=== unit_bus_arbiter_flat ===
==> unit_bus_arbiter_flat/layer_met1.png <==
Scale: 6 px per µm.
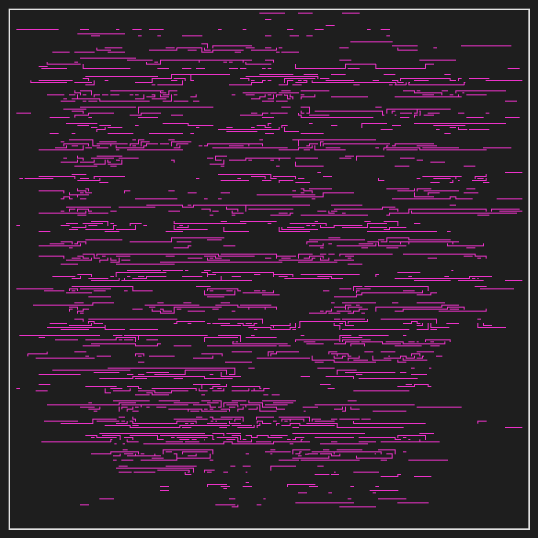

==> config.mk <==
export PLATFORM = sky130hd
export DESIGN_NAME = unit_bus_arbiter_flat
export DESIGN_NICKNAME = d
export VERILOG_FILES = /design/src/rtl/unit_bus_arbiter_pkg.sv /design/src/rtl/unit_bus_arbiter_if.sv /design/src/rtl/unit_bus_arbiter_rr_priority_picker.sv /design/src/rtl/unit_bus_arbiter.sv /design/src/flat_wrapper.sv
export SDC_FILE = /design/constraint.sdc
export NUM_CORES = 1
export LEC_CHECK = 0
export ABC_AREA = 1
export ABC_CLOCK_PERIOD_IN_PS = 3500
export CAP_MARGIN = 30
export CORE_UTILIZATION = 44
export DETAILED_ROUTE_END_ITERATION = 10
export PLACE_DENSITY_LB_ADDON = 0.2
export SYNTH_ARGS = -nofsm -noshare
export SYNTH_HDL_FRONTEND = slang
export SYNTH_SLANG_ARGS = --single-unit
==> constraint.sdc <==
create_clock -name clock -period 3.5 [get_ports clock]
set_input_delay 0.35 -clock clock [delete_from_list [all_inputs] [get_ports clock]]
set_output_delay 0.35 -clock clock [all_outputs]
set_load 0.02 [all_outputs]
==> src/rtl/unit_bus_arbiter_pkg.sv <==
// ---------------------------------------------------------------------------
// arb_pack
// Shared definitions for the unit bus arbiter: requester/slave counts, the
// bus widths, the sequencer state type and the address decode helpers.
// No ports (package).
// ---------------------------------------------------------------------------
package arb_pack;

    localparam int NUM_REQ = 4;
    localparam int NUM_SLV = 6;
    localparam int ADDR_W  = 8;
    localparam int DATA_W  = 8;
    localparam int IDX_W   = 2;
    localparam int SLV_W   = 3;

    typedef enum logic [1:0] {
        IDLE   = 2'd0,
        ACCESS = 2'd1,
        RESP   = 2'd2
    } arb_state_t;

    // The slave is selected by the top three address bits.
    function automatic logic [SLV_W-1:0] slave_index(input logic [ADDR_W-1:0] addr);
        return addr[ADDR_W-1 -: SLV_W];
    endfunction

    // Slave indices 6 and 7 have no slave behind them.
    function automatic logic addr_valid(input logic [ADDR_W-1:0] addr);
        return slave_index(addr) < SLV_W'(NUM_SLV);
    endfunction

    // One-hot slave select for a (valid) slave index.
    function automatic logic [NUM_SLV-1:0] slave_select(input logic [SLV_W-1:0] idx);
        return NUM_SLV'(1) << idx;
    endfunction

endpackage

==> src/rtl/unit_bus_arbiter_if.sv <==
// ---------------------------------------------------------------------------
// unit_bus_arbiter_if
// Bundles the requester-side handshake and the decoded slave bus of the unit
// bus arbiter.
//   Requester side : req_in, req_wr_rd_in, req_addr_in, req_wr_data_in (in)
//                    grant_out, done_out, err_out, rd_data_out          (out)
//   Slave side     : sel_en_out, wr_rd_d_out, addr_out, wr_data_out     (out)
//                    rd_data_in, ack_in                                 (in)
// Modport master is the arbiter's view; modport slave is the view of the
// surrounding logic (requesters plus slaves) that drives the inputs.
// ---------------------------------------------------------------------------
interface unit_bus_arbiter_if
    import arb_pack::*;
();

    logic [NUM_REQ-1:0]        req_in;
    logic [NUM_REQ-1:0]        req_wr_rd_in;
    logic [NUM_REQ*ADDR_W-1:0] req_addr_in;
    logic [NUM_REQ*DATA_W-1:0] req_wr_data_in;

    logic [NUM_REQ-1:0]        grant_out;
    logic [NUM_REQ-1:0]        done_out;
    logic                      err_out;
    logic [DATA_W-1:0]         rd_data_out;

    logic [NUM_SLV-1:0]        sel_en_out;
    logic                      wr_rd_d_out;
    logic [ADDR_W-1:0]         addr_out;
    logic [DATA_W-1:0]         wr_data_out;
    logic [DATA_W-1:0]         rd_data_in;
    logic [NUM_SLV-1:0]        ack_in;

    modport master (
        input  req_in, req_wr_rd_in, req_addr_in, req_wr_data_in,
        input  rd_data_in, ack_in,
        output grant_out, done_out, err_out, rd_data_out,
        output sel_en_out, wr_rd_d_out, addr_out, wr_data_out
    );

    modport slave (
        output req_in, req_wr_rd_in, req_addr_in, req_wr_data_in,
        output rd_data_in, ack_in,
        input  grant_out, done_out, err_out, rd_data_out,
        input  sel_en_out, wr_rd_d_out, addr_out, wr_data_out
    );

endinterface

==> src/rtl/unit_bus_arbiter_rr_priority_picker.sv <==
// ---------------------------------------------------------------------------
// rr_priority_picker
// Combinational round-robin pick among NUM_REQ requesters. The search starts
// at last_grant+1 (mod NUM_REQ) so the most recent owner has lowest priority.
//   req        in   request vector
//   last_grant in   index of the previous owner
//   grant      out  one-hot winner (all zero when nothing is requested)
//   index      out  binary index of the winner (0 when nothing is requested)
// ---------------------------------------------------------------------------
module rr_priority_picker
    import arb_pack::*;
(
    input  logic [NUM_REQ-1:0] req,
    input  logic [IDX_W-1:0]   last_grant,
    output logic [NUM_REQ-1:0] grant,
    output logic [IDX_W-1:0]   index
);

    always_comb begin
        logic             found;
        logic [IDX_W-1:0] cand;
        grant = '0;
        index = '0;
        found = 1'b0;
        cand  = '0;
        for (int k = 1; k <= NUM_REQ; k++) begin
            // Two-bit addition wraps naturally over the four requesters.
            cand = last_grant + IDX_W'(k);
            if (!found && req[cand]) begin
                found       = 1'b1;
                grant[cand] = 1'b1;
                index       = cand;
            end
        end
    end

endmodule

==> src/rtl/unit_bus_arbiter.sv <==
// ---------------------------------------------------------------------------
// unit_bus_arbiter
// Round-robin arbiter and single-outstanding transaction sequencer sharing a
// six-slave decoded bus between four requesters. The winner's payload is
// captured at the grant edge, the decoded slave is selected until it acks or
// the access times out, and the result is returned to the owner as a
// one-cycle done pulse qualified by err_out.
//   clock  in   rising-edge clock
//   reset  in   asynchronous active-high reset; abandons any transaction
//   bus    master modport of unit_bus_arbiter_if (requester and slave sides)
// Parameter TIMEOUT: ACCESS cycles allowed without ack (2..255).
// ---------------------------------------------------------------------------
module unit_bus_arbiter
    import arb_pack::*;
#(
    parameter int TIMEOUT = 16
) (
    input  logic               clock,
    input  logic               reset,
    unit_bus_arbiter_if.master bus
);

    localparam int                CNT_W    = $clog2(TIMEOUT);
    localparam logic [CNT_W-1:0]  CNT_LAST = CNT_W'(TIMEOUT - 1);

    arb_state_t          state, state_next;
    logic [IDX_W-1:0]    last_grant, last_grant_next;
    logic [IDX_W-1:0]    owner, owner_next;
    logic [CNT_W-1:0]    cnt, cnt_next;

    logic [NUM_REQ-1:0]  grant, grant_next;
    logic [NUM_REQ-1:0]  done, done_next;
    logic                err, err_next;
    logic [DATA_W-1:0]   rd_data, rd_data_next;
    logic [NUM_SLV-1:0]  sel_en, sel_en_next;
    logic                wr_rd, wr_rd_next;
    logic [ADDR_W-1:0]   addr, addr_next;
    logic [DATA_W-1:0]   wr_data, wr_data_next;

    logic [NUM_REQ-1:0]  pick_grant;
    logic [IDX_W-1:0]    pick_idx;
    logic [ADDR_W-1:0]   pick_addr;
    logic [DATA_W-1:0]   pick_wr_data;
    logic                pick_wr_rd;
    logic                ack_hit;

    rr_priority_picker u_picker (
        .req        (bus.req_in),
        .last_grant (last_grant),
        .grant      (pick_grant),
        .index      (pick_idx)
    );

    // Payload of the requester that would win this cycle.
    assign pick_addr    = bus.req_addr_in[{pick_idx, 3'b000} +: ADDR_W];
    assign pick_wr_data = bus.req_wr_data_in[{pick_idx, 3'b000} +: DATA_W];
    assign pick_wr_rd   = bus.req_wr_rd_in[pick_idx];

    // Only the ack of the currently selected slave counts.
    assign ack_hit = |(sel_en & bus.ack_in);

    always_ff @(posedge clock or posedge reset) begin
        if (reset) begin
            state <= IDLE;
        end else begin
            state <= state_next;
        end
    end

    always_comb begin
        state_next      = state;
        last_grant_next = last_grant;
        owner_next      = owner;
        cnt_next        = cnt;
        grant_next      = grant;
        done_next       = '0;
        err_next        = err;
        rd_data_next    = rd_data;
        sel_en_next     = sel_en;
        wr_rd_next      = wr_rd;
        addr_next       = addr;
        wr_data_next    = wr_data;

        case (state)
            IDLE: begin
                // The done cycle of the previous transaction lives here; the
                // next edge retires it and may start a new one.
                grant_next   = '0;
                err_next     = 1'b0;
                rd_data_next = '0;
                sel_en_next  = '0;
                if (|bus.req_in) begin
                    grant_next   = pick_grant;
                    owner_next   = pick_idx;
                    addr_next    = pick_addr;
                    wr_data_next = pick_wr_data;
                    wr_rd_next   = pick_wr_rd;
                    if (addr_valid(pick_addr)) begin
                        sel_en_next = slave_select(slave_index(pick_addr));
                        cnt_next    = '0;
                        state_next  = ACCESS;
                    end else begin
                        err_next   = 1'b1;
                        state_next = RESP;
                    end
                end
            end

            ACCESS: begin
                // Ack is tested first so it wins over a simultaneous timeout.
                if (ack_hit) begin
                    sel_en_next  = '0;
                    err_next     = 1'b0;
                    rd_data_next = wr_rd ? '0 : bus.rd_data_in;
                    state_next   = RESP;
                end else if (cnt == CNT_LAST) begin
                    sel_en_next  = '0;
                    err_next     = 1'b1;
                    rd_data_next = '0;
                    state_next   = RESP;
                end else begin
                    cnt_next = cnt + 1'b1;
                end
            end

            RESP: begin
                done_next       = grant;
                last_grant_next = owner;
                state_next      = IDLE;
            end

            default: begin
                state_next = IDLE;
            end
        endcase
    end

    always_ff @(posedge clock or posedge reset) begin
        if (reset) begin
            last_grant <= IDX_W'(NUM_REQ - 1);
            owner      <= '0;
            cnt        <= '0;
            grant      <= '0;
            done       <= '0;
            err        <= 1'b0;
            rd_data    <= '0;
            sel_en     <= '0;
            wr_rd      <= 1'b0;
            addr       <= '0;
            wr_data    <= '0;
        end else begin
            last_grant <= last_grant_next;
            owner      <= owner_next;
            cnt        <= cnt_next;
            grant      <= grant_next;
            done       <= done_next;
            err        <= err_next;
            rd_data    <= rd_data_next;
            sel_en     <= sel_en_next;
            wr_rd      <= wr_rd_next;
            addr       <= addr_next;
            wr_data    <= wr_data_next;
        end
    end

    assign bus.grant_out   = grant;
    assign bus.done_out    = done;
    assign bus.err_out     = err;
    assign bus.rd_data_out = rd_data;
    assign bus.sel_en_out  = sel_en;
    assign bus.wr_rd_d_out = wr_rd;
    assign bus.addr_out    = addr;
    assign bus.wr_data_out = wr_data;

endmodule
==> src/flat_wrapper.sv <==
// flat-port wrapper written by rule: the top's interface ports become plain ports
module unit_bus_arbiter_flat import arb_pack::*;
#(
    parameter int TIMEOUT = 16
)
  (clock, reset, bus_req_in, bus_req_wr_rd_in, bus_req_addr_in, bus_req_wr_data_in, bus_rd_data_in, bus_ack_in, bus_grant_out, bus_done_out, bus_err_out, bus_rd_data_out, bus_sel_en_out, bus_wr_rd_d_out, bus_addr_out, bus_wr_data_out);
  unit_bus_arbiter_if bus_i ();
  input  logic clock;
  input  logic reset;
  input wire logic [$bits(bus_i.req_in)-1:0] bus_req_in;
  input wire logic [$bits(bus_i.req_wr_rd_in)-1:0] bus_req_wr_rd_in;
  input wire logic [$bits(bus_i.req_addr_in)-1:0] bus_req_addr_in;
  input wire logic [$bits(bus_i.req_wr_data_in)-1:0] bus_req_wr_data_in;
  input wire logic [$bits(bus_i.rd_data_in)-1:0] bus_rd_data_in;
  input wire logic [$bits(bus_i.ack_in)-1:0] bus_ack_in;
  output wire logic [$bits(bus_i.grant_out)-1:0] bus_grant_out;
  output wire logic [$bits(bus_i.done_out)-1:0] bus_done_out;
  output wire logic [$bits(bus_i.err_out)-1:0] bus_err_out;
  output wire logic [$bits(bus_i.rd_data_out)-1:0] bus_rd_data_out;
  output wire logic [$bits(bus_i.sel_en_out)-1:0] bus_sel_en_out;
  output wire logic [$bits(bus_i.wr_rd_d_out)-1:0] bus_wr_rd_d_out;
  output wire logic [$bits(bus_i.addr_out)-1:0] bus_addr_out;
  output wire logic [$bits(bus_i.wr_data_out)-1:0] bus_wr_data_out;
  assign bus_i.req_in = bus_req_in;
  assign bus_i.req_wr_rd_in = bus_req_wr_rd_in;
  assign bus_i.req_addr_in = bus_req_addr_in;
  assign bus_i.req_wr_data_in = bus_req_wr_data_in;
  assign bus_i.rd_data_in = bus_rd_data_in;
  assign bus_i.ack_in = bus_ack_in;
  assign bus_grant_out = bus_i.grant_out;
  assign bus_done_out = bus_i.done_out;
  assign bus_err_out = bus_i.err_out;
  assign bus_rd_data_out = bus_i.rd_data_out;
  assign bus_sel_en_out = bus_i.sel_en_out;
  assign bus_wr_rd_d_out = bus_i.wr_rd_d_out;
  assign bus_addr_out = bus_i.addr_out;
  assign bus_wr_data_out = bus_i.wr_data_out;
  unit_bus_arbiter #(.TIMEOUT(TIMEOUT)) u_core (.clock(clock), .reset(reset), .bus(bus_i));
endmodule
=== sample_delay_buffer ===
==> config.mk <==
export PLATFORM = sky130hd
export DESIGN_NAME = sample_delay_buffer
export DESIGN_NICKNAME = d
export VERILOG_FILES = /design/src/rtl/sample_delay_buffer.sv
export SDC_FILE = /design/constraint.sdc
export NUM_CORES = 1
export LEC_CHECK = 0
export ABC_AREA = 1
export CORE_MARGIN = 4
export CORE_UTILIZATION = 53
export CTS_BUF_LIST = sky130_fd_sc_hd__clkbuf_8
export CTS_CLUSTER_SIZE = 14
export DETAILED_ROUTE_END_ITERATION = 16
export GPL_ROUTABILITY_DRIVEN = 0
export PLACE_DENSITY = 0.82
export REMOVE_ABC_BUFFERS = 1
export SYNTH_ARGS = -nofsm -noshare
export SYNTH_HDL_FRONTEND = slang
export SYNTH_SLANG_ARGS = --single-unit
==> constraint.sdc <==
create_clock -name clk -period 3 [get_ports clk]
set_input_delay 0.45 -clock clk [delete_from_list [all_inputs] [get_ports clk]]
set_output_delay 0.45 -clock clk [all_outputs]
set_load 0.03 [all_outputs]
==> src/rtl/sample_delay_buffer.sv <==
// Circular sample delay line: pairs each input sample with the one stored buffer_depth
// samples earlier, hands both to an external operator, writes back and emits its result.
module sample_delay_buffer #(
    parameter int sample_width = 16,
    parameter int buffer_depth = 4
) (
    input  logic                    clk,
    input  logic                    reset,
    input  logic                    i_valid,
    output logic                    i_ready,
    input  logic [sample_width-1:0] i_audio,
    output logic                    o_valid_operator,
    input  logic                    o_ready_operator,
    output logic [sample_width-1:0] o_current,
    output logic [sample_width-1:0] o_buffer,
    input  logic                    i_valid_result,
    output logic                    i_ready_result,
    input  logic [sample_width-1:0] i_result,
    input  logic [sample_width-1:0] i_buffer,
    output logic                    o_valid,
    input  logic                    o_ready,
    output logic [sample_width-1:0] o_audio
);

    localparam int ptr_w = (buffer_depth > 1) ? $clog2(buffer_depth) : 1;
    localparam logic [ptr_w-1:0] last_idx = ptr_w'(buffer_depth - 1);

    typedef enum logic [2:0] {
        S_CLEAR,
        S_IDLE,
        S_READ,
        S_OPER,
        S_RESULT,
        S_OUT
    } state_t;

    state_t state, next_state;

    logic [ptr_w-1:0]        ptr;
    logic [ptr_w-1:0]        clr_idx;
    logic [sample_width-1:0] mem [buffer_depth];
    logic [sample_width-1:0] rd_data;

    logic                    in_xfer, op_xfer, res_xfer, out_xfer;
    logic                    mem_we;
    logic [ptr_w-1:0]        mem_addr;
    logic [sample_width-1:0] mem_wdata;

    // Handshake flags are pure state decodes, so at most one is ever high.
    assign i_ready          = (state == S_IDLE);
    assign o_valid_operator = (state == S_OPER);
    assign i_ready_result   = (state == S_RESULT);
    assign o_valid          = (state == S_OUT);

    assign in_xfer  = i_valid & i_ready;
    assign op_xfer  = o_valid_operator & o_ready_operator;
    assign res_xfer = i_valid_result & i_ready_result;
    assign out_xfer = o_valid & o_ready;

    always_ff @(posedge clk) begin
        if (reset) begin
            state <= S_CLEAR;
        end else begin
            state <= next_state;
        end
    end

    always_comb begin
        next_state = state;
        case (state)
            S_CLEAR:  if (clr_idx == last_idx) next_state = S_IDLE;
            S_IDLE:   if (in_xfer) next_state = S_READ;
            S_READ:   next_state = S_OPER;
            S_OPER:   if (op_xfer) next_state = S_RESULT;
            S_RESULT: if (res_xfer) next_state = S_OUT;
            S_OUT:    if (out_xfer) next_state = S_IDLE;
            default:  next_state = S_CLEAR;
        endcase
    end

    // Single write port shared between the clear sweep and the operator write-back.
    always_comb begin
        mem_we    = 1'b0;
        mem_addr  = ptr;
        mem_wdata = '0;
        if (state == S_CLEAR) begin
            mem_we   = 1'b1;
            mem_addr = clr_idx;
        end else if (res_xfer) begin
            mem_we    = 1'b1;
            mem_wdata = i_buffer;
        end
    end

    always_ff @(posedge clk) begin
        if (mem_we) begin
            mem[mem_addr] <= mem_wdata;
        end
        if (in_xfer) begin
            rd_data <= mem[ptr];
        end
    end

    always_ff @(posedge clk) begin
        if (reset) begin
            ptr       <= '0;
            clr_idx   <= '0;
            o_current <= '0;
            o_buffer  <= '0;
            o_audio   <= '0;
        end else begin
            if (state == S_CLEAR) begin
                clr_idx <= (clr_idx == last_idx) ? '0 : clr_idx + ptr_w'(1);
            end
            if (in_xfer) begin
                o_current <= i_audio;
            end
            if (state == S_READ) begin
                o_buffer <= rd_data;
            end
            if (res_xfer) begin
                ptr     <= (ptr == last_idx) ? '0 : ptr + ptr_w'(1);
                o_audio <= i_result;
            end
        end
    end

endmodule

==> unit_bus_arbiter_flat/sizes.png <==
Scale: 4 px per µm.
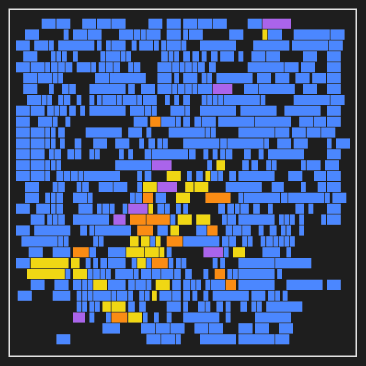
- orange: _3 and _4 cells (cells 13; share 2.4%)
- purple: _6 and larger (cells 8; share 1.5%)
- blue: _0 and _1 cells (cells 484; share 90%)
- yellow: _2 cells (cells 30; share 5.6%)

Notes on unit_bus_arbiter_flat/layer_met1.png above:
- wire length on this layer: 3580 µm
- longest straight run: 21.6 µm

==> results.txt, unit_bus_arbiter_flat <==
Figures from the flow reports.

Timing:
- The run puts the number of hold-slack violations in the final timing report at 0.
- The run puts the final count of negative-setup-slack endpoints at 0.
- After routing, the total negative slack on setup checks comes to 0 ps.

Worst setup path:
- The run gives the endpoint of the worst setup timing path as u_core.cnt[2].
- Per STA, the worst path is made up of inv_6 -> ha_1 -> inv_1 -> nand3_2 -> nand2_4 -> nor2_2 -> nand2_1 -> nand2_1 -> nand2_2 -> nand2_4 -> buf_4 -> nand2_1 -> nand3_2 -> nand3_2 -> nand4_1 -> nand2_1.
- Walking the critical path from launch to capture passes 16 cell instances.
- For the worst reg-to-reg path, the startpoint reported by OpenROAD is u_core.last_grant[0].
- The worst setup path is launched from a register.
- The run gives the highest fanout seen on the critical path as 34.
- The run puts the largest stage delay on the critical path at 710 ps.

Power and ir drop:
- The run puts the internal power at 2200 µW.
- The run puts the switching power at 2700 µW.

Layout:
- Once layout is complete, the utilization of the core stands at approximately two thirds.
- The run gives the share of layout cells above drive strength 1 as 9.53%.
- The run puts the fraction of area in registers at 27.5%.
- After the flow finishes, the layout carries non-filler instances totaling between 600 and 700.
- Measured on the final layout, buffering overhead outside the clock network stands at 28.8%.

Run:
- The run gives the number of maximum-capacitance constraint violations as 0.

Synth:
- In the Yosys report, the sequential cells make up 40.0% of the chip area.
- The run puts the chip area in the Yosys report at 0.00313 mm².
- The synthesis stats list as the most numerous cell nand2_1.
- Counting the warning lines in the Yosys log gives 0.

Routing:
- The run puts the final routed wire length divided by cell count at 13.5 µm.

Outcome:
- The run finished with clean final reports.

CTS:
- Clock latency on the worst-skew pair, taken at its later pin, is 310 ps.
- The run gives the sink count of the clock tree as 50.
- The run gives the clock-pin slew on the worst setup and hold paths as approximately 100 ps.
- The run puts the hold buffer count at CTS at 0.

GRT:
- Recorded from the global router log, the overflow total was 0.

Placement:
- Once placement finished, the instance area stood at approximately 0.0045 mm².
-- unit_bus_arbiter_flat: power by group through the flow --
stage | clock (µW) | sequential (µW) | combinational, µW
3_5_place_dp | 0 | 970 | 3560
4_1_cts | 360 | 964 | 3570
5_1_grt | 384 | 995 | 3960
6_report | 354 | 965 | 3580
2_1_floorplan | 0 | 1130 | 2570
3_3_place_gp | 0 | 967 | 3460
-- unit_bus_arbiter_flat: layout by cell type, fill, tap and decap left out, types with 6 or more instances in the layout --
| master | count |
|---|---|
| nand2_1 | 140 |
| clkdlybuf4s50_1 | 127 |
| nand3_1 | 57 |
| dfrtp_1 | 48 |
| inv_1 | 32 |
| nor2_1 | 17 |
| nand3_2 | 12 |
| o21ai_0 | 11 |
| ha_1 | 9 |
| a32o_1 | 8 |
| nand2_2 | 6 |
| inv_2 | 6 |
| o21ai_1 | 6 |
| a21oi_1 | 6 |
-- unit_bus_arbiter_flat: layer usage --
layer / GRT usage, % / vias to the layer above
li1: - / 1593
met1: 31.2 / 1504
met2: 37.8 / 161
met3: 4.48 / 17
met4: 7.73 / 0
met5: 0 / -
==> sample_delay_buffer/sizes.png <==
Scale: 4 px per µm.
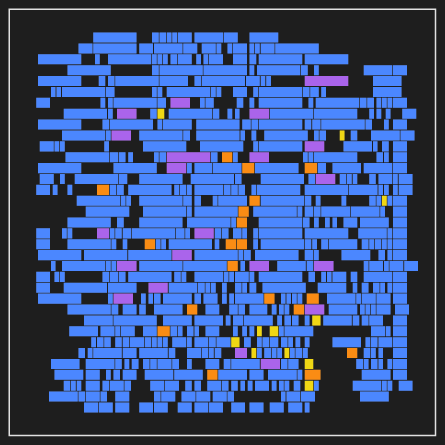
- purple: _6 and larger (cells 21; share 3.4%)
- blue: _0 and _1 cells (cells 563; share 92%)
- orange: _3 and _4 cells (cells 19; share 3.1%)
- yellow: _2 cells (cells 11; share 1.8%)

==> results.txt, sample_delay_buffer <==
Figures from the flow reports.

Outcome:
- The flow ran to the end, and the final reports show no timing, DRC or antenna violations.

Die:
- The run puts the horizontal extent of the die at approximately 110 µm.
- The run gives the number of cell rows as 35.

Hold path:
- The run gives the capture endpoint of the worst hold path as o_audio[8].

Synth:
- The run puts the proportion of synthesized area in mux cells at 0%.
- The run puts the proportion of netlist area held by the largest area contributor at 47.0%.
- The run gives the post-synthesis share of cell area spent on and, or, nand and nor gates as 14.6%.
- Ranked by instance count, the synthesized netlist is headed by 125 x nor2_1, 80 x edfxtp_1, 60 x o21ai_0.
- The run puts the number of library cell types mapped by synthesis at 25.
- By area the synthesized netlist is led by edfxtp_1 47%, dfxtp_1 22%, nor2_1 9.2%.

Layout:
- The finished layout holds between 700 and 800 standard cells, fillers aside.
- In the final layout, excluding clock inverters the inverter count is 36.

Timing:
- Setup repair after global routing left no endpoint under its margin.
- The final timing report gives a worst setup slack of about 470 ps.
- The clock arrives with 11.3 ps of skew.
- The run gives the transition at the pin with the smallest max-transition slack as 960 ps.

Worst setup path:
- STA classifies the critical path endpoint as an output port.
- STA classifies the critical path startpoint as a register.
- The largest single stage delay on the critical path is roughly 740 ps.
- The run gives the logic depth of the worst register-to-register path as 5.

Run:
- The number of maximum-capacitance violations recorded for the run is 0.

GRT:
- In the global route stage, met1 resource usage came out at approximately 24%.
- The run gives the number of antenna violations at the first check in global routing as 0.

Power and ir drop:
- The run gives the power after layout as between 5000 and 6000 µW.

CTS:
- The root buffer cell chosen for the clock tree is clkbuf_8.
-- sample_delay_buffer: worst max-delay path by stage --
stage                        start        endpoint  slack (ps)  cells after the start
CTS                       state[0]  i_ready_result         470                      4
global placement    i_valid_result      mem[1][13]         780                      6
floorplan                   ptr[0]       mem[1][0]         720                      3
detailed placement  i_valid_result       mem[1][9]         730                      6
global route              state[0]  i_ready_result         340                      4
finish                    state[0]  i_ready_result         470                      4
-- sample_delay_buffer: worst max-delay path: cells and delay by family (launching register included) --
family        cells  cell delay (ps)
buf+inv           2              990
flops             1              390
simple gates      2              290
-- sample_delay_buffer: placed cells by master (no fill, tap or decap), types with 2 or more instances in the layout --
cell type,n
a21oi_1,21
buf_4,10
bufinv_16,2
clkbuf_8,17
clkdlybuf4s50_1,105
clkinv_4,5
clkinvlp_4,3
dfxtp_1,55
edfxtp_1,80
ha_1,2
inv_1,32
inv_2,5
inv_6,2
nand2_1,30
nand2_2,2
nand3_1,20
nor2_1,125
nor2_2,3
nor3_1,2
o21ai_0,60
o21ai_1,10
o22ai_1,16
-- sample_delay_buffer: registers in the layout, indices dropped and copies added (netlist names) --
register,count
o_audio,16
rd_data,16
o_current,16
state,3
mem,64
clr_idx,2
ptr,2
o_buffer,16

## Gallery

Routing congestion.
picture 1
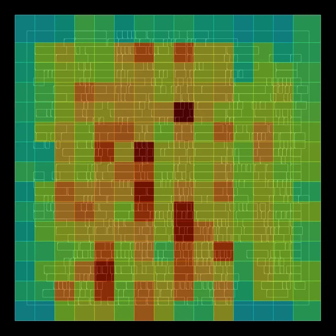
picture 2
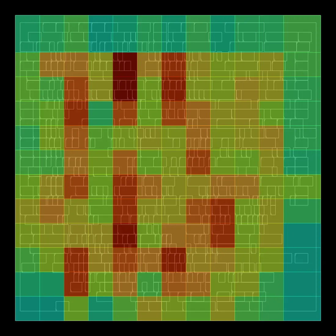
picture 1 -> sample_delay_buffer
picture 2 -> unit_bus_arbiter_flat


=== uart_tx ===
==> uart_tx/congestion.png <==
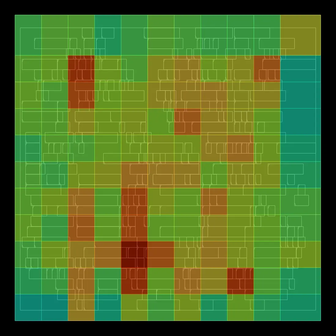

File: config.mk
export PLATFORM = sky130hd
export DESIGN_NAME = uart_tx
export DESIGN_NICKNAME = d
export VERILOG_FILES = /design/src/rtl/uart_tx.sv
export SDC_FILE = /design/constraint.sdc
export NUM_CORES = 1
export LEC_CHECK = 0
export ABC_AREA = 1
export ABC_CLOCK_PERIOD_IN_PS = 2500
export CAP_MARGIN = 40
export CELL_PAD_IN_SITES_DETAIL_PLACEMENT = 0
export CELL_PAD_IN_SITES_GLOBAL_PLACEMENT = 1
export CORE_UTILIZATION = 46
export DETAILED_ROUTE_END_ITERATION = 10
export GPL_TIMING_DRIVEN = 0
export HOLD_SLACK_MARGIN = 0.02
export PLACE_DENSITY_LB_ADDON = 0.1
export SYNTH_ARGS = -nofsm -noshare
export SYNTH_HDL_FRONTEND = slang
export SYNTH_SLANG_ARGS = --single-unit
File: constraint.sdc
create_clock -name clk -period 2.5 [get_ports clk]
set_clock_uncertainty 0.05 [all_clocks]
set_input_delay 0.375 -clock clk [delete_from_list [all_inputs] [get_ports clk]]
set_output_delay 0.375 -clock clk [all_outputs]
set_load 0.05 [all_outputs]
File: src/rtl/uart_tx.sv
// UART transmitter: 8N1 frames from a small byte FIFO onto a registered TX line.
// Define UART_TX_PARITY_EN to insert an even-parity bit between d[7] and stop.
module uart_tx #(
    parameter int CLK_FREQ   = 5000000,
    parameter int BAUD_RATE  = 115200,
    parameter int FIFO_DEPTH = 4
) (
    input  logic                        clk,
    input  logic                        rst_n,
    input  logic [7:0]                  tx_data,
    input  logic                        tx_valid,
    output logic                        tx_ready,
    output logic                        TX,
    output logic                        busy,
    output logic [$clog2(FIFO_DEPTH):0] fifo_count
);
    localparam int BIT_CYCLES = CLK_FREQ / BAUD_RATE;
    localparam int CW = (BIT_CYCLES > 1) ? $clog2(BIT_CYCLES) : 1;
    localparam int PW = $clog2(FIFO_DEPTH);
    localparam logic [CW-1:0] LAST = CW'(BIT_CYCLES - 1);
    localparam logic [PW:0] FULL = (PW + 1)'(FIFO_DEPTH);

`ifdef UART_TX_PARITY_EN
    typedef enum logic [2:0] {
        IDLE = 3'd0, START = 3'd1, DATA = 3'd2, PARITY = 3'd3, STOP = 3'd4
    } state_t;
`else
    typedef enum logic [2:0] {
        IDLE = 3'd0, START = 3'd1, DATA = 3'd2, STOP = 3'd4
    } state_t;
`endif

    logic [7:0]    mem [FIFO_DEPTH];
    logic [PW-1:0] wr_ptr, rd_ptr;
    logic [PW:0]   count;
    logic          push, pop, empty;
    logic [7:0]    head;

    state_t        state, state_n;
    logic [CW-1:0] cnt, cnt_n;
    logic [2:0]    idx, idx_n;
    logic [7:0]    shreg, shreg_n;
    logic          tx_q, tx_n, wrap;
`ifdef UART_TX_PARITY_EN
    logic          par, par_n;
`endif

    assign empty      = (count == '0);
    assign tx_ready   = (count != FULL);
    assign push       = tx_valid & tx_ready;
    assign head       = mem[rd_ptr];
    assign fifo_count = count;
    assign busy       = (state != IDLE) | !empty;
    assign TX         = tx_q;
    assign wrap       = (cnt == LAST);

    always_ff @(posedge clk) begin
        if (push) mem[wr_ptr] <= tx_data;
    end

    // Pointers are PW bits wide, so they wrap modulo FIFO_DEPTH for free.
    always_ff @(posedge clk or negedge rst_n) begin
        if (!rst_n) begin
            wr_ptr <= '0;
            rd_ptr <= '0;
            count  <= '0;
        end else begin
            if (push) wr_ptr <= wr_ptr + 1'b1;
            if (pop)  rd_ptr <= rd_ptr + 1'b1;
            unique case ({push, pop})
                2'b10:   count <= count + 1'b1;
                2'b01:   count <= count - 1'b1;
                default: count <= count;
            endcase
        end
    end

    always_ff @(posedge clk or negedge rst_n) begin
        if (!rst_n) begin
            state <= IDLE;
            cnt   <= '0;
            idx   <= '0;
            shreg <= '0;
            tx_q  <= 1'b1;
`ifdef UART_TX_PARITY_EN
            par   <= 1'b0;
`endif
        end else begin
            state <= state_n;
            cnt   <= cnt_n;
            idx   <= idx_n;
            shreg <= shreg_n;
            tx_q  <= tx_n;
`ifdef UART_TX_PARITY_EN
            par   <= par_n;
`endif
        end
    end

    always_comb begin
        state_n = state;
        cnt_n   = cnt;
        idx_n   = idx;
        shreg_n = shreg;
        pop     = 1'b0;
`ifdef UART_TX_PARITY_EN
        par_n   = par;
`endif
        unique case (state)
            IDLE: begin
                if (!empty) begin
                    pop     = 1'b1;
                    shreg_n = head;
                    state_n = START;
                    cnt_n   = '0;
`ifdef UART_TX_PARITY_EN
                    par_n   = ^head;
`endif
                end
            end
            START: begin
                cnt_n = wrap ? '0 : cnt + 1'b1;
                if (wrap) begin
                    state_n = DATA;
                    idx_n   = '0;
                end
            end
            DATA: begin
                cnt_n = wrap ? '0 : cnt + 1'b1;
                if (wrap) begin
                    shreg_n = shreg >> 1;
                    idx_n   = idx + 3'd1;
`ifdef UART_TX_PARITY_EN
                    if (idx == 3'd7) state_n = PARITY;
`else
                    if (idx == 3'd7) state_n = STOP;
`endif
                end
            end
`ifdef UART_TX_PARITY_EN
            PARITY: begin
                cnt_n = wrap ? '0 : cnt + 1'b1;
                if (wrap) state_n = STOP;
            end
`endif
            STOP: begin
                cnt_n = wrap ? '0 : cnt + 1'b1;
                // Pop straight into the next start bit so frames abut.
                if (wrap && !empty) begin
                    pop     = 1'b1;
                    shreg_n = head;
                    state_n = START;
`ifdef UART_TX_PARITY_EN
                    par_n   = ^head;
`endif
                end else if (wrap) begin
                    state_n = IDLE;
                end
            end
            default: begin
                state_n = IDLE;
                cnt_n   = '0;
            end
        endcase
    end

    // TX is registered from the next state so the line never glitches.
    always_comb begin
        tx_n = 1'b1;
        unique case (state_n)
            START:   tx_n = 1'b0;
            DATA:    tx_n = shreg_n[0];
`ifdef UART_TX_PARITY_EN
            PARITY:  tx_n = par_n;
`endif
            default: tx_n = 1'b1;
        endcase
    end
endmodule

=== lcd_pb_controller ===
$ cat config.mk
export PLATFORM = sky130hd
export DESIGN_NAME = lcd_pb_controller
export DESIGN_NICKNAME = d
export VERILOG_FILES = /design/src/rtl/lcd_pb_controller.sv
export SDC_FILE = /design/constraint.sdc
export NUM_CORES = 1
export LEC_CHECK = 0
export ABC_CLOCK_PERIOD_IN_PS = 3500
export CAP_MARGIN = 20
export CORE_MARGIN = 2
export CORE_UTILIZATION = 50
export CTS_CLUSTER_SIZE = 14
export DETAILED_ROUTE_END_ITERATION = 10
export GPL_TIMING_DRIVEN = 0
export PLACE_DENSITY = 0.78
export SKIP_CTS_REPAIR_TIMING = 1
export SYNTH_ARGS = -nofsm -noshare
export SYNTH_HDL_FRONTEND = slang
export SYNTH_SLANG_ARGS = --single-unit
$ cat constraint.sdc
create_clock -name clk -period 3.5 [get_ports clk]
set_clock_uncertainty 0.1 [all_clocks]
set_input_delay 0.7 -clock clk [delete_from_list [all_inputs] [get_ports clk]]
set_output_delay 0.7 -clock clk [all_outputs]
set_load 0.01 [all_outputs]
$ cat src/rtl/lcd_pb_controller.sv
// HD44780-style 4-bit LCD write sequencer that time-shares the lcd_data/lcd_rs pads with push-button sampling.
// Latency: ack to IDLE = 2*(E_SETUP+E_HIGH+E_HOLD) + delay + 2 cycles (one nibble fewer for single_nibble).
// Backpressure: lcd_in_ack only pulses in IDLE with no sample pending; a held lcd_in_stb simply waits.
//
// Ports:
//   clk, rst                 clk_50 domain, synchronous active-high reset
//   lcd_in/_stb/_ack         command word {long_delay, single_nibble, rs, byte[7:0]} and its handshake
//   lcd_data_out, lcd_rs_out pad drive values; lcd_oe enables the pad drivers; lcd_e is the LCD strobe
//   lcd_data_in, lcd_rs_in   pad readback used for button sampling (pulled up, pressed = low)
//   pb_out                   debounced pressed flags {rs, data[3:0]} in [4:0]
//   busy                     high whenever the sequencer is not idle
module lcd_pb_controller #(
  parameter int E_SETUP_CLOCKS    = 4,
  parameter int E_HIGH_CLOCKS     = 25,
  parameter int E_HOLD_CLOCKS     = 25,
  parameter int CMD_DELAY_CLOCKS  = 2500,
  parameter int LONG_DELAY_CLOCKS = 100000,
  parameter int SETTLE_CLOCKS     = 8,
  parameter int SAMPLE_PERIOD     = 50000,
  parameter int DEBOUNCE_COUNT    = 4
) (
  input  logic        clk,
  input  logic        rst,
  input  logic [31:0] lcd_in,
  input  logic        lcd_in_stb,
  output logic        lcd_in_ack,
  output logic [3:0]  lcd_data_out,
  output logic        lcd_rs_out,
  output logic        lcd_e,
  output logic        lcd_oe,
  input  logic [3:0]  lcd_data_in,
  input  logic        lcd_rs_in,
  output logic [31:0] pb_out,
  output logic        busy
);

  function automatic int max_of(input int a, input int b);
    return (a > b) ? a : b;
  endfunction

  // One shared down-counter times every state, so it is sized for the longest wait.
  localparam int MAX_WAIT = max_of(max_of(max_of(E_SETUP_CLOCKS, E_HIGH_CLOCKS),
                                          max_of(E_HOLD_CLOCKS, CMD_DELAY_CLOCKS)),
                                   max_of(LONG_DELAY_CLOCKS, SETTLE_CLOCKS));
  localparam int CW = $clog2(MAX_WAIT + 1);
  localparam int TW = (SAMPLE_PERIOD > 1) ? $clog2(SAMPLE_PERIOD) : 1;
  // Holds values up to DEBOUNCE_COUNT so the increment can never wrap.
  localparam int DW = (DEBOUNCE_COUNT > 1) ? $clog2(DEBOUNCE_COUNT + 1) : 1;

  typedef enum logic [2:0] {
    IDLE,
    SETUP,
    E_HIGH,
    HOLD,
    DELAY,
    RELEASE,
    SETTLE,
    SAMPLE
  } state_t;

  state_t          state;
  logic [CW-1:0]   wait_cnt;
  logic [10:0]     cmd;            // {long_delay, single_nibble, rs, byte}
  logic            low_nibble;     // second nibble of the byte is on the bus
  logic            sample_pending;
  logic [TW-1:0]   sample_timer;
  logic            timer_wrap;
  logic [4:0]      pin_meta;
  logic [4:0]      pin_sync;
  logic [4:0]      raw_pressed;
  logic [4:0]      pb_state;
  logic [DW-1:0]   deb_cnt [5];
  logic            unused_lcd_in;

  assign timer_wrap  = (sample_timer == TW'(SAMPLE_PERIOD - 1));
  assign raw_pressed = ~pin_sync;
  assign pb_out      = {27'd0, pb_state};
  assign unused_lcd_in = ^lcd_in[31:11];

  // Accept is combinational so a producer holding stb sees the pulse in the
  // very cycle the word is taken; it can only ever rise in IDLE.
  assign lcd_in_ack = !rst && (state == IDLE) && !sample_pending && lcd_in_stb;

  always_ff @(posedge clk) begin
    if (rst) begin
      state          <= IDLE;
      wait_cnt       <= '0;
      cmd            <= '0;
      low_nibble     <= 1'b0;
      sample_pending <= 1'b0;
      sample_timer   <= '0;
      pin_meta       <= '1;
      pin_sync       <= '1;
      pb_state       <= '0;
      for (int i = 0; i < 5; i++) deb_cnt[i] <= '0;
      lcd_data_out   <= '0;
      lcd_rs_out     <= 1'b0;
      lcd_e          <= 1'b0;
      lcd_oe         <= 1'b0;
      busy           <= 1'b0;
    end else begin
      // Buttons are asynchronous to clk_50; SETTLE is long enough to flush this
      // two-stage synchroniser after the pads are released.
      pin_meta <= {lcd_rs_in, lcd_data_in};
      pin_sync <= pin_meta;

      sample_timer <= timer_wrap ? '0 : sample_timer + TW'(1);

      // A wrap during SAMPLE starts a new period, so setting wins over clearing.
      if (timer_wrap)
        sample_pending <= 1'b1;
      else if (state == SAMPLE)
        sample_pending <= 1'b0;

      // Outputs are registered: each transition writes the values the next state drives.
      case (state)
        IDLE: begin
          if (sample_pending) begin
            state    <= SETTLE;
            wait_cnt <= CW'(SETTLE_CLOCKS - 1);
            busy     <= 1'b1;
          end else if (lcd_in_stb) begin
            cmd          <= lcd_in[10:0];
            low_nibble   <= 1'b0;
            lcd_data_out <= lcd_in[7:4];
            lcd_rs_out   <= lcd_in[8];
            lcd_oe       <= 1'b1;
            lcd_e        <= 1'b0;
            busy         <= 1'b1;
            wait_cnt     <= CW'(E_SETUP_CLOCKS - 1);
            state        <= SETUP;
          end
        end

        SETUP: begin
          if (wait_cnt == '0) begin
            state    <= E_HIGH;
            lcd_e    <= 1'b1;
            wait_cnt <= CW'(E_HIGH_CLOCKS - 1);
          end else begin
            wait_cnt <= wait_cnt - CW'(1);
          end
        end

        E_HIGH: begin
          if (wait_cnt == '0) begin
            state    <= HOLD;
            lcd_e    <= 1'b0;
            wait_cnt <= CW'(E_HOLD_CLOCKS - 1);
          end else begin
            wait_cnt <= wait_cnt - CW'(1);
          end
        end

        HOLD: begin
          if (wait_cnt == '0) begin
            if (!low_nibble && !cmd[9]) begin
              low_nibble   <= 1'b1;
              lcd_data_out <= cmd[3:0];
              wait_cnt     <= CW'(E_SETUP_CLOCKS - 1);
              state        <= SETUP;
            end else begin
              wait_cnt <= cmd[10] ? CW'(LONG_DELAY_CLOCKS - 1) : CW'(CMD_DELAY_CLOCKS - 1);
              state    <= DELAY;
            end
          end else begin
            wait_cnt <= wait_cnt - CW'(1);
          end
        end

        // The bus stays driven through the post-byte wait so a pending sample
        // never splits a write.
        DELAY: begin
          if (wait_cnt == '0) begin
            state  <= RELEASE;
            lcd_oe <= 1'b0;
          end else begin
            wait_cnt <= wait_cnt - CW'(1);
          end
        end

        RELEASE: begin
          state <= IDLE;
          busy  <= 1'b0;
        end

        SETTLE: begin
          if (wait_cnt == '0)
            state <= SAMPLE;
          else
            wait_cnt <= wait_cnt - CW'(1);
        end

        SAMPLE: begin
          for (int i = 0; i < 5; i++) begin
            if (raw_pressed[i] != pb_state[i]) begin
              if (deb_cnt[i] == DW'(DEBOUNCE_COUNT - 1)) begin
                pb_state[i] <= ~pb_state[i];
                deb_cnt[i]  <= '0;
              end else begin
                deb_cnt[i] <= deb_cnt[i] + DW'(1);
              end
            end else begin
              deb_cnt[i] <= '0;
            end
          end
          state <= IDLE;
          busy  <= 1'b0;
        end

        default: begin
          state  <= IDLE;
          lcd_e  <= 1'b0;
          lcd_oe <= 1'b0;
          busy   <= 1'b0;
        end
      endcase
    end
  end

endmodule

=== qos_req_ager_flat ===
### src/rtl/qos_req_ager_if.sv
// ---------------------------------------------------------------------------
// qos_req_ager_if
// Purpose : bundles the per-lane request handshake between the upstream
//           requesters, the QoS ager and the downstream arbiter.
// Signals :
//   in_valid_i   [N]    upstream request valid per lane
//   in_prio_i    [4N]   base priority per lane, lane k at [4k+3:4k]
//   in_ready_o   [N]    lane can accept a request
//   out_valid_o  [N]    held request presented to the arbiter
//   out_prio_o   [4N]   effective (aged) priority per lane
//   out_urgent_o [N]    lane has waited past the starvation limit
//   out_ready_i  [N]    arbiter accepted the lane this cycle
// Modports: slave = the ager itself, master = the environment around it.
// ---------------------------------------------------------------------------
interface qos_req_ager_if #(
  parameter int NUM_REQUESTERS = 2
);
  logic [NUM_REQUESTERS-1:0]   in_valid_i;
  logic [4*NUM_REQUESTERS-1:0] in_prio_i;
  logic [NUM_REQUESTERS-1:0]   in_ready_o;
  logic [NUM_REQUESTERS-1:0]   out_valid_o;
  logic [4*NUM_REQUESTERS-1:0] out_prio_o;
  logic [NUM_REQUESTERS-1:0]   out_urgent_o;
  logic [NUM_REQUESTERS-1:0]   out_ready_i;

  modport slave (
    input  in_valid_i, in_prio_i, out_ready_i,
    output in_ready_o, out_valid_o, out_prio_o, out_urgent_o
  );

  modport master (
    output in_valid_i, in_prio_i, out_ready_i,
    input  in_ready_o, out_valid_o, out_prio_o, out_urgent_o
  );
endinterface

### src/rtl/qos_req_ager.sv
// ---------------------------------------------------------------------------
// qos_req_ager
// Purpose : holds one request per lane and raises its priority the longer it
//           waits for the arbiter, flagging lanes that wait too long as
//           urgent and counting how many entries ever reached that point.
// Ports   :
//   clk_i            single clock, all state on the rising edge
//   rst_ni           asynchronous active-low reset
//   qos_enable_i     enables priority escalation and urgency reporting
//   bus_if (slave)   per-lane request/grant handshake (see qos_req_ager_if)
//   starve_events_o  running count of entries that reached STARVE_LIMIT
// ---------------------------------------------------------------------------
module qos_req_ager #(
  parameter int NUM_REQUESTERS = 2,
  parameter int AGE_W          = 8,
  parameter int AGE_STEP       = 4,
  parameter int STARVE_LIMIT   = 32
) (
  input  logic                 clk_i,
  input  logic                 rst_ni,
  input  logic                 qos_enable_i,
  qos_req_ager_if.slave        bus_if,
  output logic [31:0]          starve_events_o
);

  typedef enum logic {ST_EMPTY = 1'b0, ST_HELD = 1'b1} lane_state_e;

  localparam logic [AGE_W-1:0] AGE_MAX  = {AGE_W{1'b1}};
  localparam logic [AGE_W-1:0] STEP_V   = AGE_W'(AGE_STEP);
  localparam logic [AGE_W-1:0] LIMIT_V  = AGE_W'(STARVE_LIMIT);
  localparam logic [AGE_W-1:0] LIMIT_M1 = AGE_W'(STARVE_LIMIT - 1);

  lane_state_e      r_state     [NUM_REQUESTERS];
  lane_state_e      w_state_nxt [NUM_REQUESTERS];
  logic [AGE_W-1:0] r_age       [NUM_REQUESTERS];
  logic [AGE_W-1:0] w_age_nxt   [NUM_REQUESTERS];
  logic [AGE_W-1:0] w_age_inc   [NUM_REQUESTERS];
  logic [3:0]       r_base      [NUM_REQUESTERS];
  logic [3:0]       w_base_nxt  [NUM_REQUESTERS];
  logic [3:0]       r_eff       [NUM_REQUESTERS];
  logic [3:0]       w_eff_nxt   [NUM_REQUESTERS];

  logic [NUM_REQUESTERS-1:0] w_accept;
  logic [NUM_REQUESTERS-1:0] w_load;
  logic [NUM_REQUESTERS-1:0] w_starve;
  logic [31:0]               r_starve_cnt;
  logic [31:0]               w_starve_sum;

  // Lane state, age and both priority copies. The base copy is what the
  // requester asked for; the escalated copy keeps its progress even while
  // escalation is switched off so re-enabling resumes where it stopped.
  always_ff @(posedge clk_i or negedge rst_ni) begin
    if (!rst_ni) begin
      for (int k = 0; k < NUM_REQUESTERS; k++) begin
        r_state[k] <= ST_EMPTY;
        r_age[k]   <= '0;
        r_base[k]  <= '0;
        r_eff[k]   <= '0;
      end
      r_starve_cnt <= '0;
    end else begin
      for (int k = 0; k < NUM_REQUESTERS; k++) begin
        r_state[k] <= w_state_nxt[k];
        r_age[k]   <= w_age_nxt[k];
        r_base[k]  <= w_base_nxt[k];
        r_eff[k]   <= w_eff_nxt[k];
      end
      r_starve_cnt <= r_starve_cnt + w_starve_sum;
    end
  end

  // Per-lane transitions. A load wins over a plain accept so that an accept
  // and a new request in the same cycle simply replace the entry without a
  // bubble. Ageing only happens when the age really moves, so a saturated
  // counter neither escalates nor re-fires the starvation event.
  always_comb begin
    w_starve_sum = '0;
    for (int k = 0; k < NUM_REQUESTERS; k++) begin
      w_state_nxt[k] = r_state[k];
      w_age_nxt[k]   = r_age[k];
      w_base_nxt[k]  = r_base[k];
      w_eff_nxt[k]   = r_eff[k];
      w_starve[k]    = 1'b0;
      w_age_inc[k]   = r_age[k] + 1'b1;
      if (w_load[k]) begin
        w_state_nxt[k] = ST_HELD;
        w_age_nxt[k]   = '0;
        w_base_nxt[k]  = bus_if.in_prio_i[4*k +: 4];
        w_eff_nxt[k]   = bus_if.in_prio_i[4*k +: 4];
      end else if (w_accept[k]) begin
        w_state_nxt[k] = ST_EMPTY;
        w_age_nxt[k]   = '0;
      end else if (r_state[k] == ST_HELD && r_age[k] != AGE_MAX) begin
        w_age_nxt[k] = w_age_inc[k];
        if (qos_enable_i && (w_age_inc[k] % STEP_V) == '0 && r_eff[k] != 4'hF)
          w_eff_nxt[k] = r_eff[k] + 4'd1;
        if (r_age[k] == LIMIT_M1)
          w_starve[k] = 1'b1;
      end
      w_starve_sum = w_starve_sum + {31'd0, w_starve[k]};
    end
  end

  // Handshake and presentation. When escalation is off the arbiter sees the
  // requester's own priority, and urgency is suppressed.
  always_comb begin
    w_accept            = '0;
    w_load              = '0;
    bus_if.in_ready_o   = '0;
    bus_if.out_valid_o  = '0;
    bus_if.out_prio_o   = '0;
    bus_if.out_urgent_o = '0;
    for (int k = 0; k < NUM_REQUESTERS; k++) begin
      bus_if.out_valid_o[k]   = (r_state[k] == ST_HELD);
      w_accept[k]             = (r_state[k] == ST_HELD) && bus_if.out_ready_i[k];
      bus_if.in_ready_o[k]    = (r_state[k] == ST_EMPTY) || w_accept[k];
      w_load[k]               = bus_if.in_valid_i[k] && bus_if.in_ready_o[k];
      bus_if.out_prio_o[4*k +: 4] = qos_enable_i ? r_eff[k] : r_base[k];
      bus_if.out_urgent_o[k]  = qos_enable_i && (r_state[k] == ST_HELD) && (r_age[k] >= LIMIT_V);
    end
  end

  assign starve_events_o = r_starve_cnt;

endmodule

### src/flat_wrapper.sv
// flat-port wrapper written by rule: the top's interface ports become plain ports
module qos_req_ager_flat 
#(
  parameter int NUM_REQUESTERS = 2,
  parameter int AGE_W          = 8,
  parameter int AGE_STEP       = 4,
  parameter int STARVE_LIMIT   = 32
)
  (clk_i, rst_ni, qos_enable_i, starve_events_o, bus_if_in_valid_i, bus_if_in_prio_i, bus_if_out_ready_i, bus_if_in_ready_o, bus_if_out_valid_o, bus_if_out_prio_o, bus_if_out_urgent_o);
  qos_req_ager_if #(.NUM_REQUESTERS(NUM_REQUESTERS)) bus_if_i ();
  input  logic clk_i;
  input  logic rst_ni;
  input  logic qos_enable_i;
  output logic [31:0] starve_events_o;
  input wire logic [$bits(bus_if_i.in_valid_i)-1:0] bus_if_in_valid_i;
  input wire logic [$bits(bus_if_i.in_prio_i)-1:0] bus_if_in_prio_i;
  input wire logic [$bits(bus_if_i.out_ready_i)-1:0] bus_if_out_ready_i;
  output wire logic [$bits(bus_if_i.in_ready_o)-1:0] bus_if_in_ready_o;
  output wire logic [$bits(bus_if_i.out_valid_o)-1:0] bus_if_out_valid_o;
  output wire logic [$bits(bus_if_i.out_prio_o)-1:0] bus_if_out_prio_o;
  output wire logic [$bits(bus_if_i.out_urgent_o)-1:0] bus_if_out_urgent_o;
  assign bus_if_i.in_valid_i = bus_if_in_valid_i;
  assign bus_if_i.in_prio_i = bus_if_in_prio_i;
  assign bus_if_i.out_ready_i = bus_if_out_ready_i;
  assign bus_if_in_ready_o = bus_if_i.in_ready_o;
  assign bus_if_out_valid_o = bus_if_i.out_valid_o;
  assign bus_if_out_prio_o = bus_if_i.out_prio_o;
  assign bus_if_out_urgent_o = bus_if_i.out_urgent_o;
  qos_req_ager #(.NUM_REQUESTERS(NUM_REQUESTERS), .AGE_W(AGE_W), .AGE_STEP(AGE_STEP), .STARVE_LIMIT(STARVE_LIMIT)) u_core (.clk_i(clk_i), .rst_ni(rst_ni), .qos_enable_i(qos_enable_i), .bus_if(bus_if_i), .starve_events_o(starve_events_o));
endmodule
### config.mk
export PLATFORM = sky130hd
export DESIGN_NAME = qos_req_ager_flat
export DESIGN_NICKNAME = d
export VERILOG_FILES = /design/src/rtl/qos_req_ager_if.sv /design/src/rtl/qos_req_ager.sv /design/src/flat_wrapper.sv
export SDC_FILE = /design/constraint.sdc
export NUM_CORES = 1
export LEC_CHECK = 0
export CAP_MARGIN = 15
export CORE_AREA = 2 2 126 97
export DETAILED_ROUTE_END_ITERATION = 8
export DIE_AREA = 0 0 128 99
export PLACE_DENSITY = 0.48
export SLEW_MARGIN = 20
export SYNTH_ARGS = -nofsm -noshare
export SYNTH_HDL_FRONTEND = slang
export SYNTH_SLANG_ARGS = --single-unit
### constraint.sdc
create_clock -name clk_i -period 6.5 [get_ports clk_i]
set_input_delay 0.65 -clock clk_i [delete_from_list [all_inputs] [get_ports clk_i]]
set_output_delay 0.65 -clock clk_i [all_outputs]
set_load 0.1 [all_outputs]
=== pipe_hazard_ctrl ===
===== src/rtl/pipe_hazard_ctrl.sv =====
`default_nettype none
// ============================================================================
// Module      : pipe_hazard_ctrl
// Description : Issue/hazard controller for a 5-stage MIPS pipeline. It sits
//               between ID and the ID/EX register, stalls fetch and injects
//               bubbles on RAW hazards using a scoreboard shift register of
//               in-flight register writes. It also sequences run start,
//               exception drain and halt, and keeps saturating issue/stall
//               counters.
// Revision    : 1.0 - initial release
// ============================================================================
module pipe_hazard_ctrl #(
  parameter int DEPTH     = 3,
  parameter int RF_BYPASS = 0,
  parameter int CNT_W     = 16
) (
  input  logic             clk,
  input  logic             rst,
  input  logic             start,
  input  logic             exception,
  input  logic             dec_valid,
  input  logic [4:0]       dec_rs,
  input  logic [4:0]       dec_rt,
  input  logic             dec_uses_rs,
  input  logic             dec_uses_rt,
  input  logic             dec_wr_en,
  input  logic [4:0]       dec_wr_addr,
  output logic             fetch_en,
  output logic             bubble,
  output logic             issue,
  output logic             halted,
  output logic             busy,
  output logic [CNT_W-1:0] issue_cnt,
  output logic [CNT_W-1:0] stall_cnt
);

  // With a bypassing register file the oldest slot writes in the same cycle
  // the consumer reads, so that slot can never cause a hazard.
  localparam int               c_NCHK    = (RF_BYPASS != 0) ? DEPTH - 1 : DEPTH;
  localparam logic [CNT_W-1:0] c_CNT_ONE = {{(CNT_W-1){1'b0}}, 1'b1};
  localparam logic [CNT_W-1:0] c_CNT_MAX = {CNT_W{1'b1}};

  typedef enum logic [1:0] {
    S_IDLE  = 2'd0,
    S_RUN   = 2'd1,
    S_DRAIN = 2'd2,
    S_HALT  = 2'd3
  } state_t;

  state_t                state_q, state_d;
  logic [DEPTH-1:0]      slot_vld_q, slot_vld_d;
  logic [DEPTH-1:0][4:0] slot_addr_q, slot_addr_d;
  logic [CNT_W-1:0]      issue_cnt_q, issue_cnt_d;
  logic [CNT_W-1:0]      stall_cnt_q, stall_cnt_d;

  logic [DEPTH-1:0]      w_rs_hit;
  logic [DEPTH-1:0]      w_rt_hit;
  logic                  w_rs_hazard;
  logic                  w_rt_hazard;
  logic                  w_hazard;
  logic                  w_busy;

  // Per-slot address compare; unchecked slots never report a hit.
  for (genvar gk = 0; gk < DEPTH; gk++) begin : g_slot_cmp
    if (gk < c_NCHK) begin : g_checked
      assign w_rs_hit[gk] = slot_vld_q[gk] & (slot_addr_q[gk] == dec_rs);
      assign w_rt_hit[gk] = slot_vld_q[gk] & (slot_addr_q[gk] == dec_rt);
    end else begin : g_unchecked
      assign w_rs_hit[gk] = 1'b0;
      assign w_rt_hit[gk] = 1'b0;
    end
  end

  // $0 is hard-wired to zero, so a read of it can never depend on a write.
  assign w_rs_hazard = dec_uses_rs & (dec_rs != 5'd0) & (|w_rs_hit);
  assign w_rt_hazard = dec_uses_rt & (dec_rt != 5'd0) & (|w_rt_hit);
  assign w_hazard    = dec_valid & (w_rs_hazard | w_rt_hazard);
  assign w_busy      = |slot_vld_q;

  assign halted    = (state_q == S_HALT);
  assign busy      = w_busy;
  assign issue_cnt = issue_cnt_q;
  assign stall_cnt = stall_cnt_q;

  // Pipeline control: only RUN lets instructions through; an exception
  // squashes the instruction currently in ID.
  always_comb begin
    fetch_en = 1'b0;
    issue    = 1'b0;
    bubble   = 1'b1;
    if (state_q == S_RUN) begin
      fetch_en = ~w_hazard;
      issue    = dec_valid & ~w_hazard & ~exception;
      bubble   = w_hazard | ~dec_valid | exception;
    end
  end

  // Run sequencing: IDLE -> RUN -> DRAIN -> HALT, HALT sticky until reset.
  always_comb begin
    state_d = state_q;
    case (state_q)
      S_IDLE:  if (start)     state_d = S_RUN;
      S_RUN:   if (exception) state_d = S_DRAIN;
      S_DRAIN: if (!w_busy)   state_d = S_HALT;
      S_HALT:  state_d = S_HALT;
      default: state_d = S_IDLE;
    endcase
  end

  // Scoreboard shift: the issued write (if any, and not to $0) enters slot 0.
  always_comb begin
    slot_vld_d  = slot_vld_q;
    slot_addr_d = slot_addr_q;
    if (state_q != S_IDLE) begin
      for (int k = DEPTH - 1; k > 0; k--) begin
        slot_vld_d[k]  = slot_vld_q[k-1];
        slot_addr_d[k] = slot_addr_q[k-1];
      end
      slot_vld_d[0]  = issue & dec_wr_en & (dec_wr_addr != 5'd0);
      slot_addr_d[0] = dec_wr_addr;
    end
  end

  // Saturating performance counters.
  always_comb begin
    issue_cnt_d = issue_cnt_q;
    stall_cnt_d = stall_cnt_q;
    if (issue && (issue_cnt_q != c_CNT_MAX)) begin
      issue_cnt_d = issue_cnt_q + c_CNT_ONE;
    end
    if ((state_q == S_RUN) && w_hazard && (stall_cnt_q != c_CNT_MAX)) begin
      stall_cnt_d = stall_cnt_q + c_CNT_ONE;
    end
  end

  // State, scoreboard and counter registers.
  always_ff @(posedge clk) begin
    if (rst) begin
      state_q     <= S_IDLE;
      slot_vld_q  <= '0;
      slot_addr_q <= '0;
      issue_cnt_q <= '0;
      stall_cnt_q <= '0;
    end else begin
      state_q     <= state_d;
      slot_vld_q  <= slot_vld_d;
      slot_addr_q <= slot_addr_d;
      issue_cnt_q <= issue_cnt_d;
      stall_cnt_q <= stall_cnt_d;
    end
  end

endmodule
`default_nettype wire


===== config.mk =====
export PLATFORM = sky130hd
export DESIGN_NAME = pipe_hazard_ctrl
export DESIGN_NICKNAME = d
export VERILOG_FILES = /design/src/rtl/pipe_hazard_ctrl.sv
export SDC_FILE = /design/constraint.sdc
export NUM_CORES = 1
export LEC_CHECK = 0
export CELL_PAD_IN_SITES_DETAIL_PLACEMENT = 0
export CELL_PAD_IN_SITES_GLOBAL_PLACEMENT = 1
export CORE_MARGIN = 5
export CORE_UTILIZATION = 38
export CTS_BUF_LIST = sky130_fd_sc_hd__clkbuf_16
export DETAILED_ROUTE_END_ITERATION = 8
export GPL_TIMING_DRIVEN = 0
export PLACE_DENSITY = 0.77
export SETUP_SLACK_MARGIN = 0.2
export SYNTH_ARGS = -nofsm -noshare
export SYNTH_HDL_FRONTEND = slang
export SYNTH_SLANG_ARGS = --single-unit

===== constraint.sdc =====
create_clock -name clk -period 3.03 [get_ports clk]
set_input_delay 0.7575 -clock clk [delete_from_list [all_inputs] [get_ports clk]]
set_output_delay 0.7575 -clock clk [all_outputs]
set_load 0.01 [all_outputs]


## Gallery

Drive-strength map.
image #1
Scale: 4 px per µm.
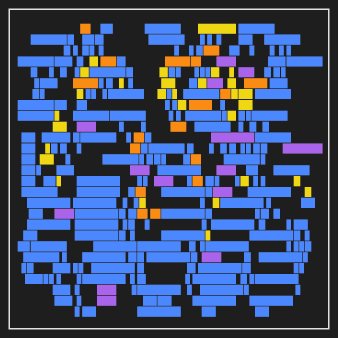
image #2
Scale: 3 px per µm.
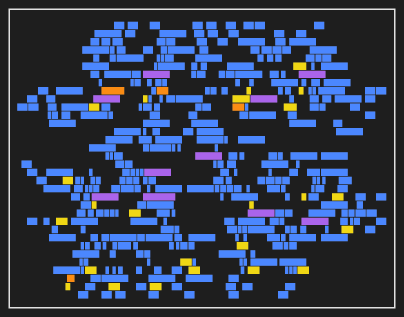
image #3
Scale: 4 px per µm.
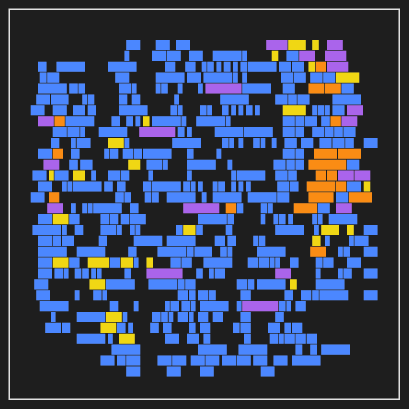
image #4
Scale: 4 px per µm.
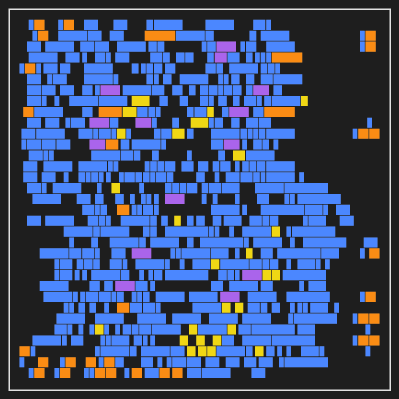
- image #4 = lcd_pb_controller
- image #2 = qos_req_ager_flat
- image #3 = pipe_hazard_ctrl
- image #1 = uart_tx
- largest die: image #2

==> qos_req_ager_flat/detail.png <==
Window x 20 to 45, y 62 to 87 µm. Cells in grey, sequential cells in the stronger grey; small squares are vias.
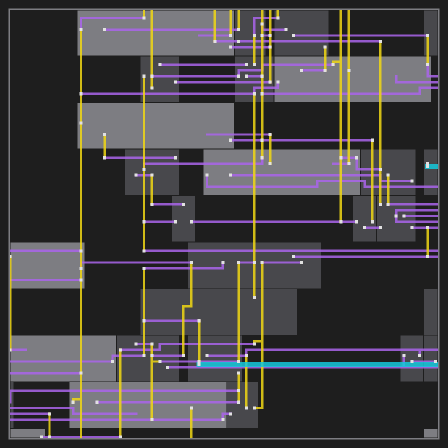
- purple: metal 1
- yellow: metal 2
- cyan: metal 3
- cells with their middle in the window: 21
- sequential cells in the window: 6
- netlist names of flops here include: u_core.starve_events_o (6)
- most frequent: dfrtp_1 (6), nand2_1 (3)

==> results.txt, qos_req_ager_flat <==
Figures from the flow reports.

Outcome:
- The flow ran to the end, and the final reports show no timing, DRC or antenna violations.

Synth:
- For this run the top cell type by instance count after synthesis was dfrtp_1.
- The run puts the post-synthesis cell count from yosys at 318.
- The run puts the proportion of netlist area held by the largest area contributor at about half.
- The run puts the post-synthesis area per instance at 10.6 µm².
- The run gives the chip area in the Yosys report as 0.00336 mm².
- The run gives the number of library cell types mapped by synthesis as 52.

Die:
- The run puts the number of tap instances at ~140.
- The run gives the height of the die as 99 µm.

Timing:
- The run gives the final count of negative-setup-slack endpoints as 0.
- The run puts the number of pins exceeding their max-slew limit in the final report at 0.
- The run puts the sum of negative setup slack at 0 ps.

Worst setup path:
- For reference, the critical path is launched at bus_if_in_valid_i[1].
- The critical path is of the input port to register type.

CTS:
- The run puts the number of levels the H-tree was split into at 3.
- The run puts the maximum number of buffers from clock root to sink at 2.
- The run puts the count of instances resized after the clock tree is built at 0.

Routing:
- The run puts the sum of met3 wire segment lengths after detailed routing at around 250 µm.
- The run puts the via density per instance at 4.91.
- The run puts the number of design rule violations left after detail routing at 0.
- The run puts the routed wire length at 7610 µm.

Power and ir drop:
- The run gives the switching part of the total power as 29.0%.
- The analysis attributes to cell leakage a power of slightly below 0.002 µW.
- The run gives the part of the total power dissipated in the clock network as 43.4%.

Layout:
- The run puts the antenna diode instance count at 0.
- The top cell types in the final layout, fill and taps aside, are 66 x dfrtp_1, 59 x clkdlybuf4s50_1, 30 x nand2_1.
- The final layout report lists a clock buffer count of 9.
- The run gives the combinational fraction of the cell area as 37.2%.
- The run puts the number of logic inverters in the finished layout at 13.

Hold path:
- The run gives the capture endpoint of the worst hold path as u_core.starve_events_o[31].
qos_req_ager_flat: kinds of logic after synthesis:
| kind of cell | Yosys count |
|---|---|
| buf+inv | 19 |
| flops | 66 |
| compound gates | 38 |
| xor+xnor | 37 |
| fa+ha+maj | 10 |
| simple gates | 134 |
| mux | 14 |
qos_req_ager_flat: critical path, cell delays in order:
cell	delay (ps)
clkdlybuf4s50_1	460
mux2_2	370
nor4_1	190
nand2_1	110
fa_1	410
inv_1	70
ha_1	250
nand2_1	130
nor4_1	840
nand3_1	220
xnor2_1	180
qos_req_ager_flat: per-stage QoR:
step | total power [µW] | instance area [µm²] | cells
2_1_floorplan | 574 | 3360 | 318
3_3_place_gp | 624 | 4130 | 517
3_5_place_dp | 625 | 4130 | 517
4_1_cts | 1100 | 4410 | 533
5_1_grt | 1140 | 4410 | 533
6_report | 1090 | 4410 | 533
qos_req_ager_flat: registers in the layout, summed over array words and instances (netlist names):
| register | count |
|---|---|
| u_core.r_eff | 8 |
| u_core.bus_if.out_valid_o | 2 |
| u_core.starve_events_o | 32 |
| u_core.r_base | 8 |
| u_core.r_age | 16 |
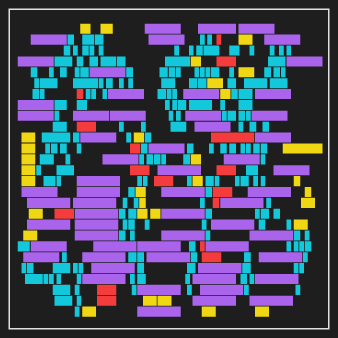
(uart_tx/placement_by_type.png)
Scale: 4 px per µm.
- purple: sequential cells (cells 60; share of their area 52%)
- cyan: combinational and other logic (cells 191; share of their area 33%)
- red: clock drivers and dummy loads (cells 16; share of their area 6.0%)
- yellow: remaining buffers and delay cells (cells 31; share of their area 9.1%)

==> uart_tx/layer_met1.png <==
Scale: 6 px per µm.
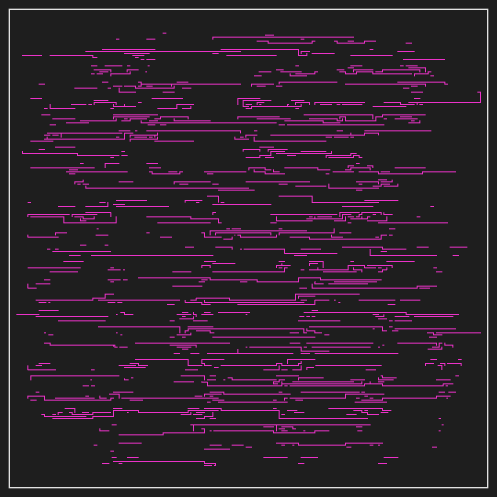
- main direction: horizontal
- longest straight run: 29.9 µm
- share of all routed wire: 50%

About uart_tx/congestion.png:
met2 track utilization from global routing: 26.1%
Total Routing Usage GR: 18.9%

==> results.txt, uart_tx <==
Figures from the flow reports.

Synth:
- The run gives the chip area in the Yosys report as approximately 0.0028 mm².
- The synthesized design contains 60 register bits.
- Yosys mapped a number of flops with a built-in enable equal to 32.
- Yosys attributes the largest share of cell area to edfxtp_1 35%, dfrtp_1 24%, nand2_1 5.6%.
- The run puts the number of standard cells after synthesis at 257.
- The run gives the mapped cell area as 0.00276 mm².
- The run gives the total nets after synthesis as 278.

Routing:
- The run puts the via density per instance at 5.05.
- The run puts the final routed wire length divided by cell count at 13.7 µm.
- The run gives the number of design rule violations left after detail routing as 0.
- The count of nets left with antenna violations once routing finished came out at 0.

Layout:
- Multi-input gates account for 28.8% of the area.
- The run gives the total non-filler cell area in the finished layout as roughly 0.0033 mm².
- The run puts the flip-flop and latch count at 60.
- The run gives the number of ordinary and repair buffers in the finished layout as 31.
- The run gives the number of logic inverters in the finished layout as 29.

CTS:
- Clock-pin slew was measured on the worst setup and hold paths at roughly 70 ps.
- The clock reaches the later pin of the worst-skew pair after 330 ps.
- The run gives the sink count of the clock tree as 60.
- Per the CTS log, the root buffer master is clkbuf_8.

Power and ir drop:
- The run puts the power density of the placed cells at 786 mW/mm².
- The run puts the standby leakage power at around 0.0014 µW.

GRT:
- For met3 alone, demand over resource in global routing was a little over 5%.
- The run gives the number of antenna violations at the first check in global routing as 0.

Outcome:
- The flow ran to the end, and the final reports show no timing, DRC or antenna violations.

Worst setup path:
- Walking the critical path from launch to capture passes 10 cell instances.
- The run gives the critical path startpoint category as a register.

Timing:
- The run puts the clock period minus final worst setup slack at between 2000 and 2500 ps.
- In this run the tightest slew margin relative to its limit is 45.1%.
- Setup repair after global routing left no endpoint under its margin.
-- uart_tx: metrics by stage --
step | std cells | hold WS (ps) | worst slack (ps)
6_report | 370 | 422 | 237
3_3_place_gp | 345 | 413 | 93.2
5_1_grt | 370 | 447 | 53.7
4_1_cts | 362 | 427 | 59.1
2_1_floorplan | 257 | 29.4 | 25.9
3_5_place_dp | 346 | 420 | 77.4
-- uart_tx: logic make-up (layout without fill, tap and decap cells) --
family | Yosys count | in the layout | synth area share [%]
simple gates | 110 | 110 | 19.7
xor+xnor | 5 | 5 | 1.59
compound gates | 37 | 37 | 8.11
fa+ha+maj | 10 | 10 | 4.80
flops | 60 | 60 | 60.2
buf+inv | 35 | 76 | 5.62
-- uart_tx: flip-flops by register name, summed over array words and instances, names as in the netlist --
name,flops
state,3
shreg,8
rd_ptr,2
fifo_count,3
wr_ptr,2
idx,3
mem,32
TX,1
cnt,6
-- uart_tx: where the power goes --
group          leakage, µW  switching, µW  internal, µW
logic             0.000662            336           158
clock network    0.0000967            358           481
registers         0.000631           58.7          1200
total              0.00139            752          1840
==> lcd_pb_controller/detail.png <==
Window x 11 to 36, y 59 to 84 µm. Cells in grey, sequential cells in the stronger grey; small squares are vias.
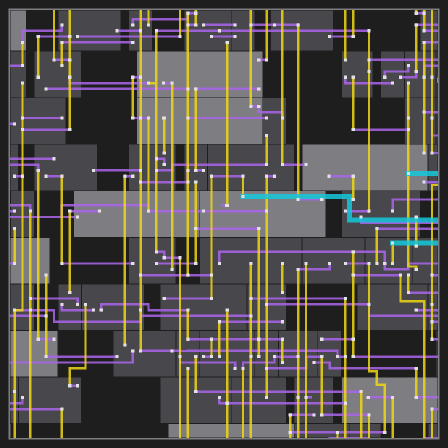
- cyan: metal 3
- purple: metal 1
- yellow: metal 2
- netlist names of flops here include: lcd_data_out (3)
- cells with their middle in the window: 44
- sequential cells in the window: 6
- most frequent: nor2_1 (10), dfxtp_1 (6), mux2i_1 (5)

==> results.txt, lcd_pb_controller <==
Figures from the flow reports.

Hold path:
- The run gives the capture endpoint of the worst hold path as pin_sync[1].
- Hold analysis shows the worst path with a depth of 1.
- The worst hold path belongs to the class register to register.

Placement:
- The run gives the count of buffers from port buffering as 32.

Layout:
- The run puts the count of nets after finishing at around 580.
- The final layout report lists a clock buffer count of 9.
- The largest cell class by area is combinational gates.
- The sequential cells in the finished layout cover a total of 0.00179 mm².

Power and ir drop:
- The run gives the standby leakage power as 0.00198 µW.

Worst setup path:
- The run gives the arrival time reported for the critical path endpoint as 2530 ps.
- The run puts the flop-to-flop setup slack at 1010 ps.
- In this run the critical path is formed by clkdlybuf4s50_1 -> clkbuf_1 -> clkbuf_1 -> nor2_1 -> clkdlybuf4s50_1.
- In the setup report, the worst path falls into the class input port to output port.

Timing:
- The run puts the transition at the pin with the smallest max-transition slack at about 630 ps.

Routing:
- In this run, the number of DRC markers left after iteration 0 of detailed routing was 239.
- After detailed routing, the number of vias per cell comes to 5.26.

Outcome:
- The run finished with clean final reports.

CTS:
- The run gives the later-pin clock latency in the skew report as 360 ps.

Synth:
- The run gives the aoi/oai-family share of the synthesized area as 12.4%.
lcd_pb_controller: worst register-to-register path: stages (launching register included):
cell and delay [ps]:
dfxtp_1 340, inv_1 130, ha_1 220, nor4b_1 430, nand4_2 190, buf_6 190
o21ai_1 280, nand2_1 170, a211oi_1 230, nor3_1 70
lcd_pb_controller: power by group through the flow:
stage / Sequential (µW) / Clock [µW] / Combinational (µW)
CTS: 1240 / 659 / 1420
global route: 1270 / 708 / 1600
finish: 1250 / 645 / 1450
floorplan: 1240 / 0 / 1080
detailed placement: 1260 / 0 / 1410
global placement: 1260 / 0 / 1380
lcd_pb_controller: cell families after synthesis:
group | after synthesis
simple gates | 187
flops | 82
compound gates | 78
buf+inv | 62
xor+xnor | 26
fa+ha+maj | 13
mux | 11
other cells | 1
lcd_pb_controller: layer usage:
metal	wire, µm	up-vias	share of wire (%)
li1	-	1688	-
met1	3780	1559	45
met2	4030	104	48
met3	438	10	5.2
met4	120	0	1.4
met5	0	-	0
==> pipe_hazard_ctrl/placement_by_type.png <==
Scale: 4 px per µm.
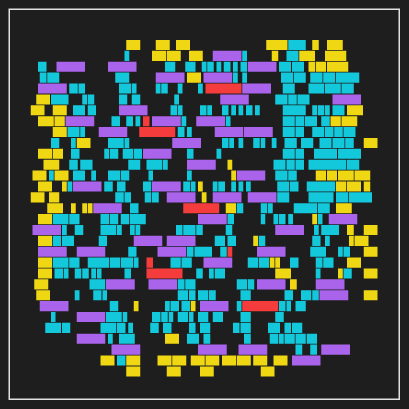
- red: clock drivers and dummy loads (cells 8; share of their area 3.6%)
- cyan: combinational and other logic (cells 281; share of their area 49%)
- yellow: remaining buffers and delay cells (cells 91; share of their area 21%)
- purple: sequential cells (cells 52; share of their area 27%)

==> results.txt, pipe_hazard_ctrl <==
Figures from the flow reports.

Worst setup path:
- The run gives the endpoint class of the critical path as an output port.
- The run gives the highest fanout seen on the critical path as 4.
- The run gives the number of buffer and inverter stages on the critical path as 4.
- The setup path with the least slack is of type input port to output port.
- The worst setup path is launched from an input port.

Power and ir drop:
- The run gives the part of the total power dissipated in the clock network as a little under two fifths.
- The run gives the power density of the placed cells as 371 mW/mm².
- The run puts the portion of total power attributed to combinational logic at 13.4%.
- The run puts the power in sequential cells at 713 µW.
- The run gives the power after layout as about 1500 µW.

Synth:
- The run puts the warning count from the yosys run at 0.
- After synthesis, the share of cell area in mux cells is about 4.3%.

Layout:
- The run gives the final standard cell count with taps included and fillers excluded as 531.
- The final antenna diode tally reported by the flow is 0.

Routing:
- The run puts the iteration tally of the first detailed-router pass at 4.
- Summing over every cut layer, the via total after detailed routing is between 2000 and 3000.
- The run puts the number of antenna-violating nets in the routed design at 0.

Die:
- The run puts the horizontal extent of the die at 97.2 µm.
- The floorplan step defined a die boundary enclosing 0.00944 mm².
- The run puts the effective utilization at floorplan at roughly 39%.

Timing:
- The run puts the highest achievable clock rate at 0.338 GHz.
- The run gives the transition at the pin with the smallest max-transition slack as approximately 600 ps.

Hold path:
- The type recorded for the worst min-delay path is register to register.

GRT:
- Routing resource usage on met2 recorded by global route was approximately 28%.
- The run gives the fraction of met1 tracks used by global routing as 23.0%.
- The run puts the remaining global-route overflow at 0.

Placement:
- The run gives the count of placed standard cells including taps as around 510.
- The run puts the instance area after placement at roughly 0.0036 mm².

Outcome:
- The run finished with clean final reports.
[pipe_hazard_ctrl: cell type report]
class                   count  share of cell area (%)
well taps                  99                    3.13
flip-flops and latches     52                    26.3
inverters                   8                   0.759
multi-input cells         273                    46.4
clock buffers               5                    3.16
clock inverters             3                   0.348
repair buffers             71                    17.5
plain buffers              20                    2.41
[pipe_hazard_ctrl: stage by stage]
stage / setup TNS (ps) / util (%)
after detailed placement: -7960 / 49.2
after global placement: -7180 / 49.2
final: 0 / 53.9
after CTS: 0 / 53.1
after global routing: 0 / 53.9
after floorplan: 0 / -
[pipe_hazard_ctrl: what timing repair did]
| action | CTS | global route |
|---|---|---|
| setup buffers | 11 | 1 |
| gates resized | 81 | 13 |
| cloned | 0 | 0 |
| pin swaps | 19 | 7 |
| endpoints found under the setup margin | 27 | 4 |
[pipe_hazard_ctrl: path summary, 6_finish.rpt]
path / from / endpoint / depth (start not counted) / slack, ps
min reg2reg: slot_vld_q[1] / slot_vld_q[1] / 2 / 500
max: dec_rs[3] / issue / 9 / 70
max reg2reg: slot_addr_q[2] / stall_cnt[5] / 9 / 450
min: slot_vld_q[1] / slot_vld_q[1] / 2 / 500

=== pipeline_control_unit ===
==> pipeline_control_unit/congestion.png <==
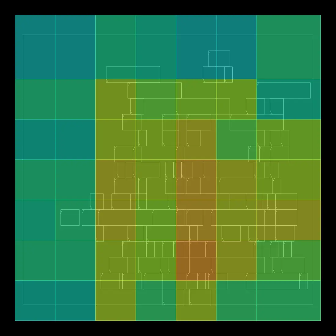

==> src/rtl/pipe_ctrl_pkg.sv <==
`default_nettype none
// ============================================================================
// Module  : pipe_ctrl_pkg
// Brief   : Shared types and control-bundle layout for the pipeline control unit.
// Revision: 1.0
// ============================================================================
package pipe_ctrl_pkg;

  localparam int c_STATE_W = 2;

  typedef enum logic [c_STATE_W-1:0] {
    ST_INIT = 2'd0,
    ST_RUN  = 2'd1,
    ST_HAZ  = 2'd2,
    ST_MEMW = 2'd3
  } state_t;

  // Bit positions of the enable/flush outputs inside the control bundle
  localparam int c_CTL_W        = 9;
  localparam int c_PC_EN        = 8;
  localparam int c_IF_ID_EN     = 7;
  localparam int c_IF_ID_FLUSH  = 6;
  localparam int c_ID_EX_EN     = 5;
  localparam int c_ID_EX_FLUSH  = 4;
  localparam int c_EX_MEM_EN    = 3;
  localparam int c_EX_MEM_FLUSH = 2;
  localparam int c_MEM_WB_EN    = 1;
  localparam int c_MEM_WB_FLUSH = 0;

  typedef logic [c_CTL_W-1:0] ctl_t;

  function automatic ctl_t make_ctl(
    input logic pc_en,
    input logic if_id_en,  input logic if_id_flush,
    input logic id_ex_en,  input logic id_ex_flush,
    input logic ex_mem_en, input logic ex_mem_flush,
    input logic mem_wb_en, input logic mem_wb_flush
  );
    ctl_t v;
    v                 = '0;
    v[c_PC_EN]        = pc_en;
    v[c_IF_ID_EN]     = if_id_en;
    v[c_IF_ID_FLUSH]  = if_id_flush;
    v[c_ID_EX_EN]     = id_ex_en;
    v[c_ID_EX_FLUSH]  = id_ex_flush;
    v[c_EX_MEM_EN]    = ex_mem_en;
    v[c_EX_MEM_FLUSH] = ex_mem_flush;
    v[c_MEM_WB_EN]    = mem_wb_en;
    v[c_MEM_WB_FLUSH] = mem_wb_flush;
    return v;
  endfunction

  localparam ctl_t c_CTL_INIT   = make_ctl(1'b0, 1'b0, 1'b1, 1'b0, 1'b1, 1'b0, 1'b1, 1'b0, 1'b1);
  localparam ctl_t c_CTL_RUN    = make_ctl(1'b1, 1'b1, 1'b0, 1'b1, 1'b0, 1'b1, 1'b0, 1'b1, 1'b0);
  localparam ctl_t c_CTL_FREEZE = make_ctl(1'b0, 1'b0, 1'b0, 1'b0, 1'b0, 1'b0, 1'b0, 1'b0, 1'b0);
  localparam ctl_t c_CTL_BRANCH = make_ctl(1'b1, 1'b1, 1'b1, 1'b1, 1'b1, 1'b1, 1'b0, 1'b1, 1'b0);
  localparam ctl_t c_CTL_HAZ    = make_ctl(1'b0, 1'b0, 1'b0, 1'b1, 1'b1, 1'b1, 1'b0, 1'b1, 1'b0);
  localparam ctl_t c_CTL_IMEM   = make_ctl(1'b0, 1'b1, 1'b1, 1'b1, 1'b0, 1'b1, 1'b0, 1'b1, 1'b0);

endpackage
`default_nettype wire

==> src/rtl/pipe_perf_counter.sv <==
`default_nettype none
// ============================================================================
// Module  : pipe_perf_counter
// Brief   : Free-running wrapping event counter with enable and synchronous clear.
// Revision: 1.0
// ============================================================================
module pipe_perf_counter #(
  parameter int WIDTH = 32
) (
  input  logic             clk,
  input  logic             rst,
  input  logic             i_en,
  input  logic             i_clr,
  output logic [WIDTH-1:0] o_count
);

  logic [WIDTH-1:0] r_count;

  always_ff @(posedge clk or posedge rst) begin
    if (rst) begin
      r_count <= '0;
    end else if (i_clr) begin
      r_count <= '0;
    end else if (i_en) begin
      r_count <= r_count + 1'b1;
    end
  end

  assign o_count = r_count;

endmodule
`default_nettype wire

==> src/rtl/pipeline_control_unit.sv <==
`default_nettype none
// ============================================================================
// Module  : pipeline_control_unit
// Brief   : Stall/flush sequencer driving PC and all RV32I pipeline registers.
//           Define PIPE_PERF_CNT_EN to add stall/flush performance counters.
// Revision: 1.0
// ============================================================================
module pipeline_control_unit
  import pipe_ctrl_pkg::*;
#(
  parameter int INIT_CYCLES    = 2,
  parameter int HAZ_MAX_CYCLES = 8,
  parameter int CNT_W          = 4
) (
  input  logic        clk,
  input  logic        reset,
  input  logic        hazard_stall,
  input  logic        branch_taken,
  input  logic        imem_busy,
  input  logic        dmem_busy,
  output logic        pc_en,
  output logic        if_id_en,
  output logic        if_id_flush,
  output logic        id_ex_en,
  output logic        id_ex_flush,
  output logic        ex_mem_en,
  output logic        ex_mem_flush,
  output logic        mem_wb_en,
  output logic        mem_wb_flush,
`ifdef PIPE_PERF_CNT_EN
  output logic [31:0] perf_stall_cnt,
  output logic [31:0] perf_flush_cnt,
`endif
  output logic        stall_timeout
);

  localparam logic [CNT_W-1:0] c_INIT_LAST = CNT_W'(INIT_CYCLES - 1);
  localparam logic [CNT_W-1:0] c_HAZ_MAX   = CNT_W'(HAZ_MAX_CYCLES);
  localparam logic [CNT_W-1:0] c_HAZ_LAST  = CNT_W'(HAZ_MAX_CYCLES - 1);

  state_t           r_state;
  state_t           w_state_nxt;
  logic [CNT_W-1:0] r_init_cnt;
  logic [CNT_W-1:0] w_init_cnt_nxt;
  logic [CNT_W-1:0] r_haz_cnt;
  logic [CNT_W-1:0] w_haz_cnt_nxt;
  logic             r_stall_timeout;
  logic             w_stall_timeout_nxt;
  ctl_t             w_ctl;
  logic             w_branch_honoured;

  always_ff @(posedge clk or posedge reset) begin
    if (reset) begin
      r_state         <= ST_INIT;
      r_init_cnt      <= '0;
      r_haz_cnt       <= '0;
      r_stall_timeout <= 1'b0;
    end else begin
      r_state         <= w_state_nxt;
      r_init_cnt      <= w_init_cnt_nxt;
      r_haz_cnt       <= w_haz_cnt_nxt;
      r_stall_timeout <= w_stall_timeout_nxt;
    end
  end

  // RUN, HAZ and MEMW share one priority decode; the state only records history
  always_comb begin
    w_state_nxt         = r_state;
    w_init_cnt_nxt      = r_init_cnt;
    w_haz_cnt_nxt       = r_haz_cnt;
    w_stall_timeout_nxt = r_stall_timeout;
    w_ctl               = c_CTL_INIT;
    w_branch_honoured   = 1'b0;

    if (r_state == ST_INIT) begin
      w_init_cnt_nxt = r_init_cnt + 1'b1;
      if (r_init_cnt == c_INIT_LAST) begin
        w_state_nxt    = ST_RUN;
        w_init_cnt_nxt = '0;
      end
    end else if (dmem_busy) begin
      w_ctl       = c_CTL_FREEZE;
      w_state_nxt = ST_MEMW;
    end else if (branch_taken) begin
      w_ctl             = c_CTL_BRANCH;
      w_state_nxt       = ST_RUN;
      w_haz_cnt_nxt     = '0;
      w_branch_honoured = 1'b1;
    end else if (hazard_stall) begin
      w_ctl       = c_CTL_HAZ;
      w_state_nxt = ST_HAZ;
      if (r_haz_cnt < c_HAZ_MAX) begin
        w_haz_cnt_nxt = r_haz_cnt + 1'b1;
      end
      if (r_haz_cnt == c_HAZ_LAST) begin
        w_stall_timeout_nxt = 1'b1;
      end
    end else if (imem_busy) begin
      w_ctl         = c_CTL_IMEM;
      w_state_nxt   = ST_RUN;
      w_haz_cnt_nxt = '0;
    end else begin
      w_ctl         = c_CTL_RUN;
      w_state_nxt   = ST_RUN;
      w_haz_cnt_nxt = '0;
    end
  end

  assign pc_en         = w_ctl[c_PC_EN];
  assign if_id_en      = w_ctl[c_IF_ID_EN];
  assign if_id_flush   = w_ctl[c_IF_ID_FLUSH];
  assign id_ex_en      = w_ctl[c_ID_EX_EN];
  assign id_ex_flush   = w_ctl[c_ID_EX_FLUSH];
  assign ex_mem_en     = w_ctl[c_EX_MEM_EN];
  assign ex_mem_flush  = w_ctl[c_EX_MEM_FLUSH];
  assign mem_wb_en     = w_ctl[c_MEM_WB_EN];
  assign mem_wb_flush  = w_ctl[c_MEM_WB_FLUSH];
  assign stall_timeout = r_stall_timeout;

`ifdef PIPE_PERF_CNT_EN
  logic w_in_init;
  assign w_in_init = (r_state == ST_INIT);

  pipe_perf_counter #(.WIDTH(32)) u_perf_stall (
    .clk     (clk),
    .rst     (reset),
    .i_en    (!w_in_init && !w_ctl[c_PC_EN]),
    .i_clr   (w_in_init),
    .o_count (perf_stall_cnt)
  );

  pipe_perf_counter #(.WIDTH(32)) u_perf_flush (
    .clk     (clk),
    .rst     (reset),
    .i_en    (w_branch_honoured),
    .i_clr   (w_in_init),
    .o_count (perf_flush_cnt)
  );
`else
  logic w_unused_ok;
  assign w_unused_ok = w_branch_honoured;
`endif

endmodule
`default_nettype wire

==> config.mk <==
export PLATFORM = sky130hd
export DESIGN_NAME = pipeline_control_unit
export DESIGN_NICKNAME = d
export VERILOG_FILES = /design/src/rtl/pipe_ctrl_pkg.sv /design/src/rtl/pipe_perf_counter.sv /design/src/rtl/pipeline_control_unit.sv
export SDC_FILE = /design/constraint.sdc
export NUM_CORES = 1
export LEC_CHECK = 0
export ABC_AREA = 1
export CORE_UTILIZATION = 25
export CTS_BUF_LIST = sky130_fd_sc_hd__clkbuf_2 sky130_fd_sc_hd__clkbuf_4 sky130_fd_sc_hd__clkbuf_8
export DETAILED_ROUTE_END_ITERATION = 12
export HOLD_SLACK_MARGIN = 0.1
export REMOVE_ABC_BUFFERS = 1
export SKIP_LAST_GASP = 1
export SYNTH_ARGS = -nofsm -noshare
export SYNTH_HDL_FRONTEND = slang
export SYNTH_SLANG_ARGS = --single-unit
==> constraint.sdc <==
create_clock -name clk -period 2.25 [get_ports clk]
set_input_delay 0.45 -clock clk [delete_from_list [all_inputs] [get_ports clk]]
set_output_delay 0.45 -clock clk [all_outputs]
set_load 0.02 [all_outputs]
=== uart_tx_scheduler_flat ===
## config.mk

```make
export PLATFORM = sky130hd
export DESIGN_NAME = uart_tx_scheduler_flat
export DESIGN_NICKNAME = d
export VERILOG_FILES = /design/src/rtl/uart_tx_scheduler_if.sv /design/src/rtl/uart_tx_scheduler.sv /design/src/flat_wrapper.sv
export SDC_FILE = /design/constraint.sdc
export NUM_CORES = 1
export LEC_CHECK = 0
export ABC_AREA = 1
export ABC_CLOCK_PERIOD_IN_PS = 2400
export CAP_MARGIN = 20
export CORE_ASPECT_RATIO = 1.5
export CORE_MARGIN = 2
export CORE_UTILIZATION = 40
export CTS_BUF_LIST = sky130_fd_sc_hd__clkbuf_16
export DETAILED_ROUTE_END_ITERATION = 8
export DONT_BUFFER_PORTS = 1
export PLACE_DENSITY = 0.65
export SETUP_SLACK_MARGIN = 0.3
export SYNTH_ARGS = -nofsm -noshare
export SYNTH_HDL_FRONTEND = slang
export SYNTH_SLANG_ARGS = --single-unit
```

## constraint.sdc

```tcl
create_clock -name clk_in -period 2.4 [get_ports clk_in]
set_input_delay 0.24 -clock clk_in [delete_from_list [all_inputs] [get_ports clk_in]]
set_output_delay 0.24 -clock clk_in [all_outputs]
set_load 0.03 [all_outputs]
```

## src/rtl/uart_tx_scheduler_if.sv

```systemverilog
// -----------------------------------------------------------------------------
// uart_tx_scheduler_if
// Bundles the byte-request bus from NUM_REQ producers together with the load
// handshake towards a single UART transmit serializer.
//
//   req_valid [NUM_REQ]         producer i has a byte
//   req_data  [NUM_REQ*DATA_W]  byte of producer i at [i*DATA_W +: DATA_W]
//   req_last  [NUM_REQ]         byte closes producer i's packet
//   req_ready [NUM_REQ]         one-hot accept from the scheduler
//   tx_data   [DATA_W]          byte presented to the serializer
//   tx_load                     load request to the serializer
//   tx_idle                     serializer status, 1 = idle
//
// Modports:
//   slave  - the scheduler (accepts bytes, drives the serializer)
//   master - the environment (producers plus serializer)
// -----------------------------------------------------------------------------
interface uart_tx_scheduler_if #(
   parameter int NUM_REQ = 4,
   parameter int DATA_W  = 8
);
   logic [NUM_REQ-1:0]        req_valid;
   logic [NUM_REQ*DATA_W-1:0] req_data;
   logic [NUM_REQ-1:0]        req_last;
   logic [NUM_REQ-1:0]        req_ready;
   logic [DATA_W-1:0]         tx_data;
   logic                      tx_load;
   logic                      tx_idle;

   modport slave (
      input  req_valid, req_data, req_last, tx_idle,
      output req_ready, tx_data, tx_load
   );

   modport master (
      output req_valid, req_data, req_last, tx_idle,
      input  req_ready, tx_data, tx_load
   );
endinterface

```

## src/rtl/uart_tx_scheduler.sv

```systemverilog
// -----------------------------------------------------------------------------
// uart_tx_scheduler
// Shares one UART transmit serializer among NUM_REQ byte producers.
// Round-robin arbitration with packet lock: the granted producer keeps the
// grant until it hands over a byte with req_last=1. The accepted byte is held
// in tx_data and tx_load is raised until the serializer leaves idle. If the
// serializer never starts within TIMEOUT_CYC cycles the byte is dropped, the
// lock is released and err_tmo pulses for one cycle.
//
// Ports:
//   clk_in     in   system clock
//   reset      in   synchronous, active-high
//   bus        slave modport of uart_tx_scheduler_if (requests + serializer)
//   grant_id   out  index of the last/current granted producer
//   locked     out  packet lock held by grant_id
//   busy       out  scheduler not in IDLE
//   err_tmo    out  one-cycle pulse when a load times out
//   dbg_state  out  current FSM state (state_t encoding)
//
// Handshake: a byte moves from producer i when req_valid[i] and req_ready[i]
// are both high at the same rising edge. req_ready is one-hot, combinational,
// only ever raised in IDLE while the serializer is idle and never during
// reset; the producer must hold data/last stable while valid is high.
// -----------------------------------------------------------------------------
module uart_tx_scheduler #(
   parameter int NUM_REQ     = 4,
   parameter int DATA_W      = 8,
   parameter int TIMEOUT_CYC = 65535,
   localparam int ID_W       = $clog2(NUM_REQ),
   localparam int TMO_W      = $clog2(TIMEOUT_CYC + 1)
) (
   input  logic                  clk_in,
   input  logic                  reset,
   uart_tx_scheduler_if.slave    bus,
   output logic [ID_W-1:0]       grant_id,
   output logic                  locked,
   output logic                  busy,
   output logic                  err_tmo,
   output logic [1:0]            dbg_state
);

   typedef enum logic [1:0] {
      S_IDLE      = 2'd0,
      S_LOAD      = 2'd1,
      S_WAIT_DONE = 2'd2
   } state_t;

   state_t             state_q,    state_d;
   logic               tx_load_q,  tx_load_d;
   logic [DATA_W-1:0]  tx_data_q,  tx_data_d;
   logic [ID_W-1:0]    grant_id_q, grant_id_d;
   logic               locked_q,   locked_d;
   logic               err_tmo_q,  err_tmo_d;
   logic [ID_W-1:0]    rr_ptr_q,   rr_ptr_d;
   logic [TMO_W-1:0]   tmo_cnt_q,  tmo_cnt_d;

   logic [NUM_REQ-1:0] req_ready;
   logic               win_found;
   logic [ID_W-1:0]    win_id;
   logic [ID_W-1:0]    cand;

   // (base + ofs) mod NUM_REQ; ofs is always below NUM_REQ.
   function automatic logic [ID_W-1:0] wrap_add(input logic [ID_W-1:0] base,
                                                input int ofs);
      int sum;
      sum = int'(base) + ofs;
      if (sum >= NUM_REQ) sum = sum - NUM_REQ;
      return ID_W'(sum);
   endfunction

   // Winner selection. Under lock only the holder may win. Otherwise the scan
   // runs from the highest offset down so the last hit is the first valid
   // index at or after rr_ptr in round-robin order.
   always_comb begin
      win_found = 1'b0;
      win_id    = '0;
      cand      = '0;
      if (locked_q) begin
         win_found = bus.req_valid[grant_id_q];
         win_id    = grant_id_q;
      end else begin
         for (int i = NUM_REQ - 1; i >= 0; i--) begin
            cand = wrap_add(rr_ptr_q, i);
            if (bus.req_valid[cand]) begin
               win_found = 1'b1;
               win_id    = cand;
            end
         end
      end
   end

   always_comb begin
      state_d    = state_q;
      tx_load_d  = tx_load_q;
      tx_data_d  = tx_data_q;
      grant_id_d = grant_id_q;
      locked_d   = locked_q;
      err_tmo_d  = 1'b0;
      rr_ptr_d   = rr_ptr_q;
      tmo_cnt_d  = tmo_cnt_q;
      req_ready  = '0;

      case (state_q)
         S_IDLE: begin
            if (!reset && bus.tx_idle && win_found) begin
               req_ready[win_id] = 1'b1;
               tx_data_d  = bus.req_data[int'(win_id)*DATA_W +: DATA_W];
               grant_id_d = win_id;
               locked_d   = ~bus.req_last[win_id];
               tmo_cnt_d  = '0;
               tx_load_d  = 1'b1;
               state_d    = S_LOAD;
               if (bus.req_last[win_id]) rr_ptr_d = wrap_add(win_id, 1);
            end
         end

         S_LOAD: begin
            tmo_cnt_d = tmo_cnt_q + 1'b1;
            // A serializer that starts on the final allowed cycle still wins.
            if (!bus.tx_idle) begin
               tx_load_d = 1'b0;
               state_d   = S_WAIT_DONE;
            end else if (tmo_cnt_q == TMO_W'(TIMEOUT_CYC - 1)) begin
               tx_load_d = 1'b0;
               err_tmo_d = 1'b1;
               locked_d  = 1'b0;
               rr_ptr_d  = wrap_add(grant_id_q, 1);
               state_d   = S_IDLE;
            end
         end

         S_WAIT_DONE: begin
            if (bus.tx_idle) state_d = S_IDLE;
         end

         default: state_d = S_IDLE;
      endcase
   end

   always_ff @(posedge clk_in) begin
      if (reset) begin
         state_q    <= S_IDLE;
         tx_load_q  <= 1'b0;
         tx_data_q  <= '0;
         grant_id_q <= '0;
         locked_q   <= 1'b0;
         err_tmo_q  <= 1'b0;
         rr_ptr_q   <= '0;
         tmo_cnt_q  <= '0;
      end else begin
         state_q    <= state_d;
         tx_load_q  <= tx_load_d;
         tx_data_q  <= tx_data_d;
         grant_id_q <= grant_id_d;
         locked_q   <= locked_d;
         err_tmo_q  <= err_tmo_d;
         rr_ptr_q   <= rr_ptr_d;
         tmo_cnt_q  <= tmo_cnt_d;
      end
   end

   assign bus.req_ready = req_ready;
   assign bus.tx_data   = tx_data_q;
   assign bus.tx_load   = tx_load_q;
   assign grant_id      = grant_id_q;
   assign locked        = locked_q;
   assign busy          = (state_q != S_IDLE);
   assign err_tmo       = err_tmo_q;
   assign dbg_state     = state_q;

endmodule

```

## src/flat_wrapper.sv

```systemverilog
// flat-port wrapper written by rule: the top's interface ports become plain ports
module uart_tx_scheduler_flat 
#(
   parameter int NUM_REQ     = 4,
   parameter int DATA_W      = 8,
   parameter int TIMEOUT_CYC = 65535,
   localparam int ID_W       = $clog2(NUM_REQ),
   localparam int TMO_W      = $clog2(TIMEOUT_CYC + 1)
)
  (clk_in, reset, grant_id, locked, busy, err_tmo, dbg_state, bus_req_valid, bus_req_data, bus_req_last, bus_tx_idle, bus_req_ready, bus_tx_data, bus_tx_load);
  uart_tx_scheduler_if #(.NUM_REQ(NUM_REQ), .DATA_W(DATA_W)) bus_i ();
  input  logic clk_in;
  input  logic reset;
  output logic [ID_W-1:0] grant_id;
  output logic locked;
  output logic busy;
  output logic err_tmo;
  output logic [1:0] dbg_state;
  input wire logic [$bits(bus_i.req_valid)-1:0] bus_req_valid;
  input wire logic [$bits(bus_i.req_data)-1:0] bus_req_data;
  input wire logic [$bits(bus_i.req_last)-1:0] bus_req_last;
  input wire logic [$bits(bus_i.tx_idle)-1:0] bus_tx_idle;
  output wire logic [$bits(bus_i.req_ready)-1:0] bus_req_ready;
  output wire logic [$bits(bus_i.tx_data)-1:0] bus_tx_data;
  output wire logic [$bits(bus_i.tx_load)-1:0] bus_tx_load;
  assign bus_i.req_valid = bus_req_valid;
  assign bus_i.req_data = bus_req_data;
  assign bus_i.req_last = bus_req_last;
  assign bus_i.tx_idle = bus_tx_idle;
  assign bus_req_ready = bus_i.req_ready;
  assign bus_tx_data = bus_i.tx_data;
  assign bus_tx_load = bus_i.tx_load;
  uart_tx_scheduler #(.NUM_REQ(NUM_REQ), .DATA_W(DATA_W), .TIMEOUT_CYC(TIMEOUT_CYC)) u_core (.clk_in(clk_in), .reset(reset), .bus(bus_i), .grant_id(grant_id), .locked(locked), .busy(busy), .err_tmo(err_tmo), .dbg_state(dbg_state));
endmodule
```

=== rd_return_receiver_flat ===
`src/rtl/rd_return_receiver_if.sv`:
```
// Read-return bus between the memory controller / core issue logic and the
// per-core return receiver. The receiver side uses the slave modport.
interface rd_return_receiver_if #(
    parameter int LINE_AW   = 23,
    parameter int PEND_LOG2 = 2
);
    logic [3:0]           whoami;
    logic [31:0]          RDreturn;
    logic [3:0]           RDdest;
    logic                 reqValid;
    logic [LINE_AW-1:0]   reqLine;
    logic                 reqReady;
    logic                 fillWr;
    logic [LINE_AW+2:0]   fillAddr;
    logic [31:0]          fillData;
    logic                 lineDone;
    logic [LINE_AW-1:0]   doneLine;
    logic [PEND_LOG2:0]   pendCount;
    logic                 protoErr;

    modport master (
        output whoami, RDreturn, RDdest, reqValid, reqLine,
        input  reqReady, fillWr, fillAddr, fillData, lineDone, doneLine,
               pendCount, protoErr
    );

    modport slave (
        input  whoami, RDreturn, RDdest, reqValid, reqLine,
        output reqReady, fillWr, fillAddr, fillData, lineDone, doneLine,
               pendCount, protoErr
    );
endinterface

```
`src/rtl/rd_return_receiver.sv`:
```
// Per-core read-return receiver: keeps an in-order FIFO of outstanding line
// reads, turns the 8 returned words of each line into registered cache fill
// writes, pulses lineDone on the last word and flags returns with nothing
// outstanding.
module rd_return_receiver #(
    parameter int LINE_AW   = 23,
    parameter int PEND_LOG2 = 2
) (
    input  logic              clock,
    input  logic              reset,
    rd_return_receiver_if.slave bus
);
    localparam int DEPTH = 1 << PEND_LOG2;
    localparam logic [PEND_LOG2:0] FULL = (PEND_LOG2+1)'(DEPTH);

    logic [LINE_AW-1:0]   pend_mem [DEPTH];
    logic [PEND_LOG2-1:0] head;
    logic [PEND_LOG2-1:0] tail;
    logic [PEND_LOG2:0]   count;
    logic [2:0]           word_cnt;
    logic                 hit;
    logic                 non_empty;
    logic                 ready;
    logic                 push;
    logic                 fill;
    logic                 pop;
    logic [LINE_AW-1:0]   head_line;

    // ID 0 means idle on the return path, so a core with ID 0 never matches.
    assign hit       = (bus.RDdest == bus.whoami) && (bus.whoami != 4'd0);
    assign non_empty = (count != '0);
    // Ready is judged on the pre-pop count: a slot freed this cycle is not
    // usable until the next one.
    assign ready     = (count != FULL);
    assign push      = bus.reqValid && ready;
    assign fill      = hit && non_empty;
    assign pop       = fill && (word_cnt == 3'd7);
    assign head_line = pend_mem[head];

    assign bus.reqReady  = ready;
    assign bus.pendCount = count;

    // Line-address storage; only the pointers need a reset value.
    always_ff @(posedge clock) begin
        if (push) pend_mem[tail] <= bus.reqLine;
    end

    // FIFO bookkeeping, word counter, and the registered fill/done outputs.
    always_ff @(posedge clock or posedge reset) begin
        if (reset) begin
            head         <= '0;
            tail         <= '0;
            count        <= '0;
            word_cnt     <= 3'd0;
            bus.fillWr   <= 1'b0;
            bus.fillAddr <= '0;
            bus.fillData <= '0;
            bus.lineDone <= 1'b0;
            bus.doneLine <= '0;
            bus.protoErr <= 1'b0;
        end else begin
            if (push) tail <= tail + PEND_LOG2'(1);
            if (pop)  head <= head + PEND_LOG2'(1);
            case ({push, pop})
                2'b10:   count <= count + (PEND_LOG2+1)'(1);
                2'b01:   count <= count - (PEND_LOG2+1)'(1);
                default: count <= count;
            endcase
            // Word index only advances on accepted words, so idle gaps and
            // stray returns leave the position within the line untouched.
            if (fill) word_cnt <= word_cnt + 3'd1;
            if (hit && !non_empty) bus.protoErr <= 1'b1;
            bus.fillWr   <= fill;
            bus.lineDone <= pop;
            if (fill) begin
                bus.fillAddr <= {head_line, word_cnt};
                bus.fillData <= bus.RDreturn;
            end
            if (pop) bus.doneLine <= head_line;
        end
    end
endmodule

```
`src/flat_wrapper.sv`:
```
// flat-port wrapper written by rule: the top's interface ports become plain ports
module rd_return_receiver_flat 
#(
    parameter int LINE_AW   = 23,
    parameter int PEND_LOG2 = 2
)
  (clock, reset, bus_whoami, bus_RDreturn, bus_RDdest, bus_reqValid, bus_reqLine, bus_reqReady, bus_fillWr, bus_fillAddr, bus_fillData, bus_lineDone, bus_doneLine, bus_pendCount, bus_protoErr);
  rd_return_receiver_if #(.LINE_AW(LINE_AW), .PEND_LOG2(PEND_LOG2)) bus_i ();
  input  logic clock;
  input  logic reset;
  input wire logic [$bits(bus_i.whoami)-1:0] bus_whoami;
  input wire logic [$bits(bus_i.RDreturn)-1:0] bus_RDreturn;
  input wire logic [$bits(bus_i.RDdest)-1:0] bus_RDdest;
  input wire logic [$bits(bus_i.reqValid)-1:0] bus_reqValid;
  input wire logic [$bits(bus_i.reqLine)-1:0] bus_reqLine;
  output wire logic [$bits(bus_i.reqReady)-1:0] bus_reqReady;
  output wire logic [$bits(bus_i.fillWr)-1:0] bus_fillWr;
  output wire logic [$bits(bus_i.fillAddr)-1:0] bus_fillAddr;
  output wire logic [$bits(bus_i.fillData)-1:0] bus_fillData;
  output wire logic [$bits(bus_i.lineDone)-1:0] bus_lineDone;
  output wire logic [$bits(bus_i.doneLine)-1:0] bus_doneLine;
  output wire logic [$bits(bus_i.pendCount)-1:0] bus_pendCount;
  output wire logic [$bits(bus_i.protoErr)-1:0] bus_protoErr;
  assign bus_i.whoami = bus_whoami;
  assign bus_i.RDreturn = bus_RDreturn;
  assign bus_i.RDdest = bus_RDdest;
  assign bus_i.reqValid = bus_reqValid;
  assign bus_i.reqLine = bus_reqLine;
  assign bus_reqReady = bus_i.reqReady;
  assign bus_fillWr = bus_i.fillWr;
  assign bus_fillAddr = bus_i.fillAddr;
  assign bus_fillData = bus_i.fillData;
  assign bus_lineDone = bus_i.lineDone;
  assign bus_doneLine = bus_i.doneLine;
  assign bus_pendCount = bus_i.pendCount;
  assign bus_protoErr = bus_i.protoErr;
  rd_return_receiver #(.LINE_AW(LINE_AW), .PEND_LOG2(PEND_LOG2)) u_core (.clock(clock), .reset(reset), .bus(bus_i));
endmodule
```
`config.mk`:
```
export PLATFORM = sky130hd
export DESIGN_NAME = rd_return_receiver_flat
export DESIGN_NICKNAME = d
export VERILOG_FILES = /design/src/rtl/rd_return_receiver_if.sv /design/src/rtl/rd_return_receiver.sv /design/src/flat_wrapper.sv
export SDC_FILE = /design/constraint.sdc
export NUM_CORES = 1
export LEC_CHECK = 0
export CORE_MARGIN = 1
export CORE_UTILIZATION = 33
export CTS_CLUSTER_DIAMETER = 60
export DETAILED_ROUTE_END_ITERATION = 10
export GPL_ROUTABILITY_DRIVEN = 0
export SLEW_MARGIN = 0
export SYNTH_ARGS = -nofsm -noshare
export SYNTH_HDL_FRONTEND = slang
export SYNTH_SLANG_ARGS = --single-unit
```
`constraint.sdc`:
```
create_clock -name clock -period 4.36 [get_ports clock]
set_clock_uncertainty 0.1 [all_clocks]
set_input_delay 0.872 -clock clock [delete_from_list [all_inputs] [get_ports clock]]
set_output_delay 0.872 -clock clock [all_outputs]
set_load 0.005 [all_outputs]
```
=== fft_bitrev_reorder ===
## src/rtl/fft_bitrev_reorder.sv

```systemverilog
// Ping-pong reorder buffer: bit-reversed FFT result stream in, natural-order stream out.
// Define FFT_REORDER_CONJ_EN to negate the imaginary part on output (IFFT by conjugation).
module fft_bitrev_reorder #(
  parameter int WIDTH = 16,
  parameter int LOG2N = 4
) (
  input  logic             clk,
  input  logic             rst_n,
  input  logic             in_valid,
  output logic             in_ready,
  input  logic [WIDTH-1:0] in_re,
  input  logic [WIDTH-1:0] in_im,
  output logic             out_valid,
  input  logic             out_ready,
  output logic [WIDTH-1:0] out_re,
  output logic [WIDTH-1:0] out_im,
  output logic             out_last,
  output logic [LOG2N-1:0] out_idx
);

  localparam int N  = 1 << LOG2N;
  localparam int DW = 2 * WIDTH;
  localparam logic [LOG2N-1:0] IDX_LAST = {LOG2N{1'b1}};

  // Both banks share one array; the bank pointer is the address MSB.
  logic [DW-1:0]    mem_q [2*N];

  logic [1:0]       full_q, full_d;
  logic             wr_bank_q, wr_bank_d;
  logic             rd_bank_q, rd_bank_d;
  logic [LOG2N-1:0] wr_idx_q, wr_idx_d;
  logic [LOG2N-1:0] rd_idx_q, rd_idx_d;
  logic [LOG2N-1:0] wr_addr_rev;

  logic             out_valid_q, out_valid_d;
  logic             out_last_q, out_last_d;
  logic [LOG2N-1:0] out_idx_q, out_idx_d;
  logic [WIDTH-1:0] out_re_q, out_re_d;
  logic [WIDTH-1:0] out_im_q, out_im_d;

  logic             wr_en;
  logic             ld_en;
  logic [DW-1:0]    rd_data;
  logic [WIDTH-1:0] im_load;

  genvar gi;
  generate
    for (gi = 0; gi < LOG2N; gi++) begin : gen_bitrev
      assign wr_addr_rev[gi] = wr_idx_q[LOG2N-1-gi];
    end
  endgenerate

  assign in_ready = ~full_q[wr_bank_q];
  assign wr_en    = in_valid & in_ready;
  assign ld_en    = full_q[rd_bank_q] & (~out_valid_q | out_ready);
  assign rd_data  = mem_q[{rd_bank_q, rd_idx_q}];

`ifdef FFT_REORDER_CONJ_EN
  assign im_load = -rd_data[WIDTH-1:0];
`else
  assign im_load = rd_data[WIDTH-1:0];
`endif

  // Write and read never touch the same bank: writes need FREE, reads need FULL.
  always_ff @(posedge clk) begin
    if (wr_en) begin
      mem_q[{wr_bank_q, wr_addr_rev}] <= {in_re, in_im};
    end
  end

  always_comb begin
    full_d    = full_q;
    wr_bank_d = wr_bank_q;
    rd_bank_d = rd_bank_q;
    wr_idx_d  = wr_idx_q;
    rd_idx_d  = rd_idx_q;
    if (wr_en) begin
      wr_idx_d = wr_idx_q + 1'b1;
      if (wr_idx_q == IDX_LAST) begin
        full_d[wr_bank_q] = 1'b1;
        wr_bank_d         = ~wr_bank_q;
      end
    end
    if (ld_en) begin
      rd_idx_d = rd_idx_q + 1'b1;
      if (rd_idx_q == IDX_LAST) begin
        full_d[rd_bank_q] = 1'b0;
        rd_bank_d         = ~rd_bank_q;
      end
    end
  end

  always_comb begin
    out_valid_d = out_valid_q;
    out_last_d  = out_last_q;
    out_idx_d   = out_idx_q;
    out_re_d    = out_re_q;
    out_im_d    = out_im_q;
    if (ld_en) begin
      out_valid_d = 1'b1;
      out_last_d  = (rd_idx_q == IDX_LAST);
      out_idx_d   = rd_idx_q;
      out_re_d    = rd_data[DW-1:WIDTH];
      out_im_d    = im_load;
    end else if (out_valid_q && out_ready) begin
      out_valid_d = 1'b0;
    end
  end

  always_ff @(posedge clk or negedge rst_n) begin
    if (!rst_n) begin
      full_q      <= '0;
      wr_bank_q   <= 1'b0;
      rd_bank_q   <= 1'b0;
      wr_idx_q    <= '0;
      rd_idx_q    <= '0;
      out_valid_q <= 1'b0;
      out_last_q  <= 1'b0;
      out_idx_q   <= '0;
      out_re_q    <= '0;
      out_im_q    <= '0;
    end else begin
      full_q      <= full_d;
      wr_bank_q   <= wr_bank_d;
      rd_bank_q   <= rd_bank_d;
      wr_idx_q    <= wr_idx_d;
      rd_idx_q    <= rd_idx_d;
      out_valid_q <= out_valid_d;
      out_last_q  <= out_last_d;
      out_idx_q   <= out_idx_d;
      out_re_q    <= out_re_d;
      out_im_q    <= out_im_d;
    end
  end

  assign out_valid = out_valid_q;
  assign out_last  = out_last_q;
  assign out_idx   = out_idx_q;
  assign out_re    = out_re_q;
  assign out_im    = out_im_q;

endmodule
```

## config.mk

```make
export PLATFORM = sky130hd
export DESIGN_NAME = fft_bitrev_reorder
export DESIGN_NICKNAME = d
export VERILOG_FILES = /design/src/rtl/fft_bitrev_reorder.sv
export SDC_FILE = /design/constraint.sdc
export NUM_CORES = 1
export LEC_CHECK = 0
export CAP_MARGIN = 10
export CORE_MARGIN = 2
export CORE_UTILIZATION = 54
export DETAILED_ROUTE_END_ITERATION = 10
export HOLD_SLACK_MARGIN = 0.03
export PLACE_DENSITY = 0.82
export SYNTH_ARGS = -nofsm -noshare
export SYNTH_HDL_FRONTEND = slang
export SYNTH_SLANG_ARGS = --single-unit
```

## constraint.sdc

```tcl
create_clock -name clk -period 4.9 [get_ports clk]
set_clock_uncertainty 0.15 [all_clocks]
set_input_delay 0.49 -clock clk [delete_from_list [all_inputs] [get_ports clk]]
set_output_delay 0.49 -clock clk [all_outputs]
set_load 0.1 [all_outputs]
```


==> gallery <==
Met1 routing.
shot_01.png
Scale: 10 px per µm.
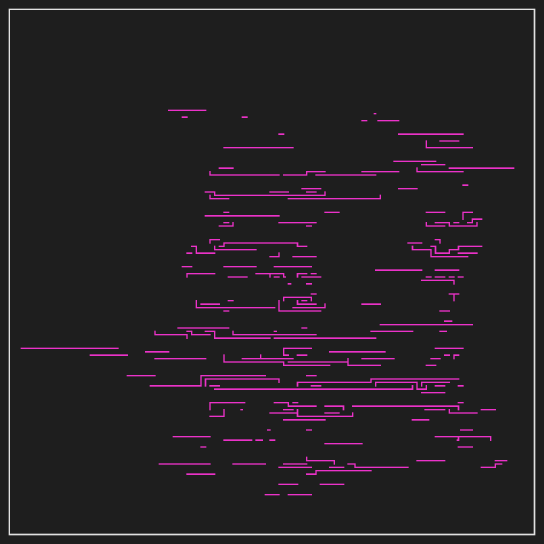
shot_02.png
Scale: 4 px per µm.
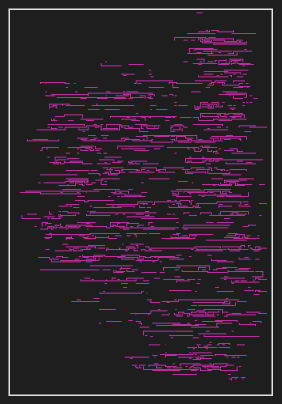
shot_03.png
Scale: 1.5 px per µm.
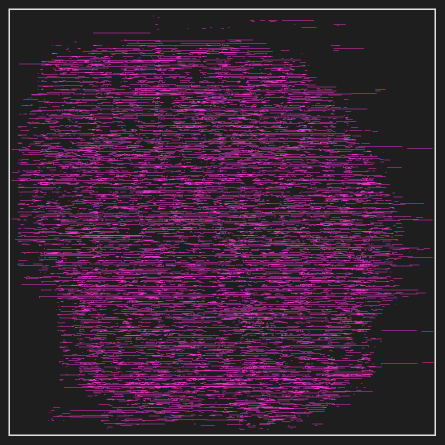
shot_04.png
Scale: 3 px per µm.
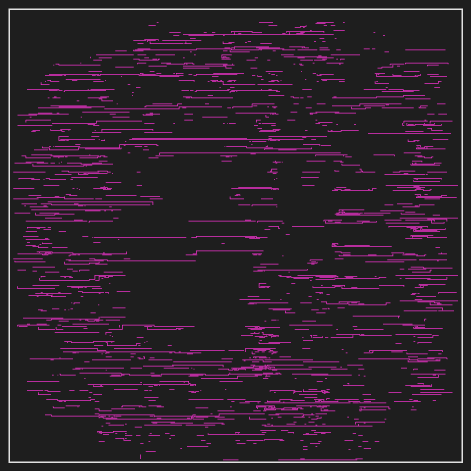
Of these, largest die: shot_03.png
Of these, smallest die: shot_01.png
- fft_bitrev_reorder = shot_03.png
- pipeline_control_unit = shot_01.png
- uart_tx_scheduler_flat = shot_02.png
- rd_return_receiver_flat = shot_04.png

Key to shot_02.png:
- nets with wire on the layer: 387
- wire length on this layer: 2540 µm
- longest straight run: 18.4 µm
- main direction: horizontal

==> rd_return_receiver_flat/detail.png <==
Window x 25 to 50, y 100 to 125 µm. Cells in grey, sequential cells in the stronger grey; small squares are vias.
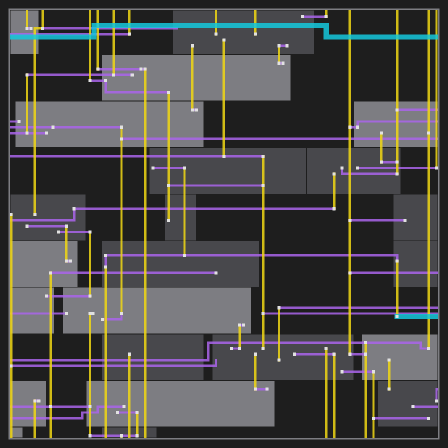
- cyan: metal 3
- yellow: metal 2
- purple: metal 1
- sequential cells in the window: 5
- cells with their middle in the window: 15
- most frequent: edfxtp_1 (4), mux4_2 (3), clkbuf_16 (2)
- netlist names of flops here include: u_core.pend_mem (4), u_core.bus.fillAddr (1)

==> rd_return_receiver_flat/placement_by_type.png <==
Scale: 2 px per µm.
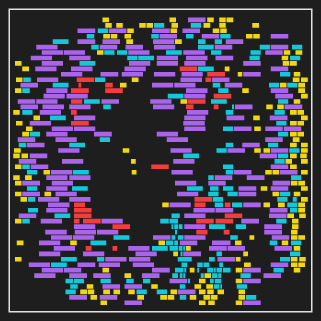
- red: clock drivers and dummy loads (cells 32; share of their area 6.3%)
- yellow: remaining buffers and delay cells (cells 163; share of their area 17%)
- purple: sequential cells (cells 186; share of their area 55%)
- cyan: combinational and other logic (cells 153; share of their area 22%)

==> results.txt, rd_return_receiver_flat <==
Figures from the flow reports.

Hold path:
- The worst hold path terminates at u_core.bus.protoErr.

Power and ir drop:
- The run gives the standby leakage power as roughly 0.0039 µW.

Routing:
- For this run, design rule violations remaining after detail routing come to 0.

Placement:
- The run gives the count of buffers from port buffering as approximately 150.

Worst setup path:
- Grouping stages by cell kind, the critical path spends the most delay in simple AND/OR/NAND/NOR gates.
- The critical path crosses 11 cells after its start point.
- The run gives the endpoint of the worst setup timing path as u_core.bus.pendCount[2].
- The cell sequence reported for the critical path is clkdlybuf4s50_1 -> xor2_1 -> nor3_2 -> nand2_1 -> inv_2 -> ha_1 -> inv_1 -> fa_1 -> xor2_1 -> nor2_1 -> xor2_1.
- The run puts the arrival time reported for the critical path endpoint at roughly 3200 ps.

Layout:
- The run gives the number of flip-flops under the largest register name as 92.
- The run puts the fraction of cell area in non-clock buffers at between 15 and 20%.

Outcome:
- The run finished with clean final reports.

Timing:
- In this run the tightest slew margin relative to its limit is 38.4%.
- The run puts the clock period minus final worst setup slack at 2920 ps.
- Setup repair after global routing left no endpoint under its margin.

GRT:
- The number of antenna violations at the first check in global routing was 1.

Die:
- During tapcell insertion the tool placed 275 well taps.
-- rd_return_receiver_flat: cell usage in the layout, fill, tap and decap left out, types with 2 or more instances in the layout --
master	synthesis	routed
inv_6	0	5
clkbuf_16	0	17
xnor2_1	5	5
buf_4	3	10
clkdlybuf4s50_1	0	153
dfrtp_1	94	93
nor2_1	2	2
clkinvlp_4	0	2
mux2_2	26	26
xor2_1	6	6
inv_8	0	2
inv_1	8	7
ha_1	7	7
and3_1	4	4
mux4_2	23	23
edfxtp_1	92	92
clkinv_8	0	4
nor3_1	2	2
mux2_4	58	58
-- rd_return_receiver_flat: through the flow --
stage | area (µm²) | total power, µW | hold WS (ps)
after floorplan | 7270 | 3420 | 366
after global placement | 9110 | 4290 | 368
after detailed placement | 9110 | 4360 | 392
after CTS | 9690 | 5870 | 410
after global routing | 9690 | 6090 | 415
final | 9690 | 5770 | 403
-- rd_return_receiver_flat: routing by layer --
| metal | up-vias | wire, µm | track usage (%) |
|---|---|---|---|
| met5 | - | 13 | 0 |
| met4 | 2 | 100 | 3.43 |
| met3 | 9 | 830 | 3.88 |
| met2 | 104 | 7200 | 23.0 |
| met1 | 1894 | 6090 | 15.6 |
| li1 | 1662 | - | - |
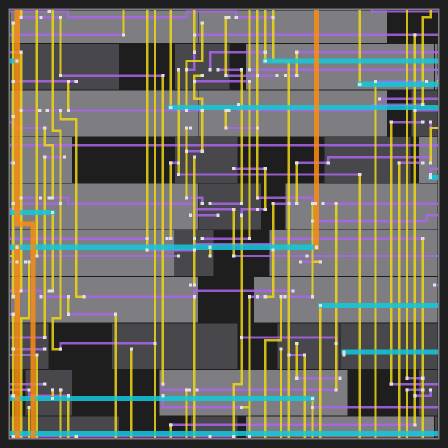
(fft_bitrev_reorder/detail.png)
Window x 58 to 83, y 200 to 225 µm. Cells in grey, sequential cells in the stronger grey; small squares are vias.
- purple: metal 1
- orange: metal 4
- yellow: metal 2
- cyan: metal 3
- sequential cells in the window: 12
- cells with their middle in the window: 23
- most frequent: edfxtp_1 (12), mux2i_1 (4), clkbuf_16 (2)
- netlist names of flops here include: mem_q (12)

==> results.txt, fft_bitrev_reorder <==
Figures from the flow reports.

Power and ir drop:
- The run gives the leading power group as registers.

Layout:
- Relative to the synthesized area, the layout overhead comes to 13.4%.
- The run gives the fraction of the core area covered by cells at the end of the flow as just over 60%.

GRT:
- The run puts the fraction of met1 tracks used by global routing at 32.8%.
- The run gives the layer carrying the most global-route usage as met2.
- The run gives the total routing usage reported by global routing as 25.7%.

Routing:
- The run gives the number of antenna-violating nets in the routed design as 0.

Synth:
- The run puts the number of library cell types mapped by synthesis at 39.

Outcome:
- The flow ran to the end, and the final reports show no timing, DRC or antenna violations.

Placement:
- The run gives the HPWL reported at the end of detailed placement as approximately 60000 µm.

CTS:
- The run gives the clock root buffer as clkbuf_16.
- CTS reports a maximum clock tree buffer depth of 3.
- In this run the post-CTS setup repair buffer count came out at 0.
- The run gives the clock-pin slew on the worst setup and hold paths as 60 ps.
- According to the CTS report, the clock sink count is 1074.

Die:
- The run puts the number of cell rows at 102.

Worst setup path:
- Looking at the critical path, the highest net fanout was 17.

Timing:
- The slew check shows that the tightest pin keeps a relative margin of 19.5%.
fft_bitrev_reorder: how the worst max path moves through the flow:
stage,from,end,slack [ps],depth (start not counted)
after floorplan,wr_bank_q,mem_q[28][0],450,6
final,wr_bank_q,mem_q[27][15],1310,5
after global placement,in_valid,mem_q[27][9],1260,5
after detailed placement,in_valid,mem_q[27][10],1140,5
after global routing,wr_bank_q,mem_q[27][13],1170,5
after CTS,wr_bank_q,mem_q[27][10],1320,5
fft_bitrev_reorder: registers in the layout (all words and copies together), names as in the netlist:
| register | cells |
|---|---|
| mem_q | 1024 |
| out_im | 16 |
| out_re | 16 |
| out_idx | 4 |
| rd_idx_q | 4 |
| wr_idx_q | 4 |
| full_q | 2 |
| out_last | 1 |
| out_valid | 1 |
| rd_bank_q | 1 |
| wr_bank_q | 1 |
fft_bitrev_reorder: final cells by class:
class                           count  share of cell area [%]
Multi-Input combinational cell   1028                    19.7
Clock buffer                      137                    5.82
Sequential cell                  1074                    67.2
Inverter                            3                  0.0236
Clock inverter                     51                   0.979
Timing Repair Buffer              180                    3.60
Tap cell                         1040                    2.73
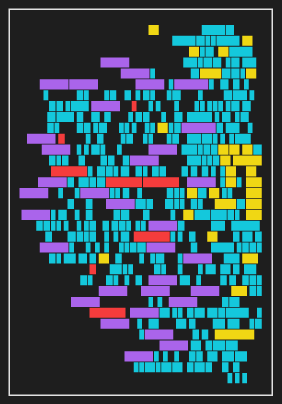
(uart_tx_scheduler_flat/placement_by_type.png)
Scale: 4 px per µm.
- cyan: combinational and other logic (cells 309; share of their area 61%)
- purple: sequential cells (cells 33; share of their area 24%)
- yellow: remaining buffers and delay cells (cells 28; share of their area 10%)
- red: clock drivers and dummy loads (cells 8; share of their area 5.0%)

==> results.txt, uart_tx_scheduler_flat <==
Figures from the flow reports.

Die:
- The design received a total of approximately 70 well taps at floorplan.

Worst setup path:
- For reference, the critical path is captured by bus_req_ready[0].
- The setup path with the least slack is of type register to output port.

Synth:
- The run gives the mapped cell area as between 0.002 and 0.0025 mm².
- The run gives the proportion of netlist area held by the largest area contributor as 29.2%.

Timing:
- The run gives the worst max-slew margin expressed relative to the limit as 70.9%.
- The run gives the share of the clock period used by the worst path after layout as 89.9%.

Placement:
- The run puts the final weighted congestion in routability-driven placement at 0.826.

GRT:
- The run gives the total routing usage reported by global routing as between 10% and 20%.

Routing:
- Once detail routing completed, the nets flagged for antenna violations numbered 0.

CTS:
- The run gives the clock root buffer as clkbuf_16.

Outcome:
- The run finished with clean final reports.

Power and ir drop:
- The run gives the part of the total power dissipated in the clock network as 17.9%.
- The run puts the switching power at 1490 µW.

Layout:
- The finished cells cover 0.00286 mm².
uart_tx_scheduler_flat: metal layers:
| layer | track usage, % | wire length (µm) | vias up |
|---|---|---|---|
| met5 | 0 | 0 | - |
| met4 | 7.64 | 91 | 0 |
| met3 | 4.09 | 325 | 8 |
| met2 | 36.2 | 3150 | 58 |
| met1 | 21.7 | 2540 | 1073 |
| li1 | - | - | 1218 |
uart_tx_scheduler_flat: sequential cells by signal (all words and copies together), names as in the netlist:
name / flops
u_core.tmo_cnt_q: 16
u_core.dbg_state: 2
u_core.grant_id: 2
u_core.rr_ptr_q: 2
u_core.err_tmo: 1
u_core.bus.tx_data: 8
u_core.locked: 1
u_core.bus.tx_load: 1
uart_tx_scheduler_flat: power by group through the flow:
stage | Clock [µW] | Combinational [µW] | Sequential, µW
after global routing | 640 | 2200 | 738
final | 597 | 2000 | 731
after CTS | 615 | 1690 | 720
after global placement | 0 | 1370 | 732
after detailed placement | 0 | 1400 | 733
after floorplan | 0 | 1180 | 729
uart_tx_scheduler_flat: logic make-up after synthesis:
family,after synthesis
buffers and inverters,76
AND/OR/NAND/NOR,147
XOR/XNOR,1
adder cells (fa/ha/maj),2
flip-flops,33
AND-OR/OR-AND,100
==> pipeline_control_unit/sizes.png <==
Scale: 8 px per µm.
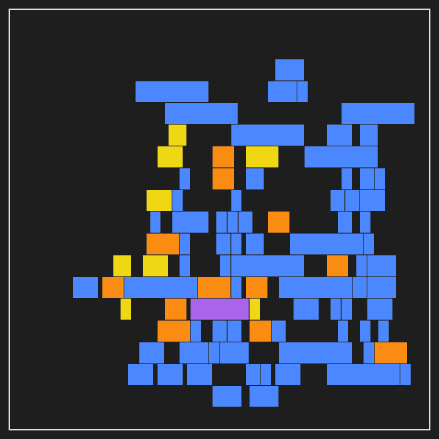
- blue: _0 and _1 cells (cells 71; share 77%)
- purple: _6 and larger (cells 1; share 1.1%)
- orange: _3 and _4 cells (cells 12; share 13%)
- yellow: _2 cells (cells 8; share 8.7%)

Notes on pipeline_control_unit/congestion.png above:
Total Routing Usage GR: 11.2%
global-route met3 utilization: 4.35%
most used routing layer in global routing: met2

==> results.txt, pipeline_control_unit <==
Figures from the flow reports.

Outcome:
- The flow ran to the end, and the final reports show no timing, DRC or antenna violations.

CTS:
- The run gives the sink count of the clock tree as 11.
- The run puts the maximum number of buffers from clock root to sink at 2.
- The run puts the later-pin clock latency in the skew report at between 200 and 300 ps.

Worst setup path:
- The run gives the arrival time reported for the critical path endpoint as 1680 ps.
- The run gives the start point of the critical path as branch_taken.
- For this design, the slowest cell found on the critical path is clkdlybuf4s50_1.

Power and ir drop:
- The run puts the peak ir drop on the vdd network at approximately 0.25 mV.

Layout:
- Counting the fill cells in the layout gives about 240.
- The run gives the count of nets after finishing as 100.
- The run gives the share of layout cells above drive strength 1 as 22.8%.
- The run puts the final standard cell count with taps included and fillers excluded at 120.
- Registers take about 280 µm².
- The run gives the commonest non-fill, non-tap cell in the layout as nand2_1.

Synth:
- The run puts the post-synthesis area per instance at just under 9 µm².
- Multiplexer cells account for 0% of the synthesized area.
- The run gives the post-synthesis share of cell area spent on and, or, nand and nor gates as 29.0%.
- The most common cell in the synthesized netlist is nand2_1.
- The commonest register cell is dfrtp_1.
- Yosys mapped the design onto 23 distinct sky130hd cell types.
- In this run, synthesis produced a sequential element count of 11.

Routing:
- In the post-route report, total wirelength is listed as 1230 µm.
- The detailed router finished its first iteration with 5 violations.
- Nets still carrying antenna violations after routing amount to 0.

Timing:
- Setup repair after global routing left no endpoint under its margin.
- The run puts the transition at the pin with the smallest max-transition slack at 420 ps.
- The run puts the highest achievable clock rate at 0.469 GHz.

Hold path:
- The launch point of the worst min-delay path is recorded as r_init_cnt[3].

Placement:
- The run gives the count of buffers from port buffering as 15.
-- pipeline_control_unit: report_power, final --
group | switching [µW] | total, µW | internal [µW] | leakage [µW]
registers | 20.4 | 234 | 214 | 0.000143
logic | 58.6 | 107 | 47.9 | 0.000267
clock network | 68.6 | 149 | 80.6 | 0.0000184
total | 148 | 490 | 342 | 0.000429
-- pipeline_control_unit: registers in the layout (all words and copies together) (netlist names) --
| name | cells |
|---|---|
| stall_timeout | 1 |
| r_state | 2 |
| r_haz_cnt | 4 |
| r_init_cnt | 4 |
-- pipeline_control_unit: final timing paths --
path                                       to  slack [ps]  cells past startpoint
worst min register to register  r_init_cnt[3]         460                      1
worst max register to register   r_haz_cnt[3]        1070                      5
worst min-delay path            r_init_cnt[3]         460                      1
min in group asynchronous       r_init_cnt[2]         470                      2
max in group asynchronous        r_haz_cnt[3]        1490                      2
worst max-delay path              if_id_flush         120                      6
-- pipeline_control_unit: final cells by class --
cell class | count | area share [%]
multi-input combinational | 47 | 34.8
sequential | 11 | 32.4
timing repair buffer | 19 | 20.2
inverter | 11 | 4.87
tap | 28 | 4.13
clock buffer | 4 | 3.54


==> notes/layouts.md <==
Pictures saved along the way, in no particular order.

Routing congestion.
Plate I
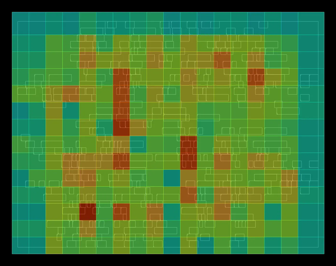
Plate II
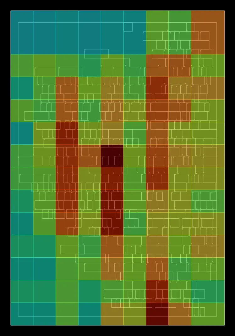
Plate III
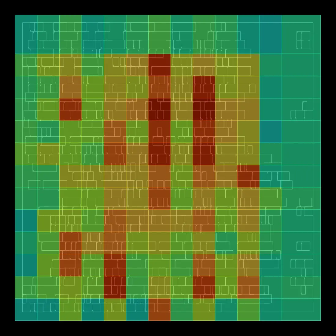
Plate IV
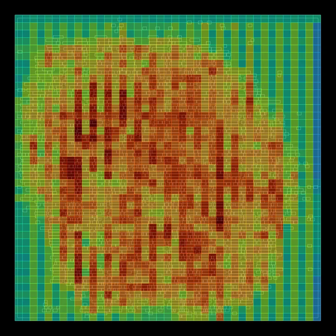
Plate V
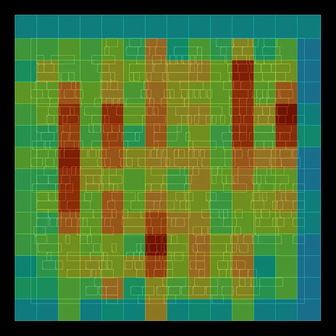
Plate VI
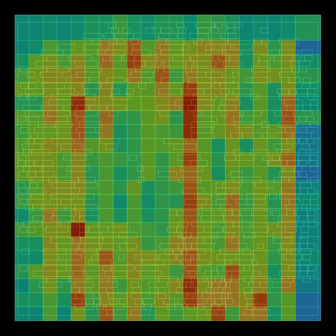
Plate IV: fft_bitrev_reorder
Plate V: pipe_hazard_ctrl
Plate III: lcd_pb_controller
Plate I: qos_req_ager_flat
Plate II: uart_tx_scheduler_flat
Plate VI: rd_return_receiver_flat


==> layout pictures side by side <==
Cells coloured by class.
panel A
Scale: 1.5 px per µm.
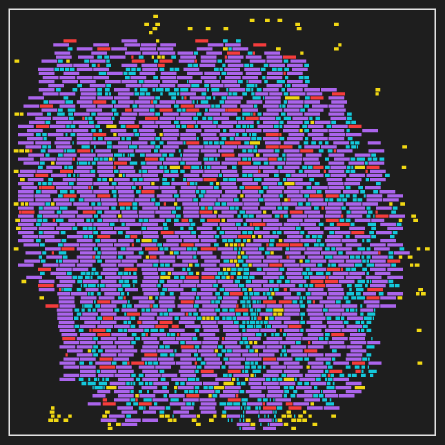
panel B
Scale: 8 px per µm.
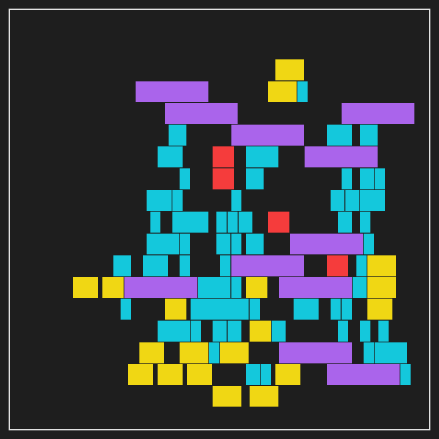
panel C
Scale: 4 px per µm.
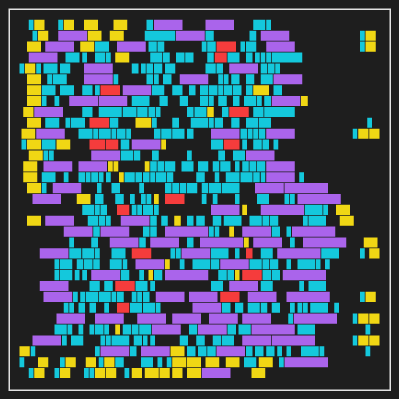
panel D
Scale: 4 px per µm.
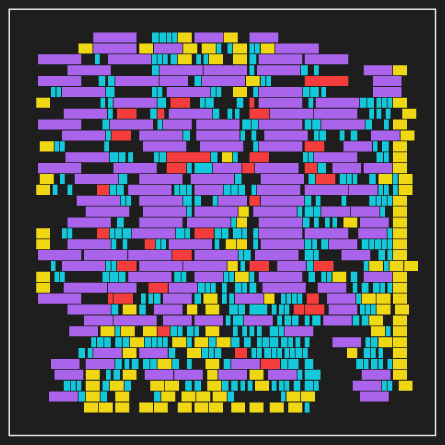
panel E
Scale: 4 px per µm.
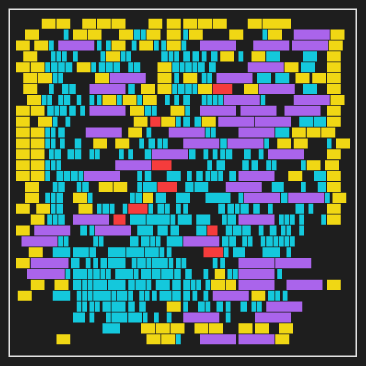
panel F
Scale: 3 px per µm.
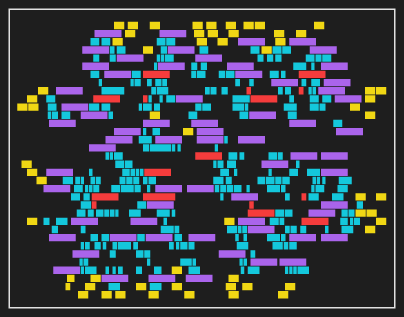
panel A -> fft_bitrev_reorder
panel B -> pipeline_control_unit
panel E -> unit_bus_arbiter_flat
panel F -> qos_req_ager_flat
panel D -> sample_delay_buffer
panel C -> lcd_pb_controller

Key to panel B:
- purple: sequential cells (cells 11; share of their area 34%)
- yellow: remaining buffers and delay cells (cells 19; share of their area 21%)
- red: clock drivers and dummy loads (cells 4; share of their area 3.7%)
- cyan: combinational and other logic (cells 58; share of their area 41%)

Power is estimated from default activity; no workload was simulated.
